######## design 1 ########
### Wiring by layer, design 1

Drawn at 4 px/µm. Two of the layers only.
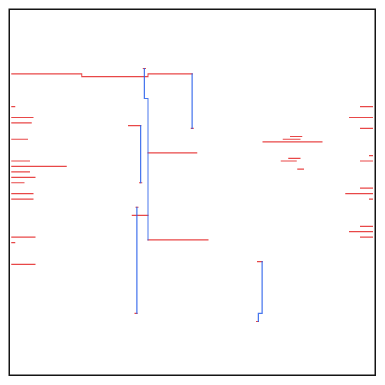

`src/rtl/bp_pkg.sv`:
```
`default_nettype none
// ============================================================================
// Module      : bp_pkg
// Description : Shared types and helpers for the branch predictor slice:
//               the 2-bit saturating counter state and its direction decode.
// Revision    : 1.0 - initial release
// ============================================================================
package bp_pkg;

  // 2-bit saturating counter states of the predictor
  typedef enum logic [1:0] {
    SNT = 2'd0,
    WNT = 2'd1,
    WT  = 2'd2,
    ST  = 2'd3
  } state_t;

  // Weakly/strongly taken states both predict taken, so the MSB is the direction
  function automatic logic pred_dir(input state_t s);
    logic [1:0] v;
    v = s;
    return v[1];
  endfunction

endpackage : bp_pkg
`default_nettype wire

```
`src/rtl/bp_pred_fifo.sv`:
```
`default_nettype none
// ============================================================================
// Module      : bp_pred_fifo
// Description : Generic synchronous FIFO with full/empty/count outputs and a
//               synchronous clear that overrides any write or read.
// Revision    : 1.0 - initial release
// ============================================================================
module bp_pred_fifo #(
  parameter int WIDTH = 2,
  parameter int DEPTH = 8
) (
  input  logic                       clk,
  input  logic                       reset,
  input  logic                       clear,
  input  logic                       wr_en,
  input  logic [WIDTH-1:0]           wr_data,
  input  logic                       rd_en,
  output logic [WIDTH-1:0]           rd_data,
  output logic                       full,
  output logic                       empty,
  output logic [$clog2(DEPTH):0]     count
);

  localparam int PTR_W = $clog2(DEPTH);
  localparam int CNT_W = PTR_W + 1;

  localparam logic [PTR_W-1:0] c_ptr_one   = PTR_W'(1);
  localparam logic [CNT_W-1:0] c_cnt_one   = CNT_W'(1);
  localparam logic [CNT_W-1:0] c_depth_cnt = CNT_W'(DEPTH);

  logic [WIDTH-1:0] r_mem [DEPTH];
  logic [PTR_W-1:0] r_wr_ptr;
  logic [PTR_W-1:0] r_rd_ptr;
  logic [CNT_W-1:0] r_count;

  logic w_wr;
  logic w_rd;

  // Full/empty come from the registered count only, so there is no
  // combinational path from the request inputs to the ready outputs.
  assign full  = (r_count == c_depth_cnt);
  assign empty = (r_count == '0);
  assign count = r_count;

  // Write refused when full, read refused when empty; clear wins over both
  assign w_wr = wr_en & ~full  & ~clear;
  assign w_rd = rd_en & ~empty & ~clear;

  assign rd_data = r_mem[r_rd_ptr];

  // Storage array: contents are don't-care after reset, so no reset here
  always_ff @(posedge clk) begin
    if (w_wr) begin
      r_mem[r_wr_ptr] <= wr_data;
    end
  end

  // Pointers and occupancy; pointers wrap naturally at DEPTH (power of two)
  always_ff @(posedge clk or posedge reset) begin
    if (reset) begin
      r_wr_ptr <= '0;
      r_rd_ptr <= '0;
      r_count  <= '0;
    end else if (clear) begin
      r_wr_ptr <= '0;
      r_rd_ptr <= '0;
      r_count  <= '0;
    end else begin
      if (w_wr) begin
        r_wr_ptr <= r_wr_ptr + c_ptr_one;
      end
      if (w_rd) begin
        r_rd_ptr <= r_rd_ptr + c_ptr_one;
      end
      case ({w_wr, w_rd})
        2'b10:   r_count <= r_count + c_cnt_one;
        2'b01:   r_count <= r_count - c_cnt_one;
        default: r_count <= r_count;
      endcase
    end
  end

endmodule : bp_pred_fifo
`default_nettype wire

```
`src/rtl/bp_outcome_tracker.sv`:
```
`default_nettype none
// ============================================================================
// Module      : bp_outcome_tracker
// Description : Queues predictor states between fetch and resolution, compares
//               the oldest prediction with the resolved outcome, emits a
//               registered training pulse plus mispredict flag, and keeps
//               saturating branch / misprediction counters.
// Revision    : 1.0 - initial release
// ============================================================================
module bp_outcome_tracker
  import bp_pkg::*;
#(
  parameter int DEPTH = 8,
  parameter int CNT_W = 16
) (
  input  logic                   clk,
  input  logic                   reset,
  input  logic                   pred_valid,
  input  logic [1:0]             pred_state,
  output logic                   pred_ready,
  input  logic                   res_valid,
  input  logic                   res_taken,
  output logic                   res_ready,
  input  logic                   flush,
  output logic                   upd_valid,
  output logic                   upd_taken,
  output logic                   mispredict,
  output logic [$clog2(DEPTH):0] occupancy,
  output logic [CNT_W-1:0]       branch_count,
  output logic [CNT_W-1:0]       mispredict_count
);

  localparam logic [CNT_W-1:0] c_cnt_one = CNT_W'(1);
  localparam logic [CNT_W-1:0] c_cnt_max = '1;

  logic [1:0]       w_head;
  state_t           w_head_state;
  logic             w_full;
  logic             w_empty;
  logic             w_pop;
  logic             w_miss;

  logic             r_upd_valid;
  logic             r_upd_taken;
  logic             r_mispredict;
  logic [CNT_W-1:0] r_branch_count;
  logic [CNT_W-1:0] r_mispredict_count;

  bp_pred_fifo #(
    .WIDTH (2),
    .DEPTH (DEPTH)
  ) u_fifo (
    .clk     (clk),
    .reset   (reset),
    .clear   (flush),
    .wr_en   (pred_valid),
    .wr_data (pred_state),
    .rd_en   (res_valid),
    .rd_data (w_head),
    .full    (w_full),
    .empty   (w_empty),
    .count   (occupancy)
  );

  assign pred_ready = ~w_full;
  assign res_ready  = ~w_empty;

  // Must match the FIFO's own read acceptance: a flush suppresses the pop and
  // a resolve while empty is silently ignored.
  assign w_pop        = res_valid & ~w_empty & ~flush;
  assign w_head_state = state_t'(w_head);
  assign w_miss       = (res_taken != pred_dir(w_head_state));

  assign upd_valid        = r_upd_valid;
  assign upd_taken        = r_upd_taken;
  assign mispredict       = r_mispredict;
  assign branch_count     = r_branch_count;
  assign mispredict_count = r_mispredict_count;

  // One-cycle training pulse; taken/mispredict are forced low without a pop
  always_ff @(posedge clk or posedge reset) begin
    if (reset) begin
      r_upd_valid  <= 1'b0;
      r_upd_taken  <= 1'b0;
      r_mispredict <= 1'b0;
    end else begin
      r_upd_valid  <= w_pop;
      r_upd_taken  <= w_pop & res_taken;
      r_mispredict <= w_pop & w_miss;
    end
  end

  // Saturating statistics counters; deliberately untouched by flush
  always_ff @(posedge clk or posedge reset) begin
    if (reset) begin
      r_branch_count     <= '0;
      r_mispredict_count <= '0;
    end else if (w_pop) begin
      if (r_branch_count != c_cnt_max) begin
        r_branch_count <= r_branch_count + c_cnt_one;
      end
      if (w_miss && (r_mispredict_count != c_cnt_max)) begin
        r_mispredict_count <= r_mispredict_count + c_cnt_one;
      end
    end
  end

endmodule : bp_outcome_tracker
`default_nettype wire

```
`config.mk`:
```
export PLATFORM = sky130hd
export DESIGN_NAME = bp_outcome_tracker
export DESIGN_NICKNAME = d
export VERILOG_FILES = /design/src/rtl/bp_pkg.sv /design/src/rtl/bp_pred_fifo.sv /design/src/rtl/bp_outcome_tracker.sv
export SDC_FILE = /design/constraint.sdc
export NUM_CORES = 1
export LEC_CHECK = 0
export ABC_AREA = 1
export CAP_MARGIN = 20
export CORE_MARGIN = 2
export CORE_UTILIZATION = 40
export DETAILED_ROUTE_END_ITERATION = 16
export PLACE_DENSITY = 0.62
export SYNTH_ARGS = -nofsm -noshare
export SYNTH_HDL_FRONTEND = slang
export SYNTH_SLANG_ARGS = --single-unit
```
`constraint.sdc`:
```
create_clock -name clk -period 2.75 [get_ports clk]
set_input_delay 0.55 -clock clk [delete_from_list [all_inputs] [get_ports clk]]
set_output_delay 0.55 -clock clk [all_outputs]
set_load 0.1 [all_outputs]
```
######## design 2 ########
File: src/rtl/avr_pkg.sv
// Shared AVR definitions: program-memory width and two-word opcode detection
// used by both the fetch unit and the core decoder.
package avr_pkg;

  localparam int PC_W_DEF = 16;

  typedef logic [15:0] word_t;

  // LDS/STS: 1001 00xd dddd 0000 ; JMP/CALL: 1001 010k kkkk 11xk
  localparam word_t LDS_STS_MASK  = 16'hFC0F;
  localparam word_t LDS_STS_VAL   = 16'h9000;
  localparam word_t JMP_CALL_MASK = 16'hFE0C;
  localparam word_t JMP_CALL_VAL  = 16'h940C;

  function automatic logic is_two_word(input word_t w);
    return ((w & LDS_STS_MASK) == LDS_STS_VAL) ||
           ((w & JMP_CALL_MASK) == JMP_CALL_VAL);
  endfunction

endpackage

File: src/rtl/avr_fetch_fifo.sv
// Prefetch FIFO: one push per cycle, pop of 0/1/2 entries, exposes the two
// head entries so a two-word instruction can be presented as a unit.
module avr_fetch_fifo
  import avr_pkg::*;
#(
  parameter int DEPTH = 4
) (
  input  logic                         clk,
  input  logic                         rst_n,
  input  logic                         i_flush,
  input  logic                         i_push,
  input  word_t                        i_push_data,
  input  logic [1:0]                   i_pop_n,
  output logic [$clog2(DEPTH+1)-1:0]   o_count,
  output word_t                        o_head0,
  output word_t                        o_head1
);

  localparam int AW = $clog2(DEPTH);
  localparam int CW = $clog2(DEPTH+1);

  word_t          r_mem [DEPTH];
  logic [AW-1:0]  r_rd;
  logic [AW-1:0]  r_wr;
  logic [CW-1:0]  r_count;

  // Pointer arithmetic modulo DEPTH so non-power-of-two depths also work.
  function automatic logic [AW-1:0] ptr_add(input logic [AW-1:0] p, input logic [1:0] n);
    int s;
    s = int'(p) + int'(n);
    if (s >= DEPTH) s = s - DEPTH;
    return AW'(s);
  endfunction

  assign o_count = r_count;
  assign o_head0 = r_mem[r_rd];
  assign o_head1 = r_mem[ptr_add(r_rd, 2'd1)];

  always_ff @(posedge clk or negedge rst_n) begin
    if (!rst_n) begin
      for (int i = 0; i < DEPTH; i++) r_mem[i] <= '0;
      r_rd    <= '0;
      r_wr    <= '0;
      r_count <= '0;
    end else if (i_flush) begin
      r_rd    <= '0;
      r_wr    <= '0;
      r_count <= '0;
    end else begin
      if (i_push) begin
        r_mem[r_wr] <= i_push_data;
        r_wr        <= ptr_add(r_wr, 2'd1);
      end
      r_rd    <= ptr_add(r_rd, i_pop_n);
      r_count <= r_count + CW'(i_push) - CW'(i_pop_n);
    end
  end

endmodule

File: src/rtl/avr_fetch.sv
// Instruction fetch unit: issues program-ROM reads, buffers returned words and
// presents one- or two-word instructions to the core, following redirects.
module avr_fetch
  import avr_pkg::*;
#(
  parameter int PC_W  = PC_W_DEF,
  parameter int DEPTH = 4
) (
  input  logic            CLK,
  input  logic            RST_N,
  output logic            pm_rd,
  output logic [PC_W-1:0] pm_addr,
  input  logic [15:0]     pm_data,
  output logic [15:0]     instr,
  output logic [15:0]     instr_ext,
  output logic            instr_two,
  output logic [PC_W-1:0] instr_pc,
  output logic            instr_valid,
  input  logic            instr_ready,
  input  logic            redirect,
  input  logic [PC_W-1:0] redirect_pc
);

  localparam int CW = $clog2(DEPTH+1);
  localparam int LW = CW + 1;

  logic [PC_W-1:0] r_fpc;
  logic [PC_W-1:0] r_instr_pc;
  logic            r_inflight;

  logic [CW-1:0]   w_count;
  word_t           w_head0;
  word_t           w_head1;
  logic            w_push;
  logic            w_consume;
  logic [1:0]      w_pop_n;
  logic [LW-1:0]   w_level;
  logic            w_issue;

  avr_fetch_fifo #(.DEPTH(DEPTH)) u_fifo (
    .clk         (CLK),
    .rst_n       (RST_N),
    .i_flush     (redirect),
    .i_push      (w_push),
    .i_push_data (pm_data),
    .i_pop_n     (w_pop_n),
    .o_count     (w_count),
    .o_head0     (w_head0),
    .o_head1     (w_head1)
  );

  assign instr_two   = is_two_word(w_head0);
  assign instr_valid = instr_two ? (w_count >= CW'(2)) : (w_count != '0);
  assign instr       = w_head0;
  assign instr_ext   = instr_two ? w_head1 : 16'h0000;
  assign instr_pc    = r_instr_pc;

  // A redirect flushes the FIFO and kills the read issued last cycle.
  assign w_push    = r_inflight & ~redirect;
  assign w_consume = instr_valid & instr_ready & ~redirect;
  assign w_pop_n   = w_consume ? (instr_two ? 2'd2 : 2'd1) : 2'd0;

  // Occupancy after this edge; a new read needs one free slot beyond it.
  assign w_level = LW'(w_count) + LW'(r_inflight) - LW'(w_pop_n);

  // Gated by RST_N so the ROM port is idle while reset is held.
  assign w_issue = RST_N & (redirect | (w_level < LW'(DEPTH)));
  assign pm_rd   = w_issue;
  assign pm_addr = RST_N ? (redirect ? redirect_pc : r_fpc) : '0;

  always_ff @(posedge CLK or negedge RST_N) begin
    if (!RST_N) begin
      r_fpc      <= '0;
      r_inflight <= 1'b0;
      r_instr_pc <= '0;
    end else begin
      r_inflight <= w_issue;
      if (w_issue) r_fpc <= pm_addr + PC_W'(1);
      if (redirect)
        r_instr_pc <= redirect_pc;
      else if (w_consume)
        r_instr_pc <= r_instr_pc + PC_W'(w_pop_n);
    end
  end

endmodule

File: config.mk
export PLATFORM = sky130hd
export DESIGN_NAME = avr_fetch
export DESIGN_NICKNAME = d
export VERILOG_FILES = /design/src/rtl/avr_pkg.sv /design/src/rtl/avr_fetch_fifo.sv /design/src/rtl/avr_fetch.sv
export SDC_FILE = /design/constraint.sdc
export NUM_CORES = 1
export LEC_CHECK = 0
export CORE_MARGIN = 2
export CORE_UTILIZATION = 56
export CTS_BUF_LIST = sky130_fd_sc_hd__clkbuf_2 sky130_fd_sc_hd__clkbuf_4 sky130_fd_sc_hd__clkbuf_8
export DETAILED_ROUTE_END_ITERATION = 6
export PLACE_DENSITY = 0.89
export SKIP_CTS_REPAIR_TIMING = 1
export SLEW_MARGIN = 20
export SYNTH_ARGS = -nofsm -noshare
export SYNTH_HDL_FRONTEND = slang
export SYNTH_SLANG_ARGS = --single-unit
File: constraint.sdc
create_clock -name CLK -period 5.3 [get_ports CLK]
set_input_delay 0.53 -clock CLK [delete_from_list [all_inputs] [get_ports CLK]]
set_output_delay 0.53 -clock CLK [all_outputs]
set_load 0.02 [all_outputs]
######## design 3 ########
$ cat config.mk
export PLATFORM = sky130hd
export DESIGN_NAME = fetch_pc_ctrl
export DESIGN_NICKNAME = d
export VERILOG_FILES = /design/src/rtl/fetch_pc_ctrl_pkg.sv /design/src/rtl/fetch_pc_ctrl_ret_addr_stack.sv /design/src/rtl/fetch_pc_ctrl.sv
export SDC_FILE = /design/constraint.sdc
export NUM_CORES = 1
export LEC_CHECK = 0
export CORE_MARGIN = 10
export CORE_UTILIZATION = 37
export DETAILED_ROUTE_END_ITERATION = 10
export PLACE_DENSITY_LB_ADDON = 0.15
export RECOVER_POWER = 100
export SLEW_MARGIN = 0
export SYNTH_ARGS = -nofsm -noshare
export SYNTH_HDL_FRONTEND = slang
export SYNTH_SLANG_ARGS = --single-unit
$ cat constraint.sdc
create_clock -name clk -period 1.5 [get_ports clk]
set_input_delay 0.3 -clock clk [delete_from_list [all_inputs] [get_ports clk]]
set_output_delay 0.3 -clock clk [all_outputs]
set_load 0.01 [all_outputs]
$ cat src/rtl/fetch_pc_ctrl_pkg.sv
// Shared definitions for the fetch program-counter stage: state encoding
// and default sizing/reset constants used by fetch_pc_ctrl and its stack.
package fetch_pkg;

  typedef enum logic [1:0] {
    ST_RUN   = 2'd0,
    ST_FLUSH = 2'd1,
    ST_HALT  = 2'd2
  } fetch_state_e;

  localparam int DEF_PROG_CTR_WID = 10;
  localparam int DEF_STACK_DEPTH  = 4;
  localparam int DEF_RESET_VECTOR = 0;

endpackage

$ cat src/rtl/fetch_pc_ctrl_ret_addr_stack.sv
// Return-address LIFO. The top entry is read combinationally so a return
// can redirect in the same cycle it is requested. Push and pop on a full or
// empty stack are ignored here; the caller decides what that means.
// If push and pop are requested together, push wins (the fetch controller
// never issues both).
module ret_addr_stack #(
  parameter int WIDTH = 10,
  parameter int DEPTH = 4
) (
  input  logic             clk,
  input  logic             reset,
  input  logic             push,
  input  logic             pop,
  input  logic [WIDTH-1:0] push_data,
  output logic [WIDTH-1:0] top,
  output logic             full,
  output logic             empty
);

  localparam int IDX_W = (DEPTH > 1) ? $clog2(DEPTH) : 1;
  localparam int PTR_W = IDX_W + 1;

  logic [WIDTH-1:0] mem [0:(2**IDX_W)-1];
  logic [PTR_W-1:0] sp_reg;
  logic [IDX_W-1:0] wr_idx;
  logic [IDX_W-1:0] rd_idx;

  // sp_reg counts live entries; the next free slot is sp, the top is sp-1.
  assign wr_idx = sp_reg[IDX_W-1:0];
  assign rd_idx = wr_idx - 1'b1;
  assign full   = (sp_reg == PTR_W'(DEPTH));
  assign empty  = (sp_reg == '0);
  assign top    = mem[rd_idx];

  // Stack pointer: cleared on reset, moves by one on accepted push/pop.
  always_ff @(posedge clk) begin
    if (reset) begin
      sp_reg <= '0;
    end else if (push && !full) begin
      sp_reg <= sp_reg + 1'b1;
    end else if (pop && !empty) begin
      sp_reg <= sp_reg - 1'b1;
    end
  end

  // Entry storage: contents need no reset, the pointer defines validity.
  always_ff @(posedge clk) begin
    if (push && !full) begin
      mem[wr_idx] <= push_data;
    end
  end

endmodule

$ cat src/rtl/fetch_pc_ctrl.sv
// Fetch program counter and control. Drives the instruction-memory address,
// handles increment, stall, branch, call/return and halt, and marks the
// cycle after any redirect as a bubble via instr_valid.
// Build option: FETCH_CALL_STACK_EN enables the return-address stack; when
// undefined, call_en acts as a plain branch, ret_en is ignored and
// stack_err stays 0.
module fetch_pc_ctrl
  import fetch_pkg::*;
#(
  parameter int                      PROG_CTR_WID = DEF_PROG_CTR_WID,
  parameter int                      STACK_DEPTH  = DEF_STACK_DEPTH,
  parameter logic [PROG_CTR_WID-1:0] RESET_VECTOR = PROG_CTR_WID'(DEF_RESET_VECTOR)
) (
  input  logic                    clk,
  input  logic                    reset,
  input  logic                    stall,
  input  logic                    branch_taken,
  input  logic [PROG_CTR_WID-1:0] branch_target,
  input  logic                    call_en,
  input  logic                    ret_en,
  input  logic                    halt_req,
  output logic [PROG_CTR_WID-1:0] prog_ctr,
  output logic                    instr_valid,
  output logic                    halted,
  output logic                    stack_err
);

  fetch_state_e            state_reg, state_next;
  logic [PROG_CTR_WID-1:0] pc_reg, pc_next, pc_inc;
  logic                    stack_err_reg, stack_err_next;

  logic                    ret_req;
  logic                    stk_push, stk_pop, stk_full, stk_empty;
  logic [PROG_CTR_WID-1:0] stk_top;

  // Natural modulo wrap: all-ones + 1 becomes 0 with no flag.
  assign pc_inc = pc_reg + 1'b1;

`ifdef FETCH_CALL_STACK_EN
  assign ret_req = ret_en;

  ret_addr_stack #(
    .WIDTH (PROG_CTR_WID),
    .DEPTH (STACK_DEPTH)
  ) u_ret_addr_stack (
    .clk       (clk),
    .reset     (reset),
    .push      (stk_push),
    .pop       (stk_pop),
    .push_data (pc_inc),
    .top       (stk_top),
    .full      (stk_full),
    .empty     (stk_empty)
  );
`else
  // No stack: returns never happen and calls never see a full stack.
  logic [2:0] unused_stack;
  assign ret_req      = 1'b0;
  assign stk_full     = 1'b0;
  assign stk_empty    = 1'b1;
  assign stk_top      = '0;
  assign unused_stack = {ret_en, stk_push, stk_pop};
`endif

  // Next-state / next-PC selection in event priority order.
  always_comb begin
    state_next     = state_reg;
    pc_next        = pc_reg;
    stack_err_next = stack_err_reg;
    stk_push       = 1'b0;
    stk_pop        = 1'b0;
    if (state_reg != ST_HALT) begin
      // FLUSH lasts one cycle unless a further redirect re-enters it.
      state_next = ST_RUN;
      if (halt_req) begin
        state_next = ST_HALT;
      end else if (ret_req) begin
        if (!stk_empty) begin
          pc_next    = stk_top;
          stk_pop    = 1'b1;
          state_next = ST_FLUSH;
        end else begin
          // Underflow: no redirect, just move on to the next word.
          pc_next        = pc_inc;
          stack_err_next = 1'b1;
        end
      end else if (call_en) begin
        // The jump is taken even when the push has to be dropped.
        stk_push       = !stk_full;
        stack_err_next = stack_err_reg | stk_full;
        pc_next        = branch_target;
        state_next     = ST_FLUSH;
      end else if (branch_taken) begin
        pc_next    = branch_target;
        state_next = ST_FLUSH;
      end else if (!stall) begin
        pc_next = pc_inc;
      end
    end
  end

  // State, PC and sticky error registers.
  always_ff @(posedge clk) begin
    if (reset) begin
      state_reg     <= ST_FLUSH;
      pc_reg        <= RESET_VECTOR;
      stack_err_reg <= 1'b0;
    end else begin
      state_reg     <= state_next;
      pc_reg        <= pc_next;
      stack_err_reg <= stack_err_next;
    end
  end

  assign prog_ctr    = pc_reg;
  assign instr_valid = (state_reg == ST_RUN);
  assign halted      = (state_reg == ST_HALT);
  assign stack_err   = stack_err_reg;

endmodule

### Wiring heat map, design 3

Drawn at 6 px/µm. The die is cut into 13 by 13 equal tiles; dark blue is low, red is high, scaled to the fullest tile. Values are wire area over tile area, all layers added.
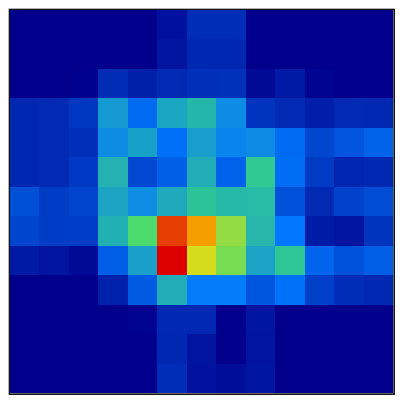
The fullest tile reaches 0.70. 34% of the tiles are nearly empty. The mean over all tiles is 0.096. 4.1% of the tiles are over half the peak.

==> impl_metrics.ini, design 3 <==
; physical design summary
[hold_path]
worst_hold_path_type = flop to flop
min-delay-start = prog_ctr[0]

[setup_path]
cp.arrival_ps = 1120
critPathKind = flop to output port

[die]
io_pins = 30

[clock_network]
cts_max_level = 1

[outcome]
status = finished clean

[pwr]
irDropWorstVdd_v = 0.000499
p_seq_w = 0.000363

[detailed_routing]
num_vias = 896
ant_nets = 0

[final_layout]
antenna_cells = 0
comb_area_share_pct = 37.8
stdcell_count = 166

[timing]
fin_crit_ps = 1420

[yosys]
ys_top_cells_by_count = 12 x dfxtp_1, 11 x nand2_1, 8 x a21oi_1, 8 x nor2_1, 8 x o21ai_0
-- design 3: worst max-delay path, cell delays in order (launching register included) --
cell and delay (ps):
dfxtp_1 350, clkbuf_1 200, dlygate4sd2_1 300
-- design 3: what timing repair did --
item / in CTS / in global routing
endpoints found under the setup margin: 14 / 11
pin swaps: 2 / 1
resized: 12 / 9
-- design 3: layout by cell type (no fill, tap or decap), types with 2 or more instances in the layout --
| cell | count |
|---|---|
| clkbuf_1 | 4 |
| a21oi_1 | 8 |
| nand2_1 | 11 |
| clkdlybuf4s50_1 | 13 |
| a211oi_1 | 3 |
| nand3_1 | 4 |
| nand4_1 | 2 |
| o21ai_0 | 7 |
| clkdlybuf4s25_1 | 2 |
| dlygate4sd2_1 | 11 |
| dfxtp_1 | 10 |
| o21ai_1 | 6 |
| a31oi_1 | 2 |
| buf_4 | 18 |
| a311oi_1 | 2 |
| nor2_1 | 8 |
| clkbuf_4 | 3 |
| o31ai_1 | 2 |
| and3_1 | 2 |
-- design 3: metal layers --
layer | vias up | share of wire (%) | track usage, %
li1 | 446 | - | -
met5 | - | 0 | 0
met3 | 4 | 11 | 4.36
met1 | 401 | 41 | 11.8
met2 | 45 | 47 | 17.9
met4 | 0 | 1.1 | 4.10
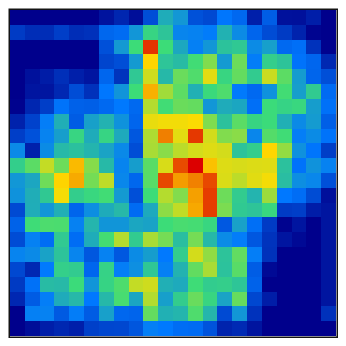
*Wiring heat map, design 2*
Drawn at 3 px/µm. The die is cut into 22 by 22 equal tiles; dark blue is low, red is high, scaled to the fullest tile. Values are wire area over tile area, all layers added.
The fullest tile reaches 0.65. The emptiest ninth of the die: north-west. 24% of the tiles are over half the peak.

==> impl_metrics.ini, design 2 <==
; physical design summary
[yosys]
synth.area.top_cells = dfrtp_1 42%, mux2_2 14%, mux4_2 12%
ys_area_um2 = 6150
yosysUniqueCellTypes = 54
yosysTopAreaCellShare_pct = 42.3

[setup_path]
r2r-start = u_fifo.r_rd[0]
endpoint_kind = output port
slowest_stage = mux4_2
cp-startpoint = u_fifo.r_rd[0]
critPathKind = flop to output port

[detailed_routing]
drt_iter0_markers = 455
first_pass_iters = 6

[timing]
rsz0062_at_grt = no
fin_skew_ps = 20.7
fin_ws_ps = 417

[grt]
grt_max_degree = 66

[pwr]
p_clk_w = 0.000523
internal-power_w = 0.00225
switchingPower_w = 0.00136
combinationalPower_w = 0.00169

[outcome]
status = finished clean

[placed_design]
dpl.hpwl_um = 10900
numPortBuffers = 102

[die]
io_pins = 103

[final_layout]
final_area_um2 = 7510
stdcell_count = 772
[design 2: layer usage]
layer  share of wire [%]  GRT usage, %  vias up  wire length [µm]
li1                    -             -     2141                 -
met1                  40          35.8     2479              6340
met2                  50          45.7      231              7930
met3                 7.4          6.40       29              1170
met4                 1.7          8.33        0               270
met5                   0             0        -                 0
[design 2: sequential cells by signal, indices dropped and copies added, names as in the netlist]
name,flops
u_fifo.r_mem,64
r_inflight,1
u_fifo.r_rd,2
u_fifo.r_wr,2
u_fifo.o_count,3
r_fpc,16
instr_pc,16
[design 2: worst paths after layout]
| check | end | slack [ps] | cells past startpoint |
|---|---|---|---|
| max | pm_rd | 420 | 13 |
| min | instr_pc[13] | 250 | 2 |
| max reg2reg | instr_pc[14] | 580 | 15 |
| min reg2reg | r_fpc[10] | 510 | 1 |
| max in group asynchronous | u_fifo.r_rd[1] | 3810 | 3 |
| min in group CLK | r_fpc[10] | 510 | 1 |
[design 2: layout make-up]
type,instances,area share (%)
multi-input cells,374,44.3
repair buffers,114,14.8
flip-flops and latches,104,34.7
inverters,24,1.20
clock buffers,11,1.93
clock inverters,5,0.816
well taps,140,2.33
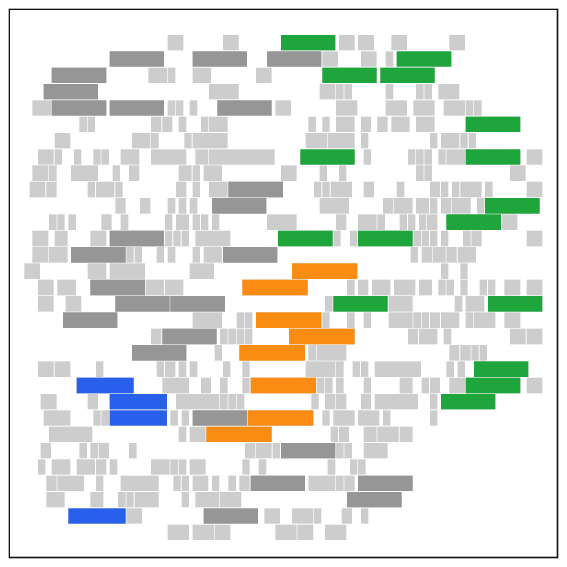
*Where the registers sit, design 1*
Drawn at 6 px/µm. Other sequential cells in the stronger gray, the rest of the logic in the fainter gray.
`u_fifo.count`: shown in blue, sequential cells 4, where south-west. `u_fifo.r_mem`: shown in orange, sequential cells 8. `mispredict_count`: shown in green, sequential cells 16.
Another 25 sequential cells are not colored.

## Picture notes: 'Wiring by layer' of design 1
metal 4: shown in blue, wire length 114 µm. metal 3: shown in red, wire length 219 µm.

==> impl_metrics.ini, design 1 <==
; physical design summary
[flow_run]
warnings = 27

[pwr]
power_w = 0.00313

[final_layout]
logic_area_um2 = 1470
most-common-layout-cells = 98 x nand2_1, 44 x buf_4, 41 x dfrtp_1, 37 x inv_1, 26 x nor2_1
largest_cell_class = combinational gates
buffers = 50
n_all_inverters = 42
stdcell_count = 496

[yosys]
ys_top_cells_by_count = 98 x nand2_1, 45 x dfrtp_1, 38 x inv_1, 26 x nand3_1, 26 x nor2_1
async_flop_share_pct = 84.9
syn_inst = 343
netlist.top_cell.by_area = dfrtp_1
ys.warnings.count = 0
syn_avg_cell_area_um2 = 8.85

[grt]
grt_max_degree = 32
grt_pass1_vias = 2320

[timing]
finalHoldViolations = 0
fin_crit_ps = 2280

[detailed_routing]
wl_per_cell_um = 12.3
post_drt_via_cell_ratio = 4.81

[setup_path]
endpoint_kind = flop
cp_max_fo = 6

[placed_design]
dp.cells = 488
place_area_um2 = 3510

[outcome]
status = finished clean

[hold_path]
worst_hold_path_type = flop to flop
design 1: sequential cells by signal, indices dropped and copies added, names as in the netlist:
name / count
upd_valid: 1
u_fifo.count: 4
upd_taken: 1
mispredict: 1
u_fifo.r_wr_ptr: 3
u_fifo.r_rd_ptr: 3
branch_count: 16
mispredict_count: 16
u_fifo.r_mem: 8
design 1: where the power goes:
group,switching [W],internal [W]
sequential,0.000147,0.000907
combinational,0.00118,0.000336
clock,0.000260,0.000297
total,0.00159,0.00154
design 1: metal layers:
layer	share of wire, %	vias to the layer above	global-route usage, %
li1	-	1192	-
met1	46	1133	20.0
met2	49	48	26.7
met3	3.6	12	3.15
met4	1.9	0	4.92
met5	0	-	0
design 1: path summary, 6_finish.rpt:
kind	endpoint	slack (ps)	depth (start not counted)
min	branch_count[15]	520	1
min reg2reg	branch_count[15]	520	1
max in group asynchronous	mispredict_count[8]	1520	3
min in group asynchronous	upd_taken	650	2
max reg2reg	u_fifo.count[3]	470	12
max	u_fifo.count[3]	470	12

######## design 4 ########
### src/rtl/cacheline_adaptor.sv
// Bridges a whole-line cache fill/writeback interface to a 64-bit, four-beat burst memory port.
// Beats are counted on resp_i, so the memory side may insert idle cycles inside a burst.
module cacheline_adaptor #(
    parameter int unsigned s_line  = 256,
    parameter int unsigned s_burst = 64
) (
    input  logic                 clk,
    input  logic                 rst,
    input  logic [s_line-1:0]    line_i,
    output logic [s_line-1:0]    line_o,
    input  logic [31:0]          address_i,
    input  logic                 read_i,
    input  logic                 write_i,
    output logic                 resp_o,
    input  logic [s_burst-1:0]   burst_i,
    output logic [s_burst-1:0]   burst_o,
    output logic [31:0]          address_o,
    output logic                 read_o,
    output logic                 write_o,
    input  logic                 resp_i
);

    localparam int unsigned BEATS = s_line / s_burst;
    localparam int unsigned CNT_W = $clog2(BEATS);
    localparam logic [CNT_W-1:0] LAST_BEAT = CNT_W'(BEATS - 1);

    typedef enum logic [1:0] {IDLE, READ, WRITE, DONE} state_t;

    state_t               state_q, state_n;
    logic [CNT_W-1:0]     cnt_q, cnt_n;
    logic [s_line-1:0]    wline_q, wline_n;
    logic [s_line-1:0]    fill_n;
    logic [31:0]          addr_n;
    logic [s_burst-1:0]   burst_n;
    logic                 read_n, write_n, resp_n;

    // Line offset bits are never forwarded to memory.
    logic                 addr_unused;
    assign addr_unused = ^address_i[4:0];

    // State, counter, latched request and registered outputs.
    always_ff @(posedge clk) begin
        if (rst) begin
            state_q   <= IDLE;
            cnt_q     <= '0;
            wline_q   <= '0;
            line_o    <= '0;
            address_o <= '0;
            burst_o   <= '0;
            read_o    <= 1'b0;
            write_o   <= 1'b0;
            resp_o    <= 1'b0;
        end else begin
            state_q   <= state_n;
            cnt_q     <= cnt_n;
            wline_q   <= wline_n;
            line_o    <= fill_n;
            address_o <= addr_n;
            burst_o   <= burst_n;
            read_o    <= read_n;
            write_o   <= write_n;
            resp_o    <= resp_n;
        end
    end

    // Next-state and next-output logic.
    always_comb begin
        state_n = state_q;
        cnt_n   = cnt_q;
        wline_n = wline_q;
        fill_n  = line_o;
        addr_n  = address_o;
        burst_n = burst_o;
        read_n  = 1'b0;
        write_n = 1'b0;
        resp_n  = 1'b0;

        unique case (state_q)
            IDLE: begin
                if (write_i) begin
                    wline_n = line_i;
                    addr_n  = {address_i[31:5], 5'b0};
                    cnt_n   = '0;
                    state_n = WRITE;
                end else if (read_i) begin
                    addr_n  = {address_i[31:5], 5'b0};
                    cnt_n   = '0;
                    state_n = READ;
                end
            end
            READ: begin
                if (resp_i) begin
                    for (int b = 0; b < BEATS; b++) begin
                        if (cnt_q == CNT_W'(b)) fill_n[b*s_burst +: s_burst] = burst_i;
                    end
                    cnt_n = cnt_q + CNT_W'(1);
                    if (cnt_q == LAST_BEAT) state_n = DONE;
                end
            end
            WRITE: begin
                if (resp_i) begin
                    cnt_n = cnt_q + CNT_W'(1);
                    if (cnt_q == LAST_BEAT) state_n = DONE;
                end
            end
            DONE: begin
                state_n = IDLE;
            end
            default: begin
                state_n = IDLE;
            end
        endcase

        // Present the beat the memory will accept next; hold the last one otherwise.
        if (state_n == WRITE) begin
            for (int b = 0; b < BEATS; b++) begin
                if (cnt_n == CNT_W'(b)) burst_n = wline_n[b*s_burst +: s_burst];
            end
        end

        read_n  = (state_n == READ);
        write_n = (state_n == WRITE);
        resp_n  = (state_n == DONE);
    end

endmodule

### config.mk
export PLATFORM = sky130hd
export DESIGN_NAME = cacheline_adaptor
export DESIGN_NICKNAME = d
export VERILOG_FILES = /design/src/rtl/cacheline_adaptor.sv
export SDC_FILE = /design/constraint.sdc
export NUM_CORES = 1
export LEC_CHECK = 0
export ABC_AREA = 1
export CAP_MARGIN = 40
export CORE_AREA = 2 2 275 277
export CTS_CLUSTER_SIZE = 8
export DETAILED_ROUTE_END_ITERATION = 16
export DIE_AREA = 0 0 277 279
export PLACE_DENSITY = 0.54
export SYNTH_ARGS = -nofsm -noshare
export SYNTH_HDL_FRONTEND = slang
export SYNTH_SLANG_ARGS = --single-unit
### constraint.sdc
create_clock -name clk -period 2.05 [get_ports clk]
set_input_delay 0.41 -clock clk [delete_from_list [all_inputs] [get_ports clk]]
set_output_delay 0.41 -clock clk [all_outputs]
set_load 0.02 [all_outputs]
######## design 5 ########
## config.mk

```make
export PLATFORM = sky130hd
export DESIGN_NAME = crc_stream_engine
export DESIGN_NICKNAME = d
export VERILOG_FILES = /design/src/rtl/crc_pkg.sv /design/src/rtl/crc_fold_step.sv /design/src/rtl/crc_stream_engine.sv
export SDC_FILE = /design/constraint.sdc
export NUM_CORES = 1
export LEC_CHECK = 0
export ABC_AREA = 1
export CAP_MARGIN = 40
export CORE_MARGIN = 2
export CORE_UTILIZATION = 50
export CTS_BUF_LIST = sky130_fd_sc_hd__clkbuf_4
export CTS_CLUSTER_SIZE = 28
export DETAILED_ROUTE_END_ITERATION = 12
export PLACE_DENSITY_LB_ADDON = 0.1
export SLEW_MARGIN = 10
export SYNTH_ARGS = -nofsm -noshare
export SYNTH_HDL_FRONTEND = slang
export SYNTH_SLANG_ARGS = --single-unit
```

## constraint.sdc

```tcl
create_clock -name clk -period 1.3 [get_ports clk]
set_input_delay 0.26 -clock clk [delete_from_list [all_inputs] [get_ports clk]]
set_output_delay 0.26 -clock clk [all_outputs]
set_load 0.03 [all_outputs]
```

## src/rtl/crc_pkg.sv

```systemverilog
// Shared definitions for the CRC stream engine.
//  - FSM state encoding (2-bit)
//  - bitrev(): reverses the low w bits of a 32-bit word
//  - Named polynomial/init sets for common CRCs
package crc_pkg;

  typedef logic [1:0] state_t;

  localparam state_t ST_IDLE  = 2'd0;
  localparam state_t ST_SHIFT = 2'd1;
  localparam state_t ST_DONE  = 2'd2;

  localparam logic [7:0]  CRC8_SMBUS_POLY  = 8'h07;
  localparam logic [7:0]  CRC8_SMBUS_INIT  = 8'h00;
  localparam logic [15:0] CRC16_CCITT_POLY = 16'h1021;
  localparam logic [15:0] CRC16_CCITT_INIT = 16'hFFFF;

  // Bit 0 of the result is bit w-1 of v; bits at and above w are zero.
  function automatic logic [31:0] bitrev(input logic [31:0] v, input int unsigned w);
    logic [31:0] r;
    r = '0;
    for (int unsigned i = 0; i < 32; i++) begin
      if (i < w) r[i] = v[w-1-i];
    end
    return r;
  endfunction

endpackage

```

## src/rtl/crc_fold_step.sv

```systemverilog
// Combinational fold of BITS bits into a CRC register.
//  crc_in   : current register value
//  bits_in  : bits to fold; bits_in[BITS-1] is folded first
//  crc_next : register after all BITS bits have been folded
module crc_fold_step #(
  parameter int               CRC_W = 8,
  parameter logic [CRC_W-1:0] POLY  = 8'h07,
  parameter int               BITS  = 1
) (
  input  logic [CRC_W-1:0] crc_in,
  input  logic [BITS-1:0]  bits_in,
  output logic [CRC_W-1:0] crc_next
);

  logic [CRC_W-1:0] c;
  logic             fb;

  // NOTE: every variable written here gets a value before any branch, so no latch is inferred.
  always_comb begin
    c  = crc_in;
    fb = 1'b0;
    for (int i = BITS - 1; i >= 0; i--) begin
      fb = c[CRC_W-1] ^ bits_in[i];
      c  = (c << 1) ^ (fb ? POLY : '0);
    end
    crc_next = c;
  end

endmodule

```

## src/rtl/crc_stream_engine.sv

```systemverilog
// Parametrised CRC engine for framed byte/word streams.
//  clk, rst_n (sync, active-low), clr (sync frame abort)
//  in_data/in_valid/in_last/in_ready : beat input handshake
//  crc_out/crc_ok/crc_valid/out_ready: frame result handshake
//  busy : a frame is in progress (beat accepted, result not yet taken)
// Each accepted beat is folded BITS_PER_CYCLE bits per clock over
// STEPS = DATA_W/BITS_PER_CYCLE clocks; the register carries across beats
// until the frame's result is taken, cleared, or reset.
module crc_stream_engine
  import crc_pkg::*;
#(
  parameter int               CRC_W          = 8,
  parameter logic [CRC_W-1:0] POLY           = 8'h07,
  parameter logic [CRC_W-1:0] INIT           = 8'h00,
  parameter logic [CRC_W-1:0] XOR_OUT        = 8'h00,
  parameter int               DATA_W         = 8,
  parameter int               BITS_PER_CYCLE = 1,
  parameter bit               REFLECT_IN     = 1'b0,
  parameter bit               REFLECT_OUT    = 1'b0,
  parameter logic [CRC_W-1:0] RESIDUE        = 8'h00
) (
  input  logic              clk,
  input  logic              rst_n,
  input  logic              clr,
  input  logic [DATA_W-1:0] in_data,
  input  logic              in_valid,
  input  logic              in_last,
  output logic              in_ready,
  output logic [CRC_W-1:0]  crc_out,
  output logic              crc_ok,
  output logic              crc_valid,
  input  logic              out_ready,
  output logic              busy
);

  localparam int STEPS = DATA_W / BITS_PER_CYCLE;
  localparam int SW    = (STEPS > 1) ? $clog2(STEPS) : 1;
  localparam logic [SW-1:0] LAST_STEP = SW'(STEPS - 1);

  state_t                    state, state_nx;
  logic [CRC_W-1:0]          crc_reg, crc_fold, crc_reg_rev;
  logic [DATA_W-1:0]         data_q, data_ord;
  logic [SW-1:0]             step_cnt;
  logic                      last_q;
  logic                      accept, step_end;
  logic [BITS_PER_CYCLE-1:0] chunk;

  assign accept   = in_valid && in_ready;
  assign step_end = (step_cnt == LAST_STEP);

  // data_q is always stored MSB-first so the fold can take the top chunk.
  always_comb begin
    for (int i = 0; i < DATA_W; i++) begin
      data_ord[i] = REFLECT_IN ? in_data[DATA_W-1-i] : in_data[i];
    end
  end

  assign chunk = data_q[DATA_W-1 -: BITS_PER_CYCLE];

  crc_fold_step #(
    .CRC_W (CRC_W),
    .POLY  (POLY),
    .BITS  (BITS_PER_CYCLE)
  ) u_fold (
    .crc_in   (crc_reg),
    .bits_in  (chunk),
    .crc_next (crc_fold)
  );

  // NOTE: reset is synchronous -- sampled only on the clock edge, never in the sensitivity list.
  always_ff @(posedge clk) begin
    if (!rst_n || clr) state <= ST_IDLE;
    else               state <= state_nx;
  end

  always_comb begin
    state_nx = state;
    case (state)
      ST_IDLE:  if (accept)    state_nx = ST_SHIFT;
      ST_SHIFT: if (step_end)  state_nx = last_q ? ST_DONE : ST_IDLE;
      ST_DONE:  if (out_ready) state_nx = ST_IDLE;
      default:                 state_nx = ST_IDLE;
    endcase
  end

  // NOTE: sequential state uses non-blocking assignments so every register sees pre-edge values.
  always_ff @(posedge clk) begin
    if (!rst_n || clr) begin
      crc_reg  <= INIT;
      step_cnt <= '0;
      last_q   <= 1'b0;
    end else begin
      case (state)
        ST_IDLE: begin
          if (accept) begin
            last_q   <= in_last;
            step_cnt <= '0;
          end
        end
        ST_SHIFT: begin
          crc_reg  <= crc_fold;
          step_cnt <= step_end ? '0 : step_cnt + SW'(1);
        end
        ST_DONE: begin
          if (out_ready) crc_reg <= INIT;
        end
        default: ;
      endcase
    end
  end

  // NOTE: the beat buffer has no reset; it is always loaded on accept before it is read.
  always_ff @(posedge clk) begin
    if (state == ST_IDLE && accept) data_q <= data_ord;
    else if (state == ST_SHIFT)     data_q <= data_q << BITS_PER_CYCLE;
  end

  assign crc_reg_rev = CRC_W'(bitrev(32'(crc_reg), CRC_W));

  // Outputs are gated by rst_n so they read as idle during the reset cycle itself.
  always_comb begin
    in_ready  = rst_n && (state == ST_IDLE) && !clr;
    crc_valid = rst_n && (state == ST_DONE);
    busy      = rst_n && ((state != ST_IDLE) || (crc_reg != INIT));
    crc_out   = (REFLECT_OUT ? crc_reg_rev : crc_reg) ^ XOR_OUT;
    crc_ok    = crc_valid && (crc_reg == RESIDUE);
  end

endmodule

```

######## design 6 ########
--- src/rtl/truth_sweep.sv ---
// Exhaustive truth-table sweep engine: steps vec through 0..2^N_IN-1, holds each
// vector SETTLE cycles, captures z into truth_table and counts the ones.
// The captured table port is truth_table because `table` is a reserved word.
module truth_sweep #(
  parameter int unsigned N_IN   = 5,
  parameter int unsigned SETTLE = 1
) (
  input  logic                   clk,
  input  logic                   rst_n,
  input  logic                   start,
  input  logic                   z,
  output logic [N_IN-1:0]        vec,
  output logic [(1<<N_IN)-1:0]   truth_table,
  output logic [N_IN:0]          ones_cnt,
  output logic                   busy,
  output logic                   done
);

  localparam logic [1:0] IDLE = 2'd0;
  localparam logic [1:0] HOLD = 2'd1;
  localparam logic [1:0] DONE = 2'd2;

  localparam logic [N_IN-1:0] LAST_IDX  = '1;
  localparam logic [7:0]      WCNT_INIT = 8'(SETTLE - 1);

  logic [1:0]      state;
  logic [N_IN-1:0] idx;
  logic [7:0]      wcnt;

  always_ff @(posedge clk or negedge rst_n) begin
    if (!rst_n) begin
      state       <= IDLE;
      truth_table <= '0;
      ones_cnt    <= '0;
      idx         <= '0;
      wcnt        <= '0;
    end else begin
      case (state)
        IDLE: begin
          if (start) begin
            truth_table <= '0;
            ones_cnt    <= '0;
            idx         <= '0;
            wcnt        <= WCNT_INIT;
            state       <= HOLD;
          end
        end
        HOLD: begin
          if (wcnt != 8'd0) begin
            wcnt <= wcnt - 8'd1;
          end else begin
            truth_table[idx] <= z;
            ones_cnt         <= ones_cnt + (N_IN+1)'(z);
            // Terminal compare comes first so idx never wraps past the last vector.
            if (idx == LAST_IDX) begin
              state <= DONE;
            end else begin
              idx  <= idx + N_IN'(1);
              wcnt <= WCNT_INIT;
            end
          end
        end
        DONE:    state <= IDLE;
        default: state <= IDLE;
      endcase
    end
  end

  always_comb begin
    busy = (state == HOLD);
    done = (state == DONE);
    vec  = busy ? idx : '0;
  end

endmodule

--- config.mk ---
export PLATFORM = sky130hd
export DESIGN_NAME = truth_sweep
export DESIGN_NICKNAME = d
export VERILOG_FILES = /design/src/rtl/truth_sweep.sv
export SDC_FILE = /design/constraint.sdc
export NUM_CORES = 1
export LEC_CHECK = 0
export ABC_AREA = 1
export CAP_MARGIN = 20
export CELL_PAD_IN_SITES_DETAIL_PLACEMENT = 1
export CELL_PAD_IN_SITES_GLOBAL_PLACEMENT = 2
export CORE_MARGIN = 2
export CORE_UTILIZATION = 30
export DETAILED_ROUTE_END_ITERATION = 8
export PLACE_DENSITY_LB_ADDON = 0.1
export SLEW_MARGIN = 20
export SYNTH_ARGS = -nofsm -noshare
export SYNTH_HDL_FRONTEND = slang
export SYNTH_SLANG_ARGS = --single-unit
--- constraint.sdc ---
create_clock -name clk -period 1.8 [get_ports clk]
set_input_delay 0.36 -clock clk [delete_from_list [all_inputs] [get_ports clk]]
set_output_delay 0.36 -clock clk [all_outputs]
set_load 0.005 [all_outputs]
######## design 7 ########
$ cat config.mk
export PLATFORM = sky130hd
export DESIGN_NAME = if_stage
export DESIGN_NICKNAME = d
export VERILOG_FILES = /design/src/rtl/if_stage_pkg.sv /design/src/rtl/if_skid_buf.sv /design/src/rtl/if_stage.sv
export SDC_FILE = /design/constraint.sdc
export NUM_CORES = 1
export LEC_CHECK = 0
export ABC_AREA = 1
export CAP_MARGIN = 0
export CELL_PAD_IN_SITES_DETAIL_PLACEMENT = 0
export CELL_PAD_IN_SITES_GLOBAL_PLACEMENT = 2
export CORE_UTILIZATION = 26
export CTS_CLUSTER_DIAMETER = 120
export DETAILED_ROUTE_END_ITERATION = 6
export PLACE_DENSITY_LB_ADDON = 0.1
export SLEW_MARGIN = 30
export SYNTH_ARGS = -nofsm -noshare
export SYNTH_HDL_FRONTEND = slang
export SYNTH_SLANG_ARGS = --single-unit
$ cat constraint.sdc
create_clock -name clk -period 1.5 [get_ports clk]
set_input_delay 0.225 -clock clk [delete_from_list [all_inputs] [get_ports clk]]
set_output_delay 0.225 -clock clk [all_outputs]
set_load 0.01 [all_outputs]
$ cat src/rtl/if_stage_pkg.sv
// Shared types and constants for the instruction fetch stage.
package if_stage_pkg;

  localparam int unsigned RegBusW = 64;
  localparam int unsigned InstW   = 32;

  // First fetch address after reset unless the parent overrides RESET_PC.
  localparam logic [RegBusW-1:0] ResetPcDefault = 64'h8000_0000;

  // addi x0, x0, 0: decodes to harmless control while no instruction is live.
  localparam logic [InstW-1:0] InstNop = 32'h0000_0013;

  // Fetch FSM: issue a request, wait for its response, or idle one cycle after a flush.
  typedef enum logic [1:0] {
    IfReq  = 2'd0,
    IfWait = 2'd1,
    IfGap  = 2'd2
  } if_state_e;

  // One fetched instruction together with the PC it was fetched from.
  typedef struct packed {
    logic [InstW-1:0]   inst;
    logic [RegBusW-1:0] addr;
  } fetch_entry_t;

  // Contents of an empty output slot.
  localparam fetch_entry_t EntryNop = '{inst: InstNop, addr: '0};

  // Instructions are 4-byte aligned; low address bits of a target are ignored.
  function automatic logic [RegBusW-1:0] align_pc(input logic [RegBusW-1:0] pc);
    return {pc[RegBusW-1:2], 2'b00};
  endfunction

endpackage

$ cat src/rtl/if_skid_buf.sv
// One-entry skid buffer holding a fetched instruction while decode stalls.
module if_skid_buf
  import if_stage_pkg::*;
(
  input  logic         i_clk,
  input  logic         i_rst,
  input  logic         i_push,
  input  fetch_entry_t i_entry,
  input  logic         i_pop,
  input  logic         i_flush,
  output logic         o_valid,
  output fetch_entry_t o_entry
);

  logic         r_valid;
  fetch_entry_t r_entry;

  // Flush wins over push, push wins over pop; the stage never pushes into a full buffer.
  always_ff @(posedge i_clk) begin
    if (i_rst) begin
      r_valid <= 1'b0;
      r_entry <= EntryNop;
    end else if (i_flush) begin
      r_valid <= 1'b0;
    end else if (i_push) begin
      r_valid <= 1'b1;
      r_entry <= i_entry;
    end else if (i_pop) begin
      r_valid <= 1'b0;
    end
  end

  assign o_valid = r_valid;
  assign o_entry = r_entry;

endmodule

$ cat src/rtl/if_stage.sv
// Instruction fetch stage: owns the PC, keeps at most one memory request in flight and
// hands instructions to decode through a registered output slot backed by a skid buffer.
module if_stage
  import if_stage_pkg::*;
#(
  parameter logic [63:0] RESET_PC = ResetPcDefault
) (
  input  logic        clk,
  input  logic        rst,
  // Instruction memory port
  output logic        imem_req,
  output logic [63:0] imem_addr,
  input  logic        imem_gnt,
  input  logic        imem_rvalid,
  input  logic [31:0] imem_rdata,
  // Control-flow redirect from downstream
  input  logic        redirect_valid,
  input  logic [63:0] redirect_pc,
  // Decode interface
  input  logic        id_ready,
  output logic        inst_valid,
  output logic [31:0] inst,
  output logic [63:0] inst_addr
);

  // Architectural state
  if_state_e    r_state;
  logic [63:0]  r_pc;
  logic [63:0]  r_req_addr;
  logic         r_drop;
  fetch_entry_t r_out;
  logic         r_out_valid;

  // Next-state values
  if_state_e    w_state_next;
  logic [63:0]  w_pc_next;
  logic [63:0]  w_req_addr_next;
  logic         w_drop_next;
  fetch_entry_t w_out_next;
  logic         w_out_valid_next;

  // Skid buffer control and status
  logic         w_sb_push;
  logic         w_sb_pop;
  logic         w_sb_flush;
  logic         w_sb_valid;
  fetch_entry_t w_sb_entry;

  // Per-cycle events
  logic         w_grant;
  logic         w_rsp;
  logic         w_rsp_live;
  logic         w_out_free;
  fetch_entry_t w_rsp_entry;

  // A full skid buffer stalls fetch so no more than two instructions are ever buffered.
  // Holding the request low during reset keeps a grant from racing the reset.
  assign imem_req  = (r_state == IfReq) && !w_sb_valid && !rst;
  assign imem_addr = r_pc;

  assign w_grant     = imem_req && imem_gnt;
  assign w_rsp       = (r_state == IfWait) && imem_rvalid;
  assign w_rsp_live  = w_rsp && !r_drop;
  assign w_rsp_entry = '{inst: imem_rdata, addr: r_req_addr};

  // The output slot can take new data when it is empty or being consumed this cycle.
  assign w_out_free = !r_out_valid || id_ready;

  // Fetch FSM: next state, PC, outstanding-request address and drop flag.
  always_comb begin
    w_state_next    = r_state;
    w_pc_next       = r_pc;
    w_req_addr_next = r_req_addr;
    w_drop_next     = r_drop;

    if (redirect_valid) begin
      w_pc_next = align_pc(redirect_pc);
      unique case (r_state)
        IfReq: begin
          if (w_grant) begin
            // The request just issued belongs to the old path; its response is discarded.
            w_req_addr_next = r_pc;
            w_drop_next     = 1'b1;
            w_state_next    = IfWait;
          end else begin
            // Retract the request for one cycle so the address never moves under it.
            w_state_next = IfGap;
          end
        end
        IfWait: begin
          if (imem_rvalid) begin
            w_drop_next  = 1'b0;
            w_state_next = IfReq;
          end else begin
            w_drop_next = 1'b1;
          end
        end
        IfGap: begin
          w_state_next = IfReq;
        end
        default: begin
          w_state_next = IfReq;
        end
      endcase
    end else begin
      unique case (r_state)
        IfReq: begin
          if (w_grant) begin
            w_req_addr_next = r_pc;
            w_pc_next       = r_pc + 64'd4;
            w_state_next    = IfWait;
          end
        end
        IfWait: begin
          if (imem_rvalid) begin
            w_drop_next  = 1'b0;
            w_state_next = IfReq;
          end
        end
        IfGap: begin
          w_state_next = IfReq;
        end
        default: begin
          w_state_next = IfReq;
        end
      endcase
    end
  end

  // Output slot and skid buffer steering: buffered data drains before a fresh response.
  always_comb begin
    w_out_next       = r_out;
    w_out_valid_next = r_out_valid;
    w_sb_push        = 1'b0;
    w_sb_pop         = 1'b0;
    w_sb_flush       = 1'b0;

    if (redirect_valid) begin
      // Anything consumed this cycle already left; everything else is on the wrong path.
      w_out_valid_next = 1'b0;
      w_sb_flush       = 1'b1;
    end else if (w_out_free) begin
      if (w_sb_valid) begin
        w_out_next       = w_sb_entry;
        w_out_valid_next = 1'b1;
        w_sb_pop         = 1'b1;
      end else if (w_rsp_live) begin
        w_out_next       = w_rsp_entry;
        w_out_valid_next = 1'b1;
      end else begin
        w_out_valid_next = 1'b0;
      end
    end else if (w_rsp_live) begin
      w_sb_push = 1'b1;
    end

    // An empty slot always shows a NOP at address 0 to decode.
    if (!w_out_valid_next) begin
      w_out_next = EntryNop;
    end
  end

  // FSM and PC registers.
  always_ff @(posedge clk) begin
    if (rst) begin
      r_state    <= IfReq;
      r_pc       <= RESET_PC;
      r_req_addr <= RESET_PC;
      r_drop     <= 1'b0;
    end else begin
      r_state    <= w_state_next;
      r_pc       <= w_pc_next;
      r_req_addr <= w_req_addr_next;
      r_drop     <= w_drop_next;
    end
  end

  // Output register presented to decode.
  always_ff @(posedge clk) begin
    if (rst) begin
      r_out       <= EntryNop;
      r_out_valid <= 1'b0;
    end else begin
      r_out       <= w_out_next;
      r_out_valid <= w_out_valid_next;
    end
  end

  if_skid_buf u_skid_buf (
    .i_clk   (clk),
    .i_rst   (rst),
    .i_push  (w_sb_push),
    .i_entry (w_rsp_entry),
    .i_pop   (w_sb_pop),
    .i_flush (w_sb_flush),
    .o_valid (w_sb_valid),
    .o_entry (w_sb_entry)
  );

  assign inst_valid = r_out_valid;
  assign inst       = r_out.inst;
  assign inst_addr  = r_out.addr;

endmodule


==> layout pictures side by side <==
Where the registers sit.
image #1
Drawn at 4 px/µm. Other sequential cells in the stronger gray, the rest of the logic in the fainter gray.
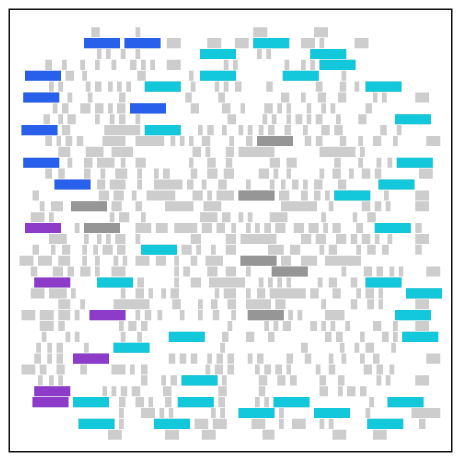
image #2
Drawn at 2 px/µm. Other sequential cells in the stronger gray, the rest of the logic in the fainter gray.
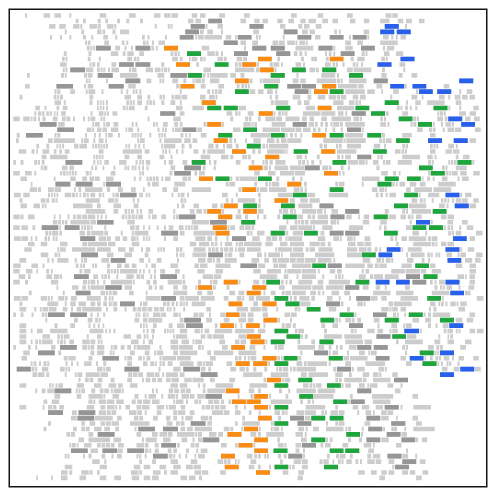
image #3
Drawn at 2 px/µm. Other sequential cells in the stronger gray, the rest of the logic in the fainter gray.
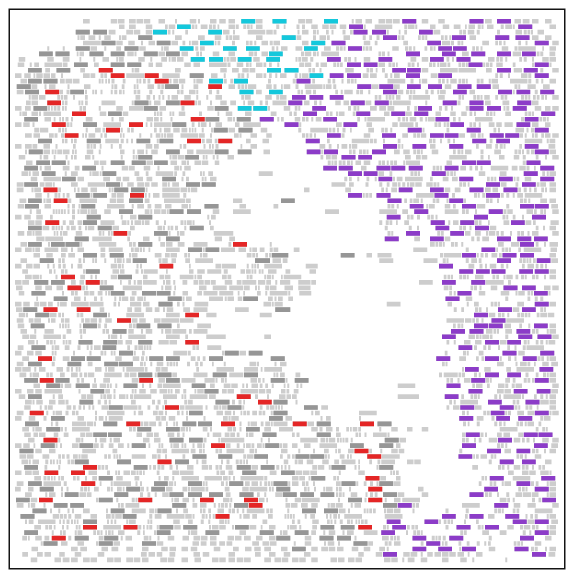
image #4
Drawn at 12 px/µm. Other sequential cells in the stronger gray, the rest of the logic in the fainter gray.
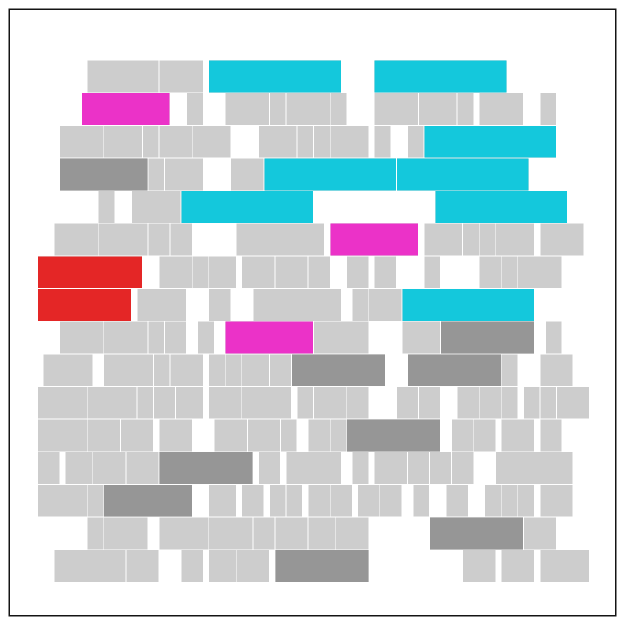
Of these, most sequential cells: image #3
Of these, most cells: image #3
- design 7 = image #2
- design 4 = image #3
- design 6 = image #1
- design 5 = image #4

### Placed standard cells, design 7

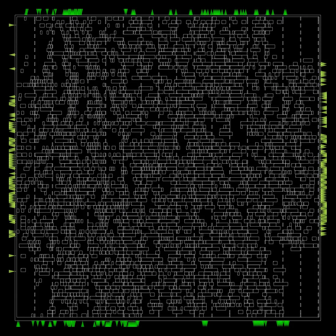
sequential share of cell area: 25.0%
Finished Core Util: 47.4%
# Taps: 748
fillcell total: 5492

==> impl_metrics.ini, design 7 <==
; physical design summary
[setup_path]
slowest_stage = dfxtp_4
cp_data_required_time_ps = 2000
crit_family = buffers and inverters
rrSetupSlack_ps = -270
cp-startpoint = r_state[0]
cp.arrival_ps = 2270

[outcome]
status = finished, violations left
violations = setup timing

[clock_network]
clockRootBuffer = clkbuf_16
clk_pin_slew_ps = 60
clkSinkCount = 317

[die]
fp.dieW_um = 238
num_rows = 86

[detailed_routing]
route.final.wire_length_um = 68700
wl_per_cell_um = 19.8

[yosys]
ys_sh_aoi_pct = 21.8
ys_top_cells_by_count = 556 x nand2_1, 317 x dfxtp_1, 285 x o21ai_0, 284 x a21oi_1, 211 x inv_1
top_logic_kind = simple AND/OR/NAND/NOR gates

[grt]
grt-ovfl-total = 0
grt_max_degree = 115

[timing]
setup_viol = 283
slew_violations = 0
fin_ws_ps = -267

[placed_design]
dp.cells = 3231
gp_congestion = 0.893

[final_layout]
n_all_inverters = 220
comb_cells = 1442
-- design 7: sequential cells by signal, summed over array words and instances, names as in the netlist --
name	flops
imem_addr	62
inst	32
inst_addr	62
inst_valid	1
r_drop	1
r_req_addr	62
r_state	2
u_skid_buf.o_entry	94
u_skid_buf.o_valid	1
-- design 7: per-stage QoR --
stage / setup TNS [ps] / area (µm²) / power [W] / setup slack [ps]
global route: -62940 / 26100 / 0.0237 / -319
global placement: -132650 / 19500 / 0.0111 / -667
floorplan: 0 / 14500 / 0.00984 / 7.92
CTS: -46400 / 24000 / 0.0227 / -243
finish: -45560 / 26100 / 0.0228 / -267
detailed placement: -138350 / 19500 / 0.0111 / -696
-- design 7: metal layers --
metal / GRT usage, % / routed length [µm]
met2: 36.6 / 32700
met4: 7.71 / 2180
met3: 2.86 / 2890
met5: 0 / 13
met1: 30.2 / 30900
-- design 7: timing repair --
item,4_1_cts,5_1_grt
setup buffers,102,27
gates resized,811,534
cloned,39,28
setup endpoints to repair,427,329
pin swaps,85,111
-- design 7: power breakdown --
part           leakage, nW  internal (W)  switching, W
registers             2.61       0.00864      0.000174
logic                 7.65       0.00143       0.00155
clock network        0.742       0.00696       0.00406
total                 11.0        0.0170       0.00579
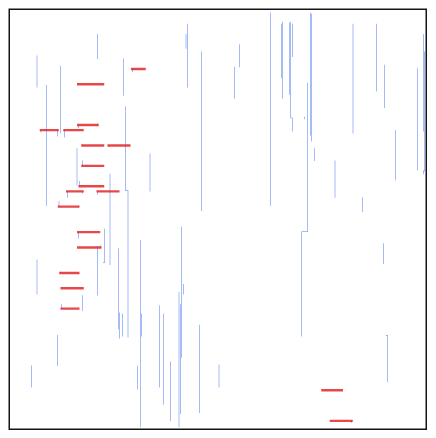
*Wiring by layer, design 4*
Drawn at 1.5 px/µm. Two of the layers only.
metal 5: shown in red, wire length 247 µm. metal 4: shown in blue, wire length 2720 µm.

==> impl_metrics.ini, design 4 <==
; physical design summary
[final_layout]
area_delta_synth_final_pct = 55.5
nClkBuffers = 88
buffers = 1025
stdcell_count = 4836
n_all_inverters = 369

[setup_path]
cp.buffers_inverters = 1

[detailed_routing]
route.final.wire_length_um = 91700
drc = 0
ant_nets = 0

[timing]
hold_slack_ps = 253
fmax_mhz = 493

[placed_design]
place_area_um2 = 34100
dp.cells = 4696
pre_cts_ws_ps = -554

[clock_network]
clk_latency_ps = 630
clockRootBuffer = clkbuf_16

[yosys]
ys.warnings.count = 0

[hold_path]
min_to = address_o[8]
worst_hold_path_type = input port to flop

[die]
core-area_um2 = 74100

[outcome]
status = finished clean

[grt]
grt_use_met1_pct = 26.5
grt_usage_pct = 22.5

[pwr]
irDropWorstVdd_v = 0.000499
internal-power_w = 0.0227
design 4: cells in the mapped netlist:
master      n  share of area (%)
nand3_2     1              0.042
a21oi_1   370                7.8
buf_2      52                1.1
clkbuf_1  134                2.1
inv_1     366                5.8
o21ai_0   454                9.5
o21ai_1    18               0.38
buf_6       3               0.14
nor2_1    263                4.1
o31ai_1    23               0.72
buf_1      16               0.25
nor3_1     21               0.44
o211ai_1    6               0.19
nand2_2     2              0.052
nand2_4     2              0.094
nor2_4      2              0.094
buf_4      24               0.76
inv_2       3              0.047
nand2_1   319                5.0
nand3_1    47               0.99
ha_1        7               0.37
dfxtp_1   610                 51
mux2i_1   210                8.8
conb_1      1              0.016
design 4: cell families after synthesis:
kind of cell    after synthesis  synth area share, %
compound gates              871                 18.6
fa+ha+maj                     7                0.367
buf+inv                     598                 10.2
flops                       610                 51.2
mux                         210                 8.81
other cells                   1               0.0157
simple gates                657                 10.9
design 4: timing repair:
action | in CTS | in global routing
resized | 154 | 93
buffers inserted | 5 | 9
gates cloned | 4 | 10
endpoints found under the setup margin | 205 | 83
pin swaps | 5 | 23
design 4: worst min-delay path: stages:
cell	delay, ps
buf_8	110
inv_8	130
o21ai_0	120
a21oi_1	40
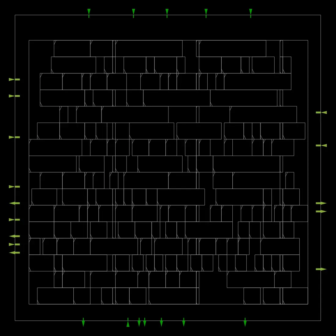
*Placed standard cells, design 5*
Core Area: 2000 µm²
sequential share of cell area: 33.5%
# Taps: 27
Flop Count: 22

==> impl_metrics.ini, design 5 <==
; physical design summary
[timing]
fin_ws_ps = -177
setup_viol = 5

[setup_path]
critPathKind = flop to output port

[outcome]
violations = setup timing
status = finished, violations left

[pwr]
swShare_pct = 23.6
p_seq_w = 0.000734
internal-power_w = 0.000927

[die]
fp_util_pct = 53.8

[grt]
grt_use_met1_pct = 24.3
antenna_found_initial = 0

[final_layout]
antenna_cells = 0
lay_top_count = buf_4

[yosys]
ys.warnings.count = 0

[detailed_routing]
wl_per_cell_um = 12.5
[design 5: sequential cells by signal, indices dropped and copies added, names as in the netlist]
signal	cells
step_cnt	3
data_q	8
state	2
last_q	1
crc_out	8
[design 5: cell families after synthesis]
group                    count (synthesis)  share of synthesized area [%]
flip-flops                              22                           48.3
buffers and inverters                   24                           11.5
adder cells (fa/ha/maj)                  2                           2.32
AND-OR/OR-AND                           23                           13.8
AND/OR/NAND/NOR                         56                           24.0
[design 5: worst paths after layout]
check / start / end / slack, ps / cells past startpoint
worst min-delay path: rst_n / state[0] / 430 / 5
worst min register to register: step_cnt[2] / step_cnt[2] / 490 / 2
worst max register to register: state[0] / data_q[5] / 0 / 5
worst max-delay path: crc_out[3] / crc_ok / -180 / 4
[design 5: final cells by class]
cell class / instances / area, µm² / area share (%)
Clock buffer: 3 / 22.5 / 1.41
Clock inverter: 1 / 3.75 / 0.235
Inverter: 19 / 71.3 / 4.47
Multi-Input combinational cell: 81 / 515 / 32.3
Sequential cell: 22 / 534 / 33.5
Tap cell: 27 / 33.8 / 2.12
Timing Repair Buffer: 45 / 414 / 26.0
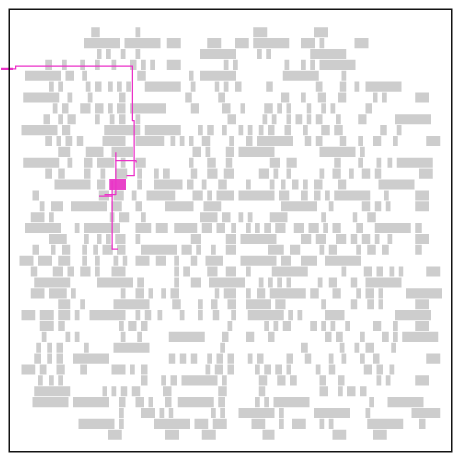
*Nets reached from selected ports, design 6*
Drawn at 4 px/µm.
`busy`: shown in magenta, direction output, edge west, end cells 1, buffers 2, wire 101 µm.

==> impl_metrics.ini, design 6 <==
; physical design summary
[setup_path]
rrSetupSlack_ps = 100
critPathKind = flop to output port

[timing]
fmax_mhz = 578
fin_skew_ps = 9.75

[die]
fp_util_pct = 31.0
fp.dieW_um = 110

[final_layout]
fin_nets = 566
buffers = 94

[detailed_routing]
num_vias = 3542

[yosys]
async_flop_share_pct = 100
netlist.top_cell.by_area = dfrtp_1
ys_sh_xor_pct = 1.29
syn_inst = 487

[placed_design]
pre_cts_ws_ps = -25.8

[pwr]
power_frac_seq_pct = 53.1
p_clk_w = 0.000996

[clock_network]
cts_max_level = 2

[outcome]
status = finished clean

[grt]
grt_pass1_vias = 3527
design 6: routing by layer:
| metal | global-route usage [%] | up-vias | wire [µm] |
|---|---|---|---|
| li1 | - | 1757 | - |
| met1 | 25.2 | 1728 | 5500 |
| met2 | 29.3 | 49 | 5310 |
| met3 | 4.23 | 8 | 427 |
| met4 | 4.29 | 0 | 129 |
| met5 | 0 | - | 0 |
design 6: state kept, by name, indices dropped and copies added, names as in the netlist:
name,count
wcnt,8
ones_cnt,6
state,2
idx,5
truth_table,32
design 6: through the flow:
stage	utilization [%]	hold slack, ps	total power, W	std cells
after detailed placement	38.3	390	0.00127	674
after global routing	41.5	64.6	0.00233	693
after CTS	40.0	62.6	0.00229	684
after floorplan	-	64.4	0.00123	487
final	41.5	34.0	0.00224	693
after global placement	38.3	386	0.00127	674
design 6: repair_timing:
item,CTS,global route
resized,23,13
setup buffers,3,3
pin swaps,1,3
gates cloned,0,6
hold buffers,0,0
endpoints found under the setup margin,7,32
design 6: critical path: cells and delay by family (launching register included):
| kind | cells | cell delay (ps) |
|---|---|---|
| AND/OR/NAND/NOR | 1 | 130 |
| flip-flops | 1 | 380 |
| buffers and inverters | 3 | 570 |


==> layout pictures side by side <==
Wiring by layer.
(a)
Drawn at 8 px/µm. Two of the layers only.
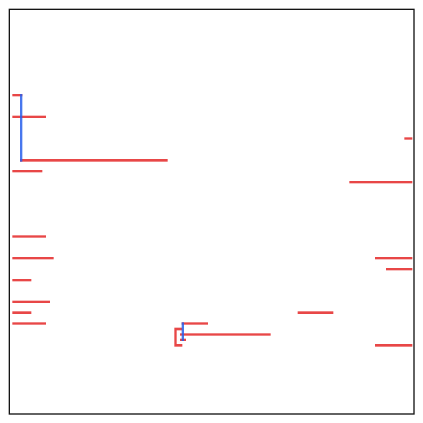
(b)
Drawn at 3 px/µm. Two of the layers only.
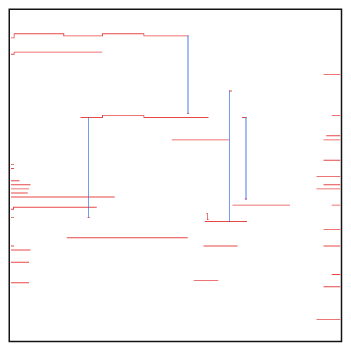
(c)
Drawn at 6 px/µm. Two of the layers only.
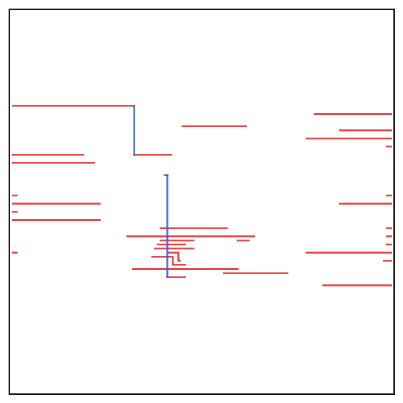
(d)
Drawn at 1.5 px/µm. Two of the layers only.
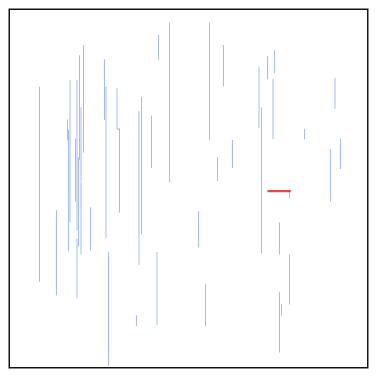
(e)
Drawn at 3 px/µm. Two of the layers only.
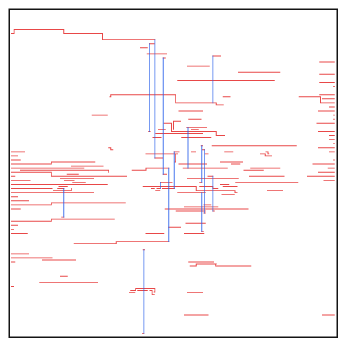
(c) -> design 3
(e) -> design 2
(d) -> design 7
(b) -> design 6
(a) -> design 5


==> screenshots <==
Wiring heat map.
panel A
Drawn at 3 px/µm. The die is cut into 22 by 22 equal tiles; dark blue is low, red is high, scaled to the fullest tile. Values are wire area over tile area, all layers added.
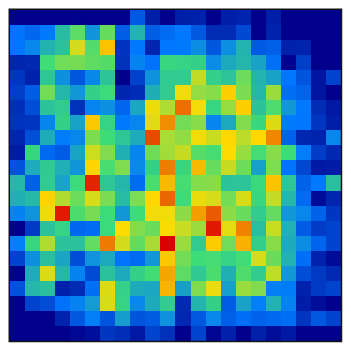
panel B
Drawn at 4 px/µm. The die is cut into 18 by 18 equal tiles; dark blue is low, red is high, scaled to the fullest tile. Values are wire area over tile area, all layers added.
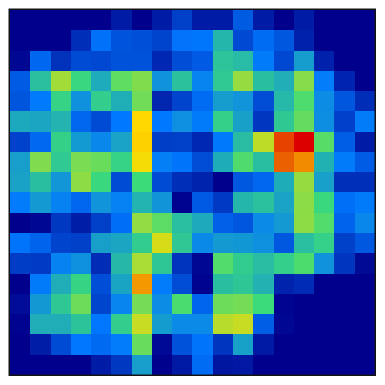
panel C
Drawn at 1.5 px/µm. The die is cut into 24 by 24 equal tiles; dark blue is low, red is high, scaled to the fullest tile. Values are wire area over tile area, all layers added.
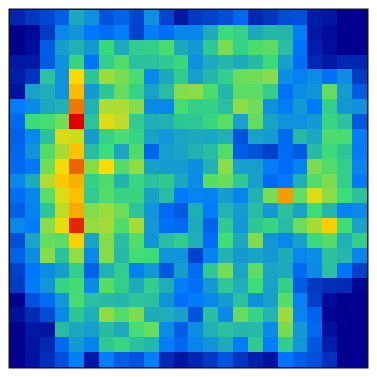
panel D
Drawn at 8 px/µm. The die is cut into 10 by 10 equal tiles; dark blue is low, red is high, scaled to the fullest tile. Values are wire area over tile area, all layers added.
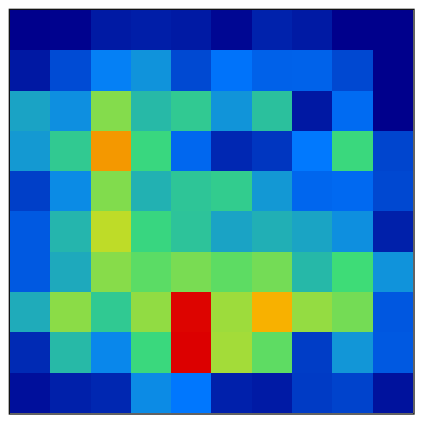
panel E
Drawn at 1.5 px/µm. The die is cut into 28 by 28 equal tiles; dark blue is low, red is high, scaled to the fullest tile. Values are wire area over tile area, all layers added.
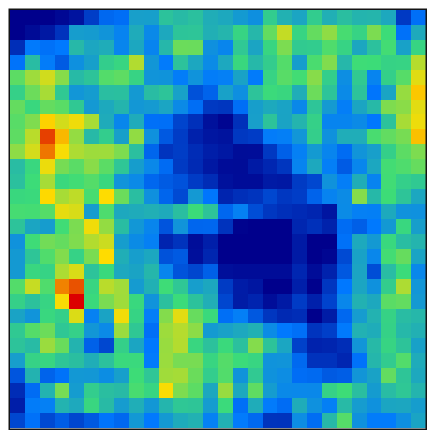
Panel C comes from design 7.
Panel B comes from design 1.
Panel A comes from design 6.
Panel E comes from design 4.
Panel D comes from design 5.

Power is estimated from default activity; no workload was simulated.
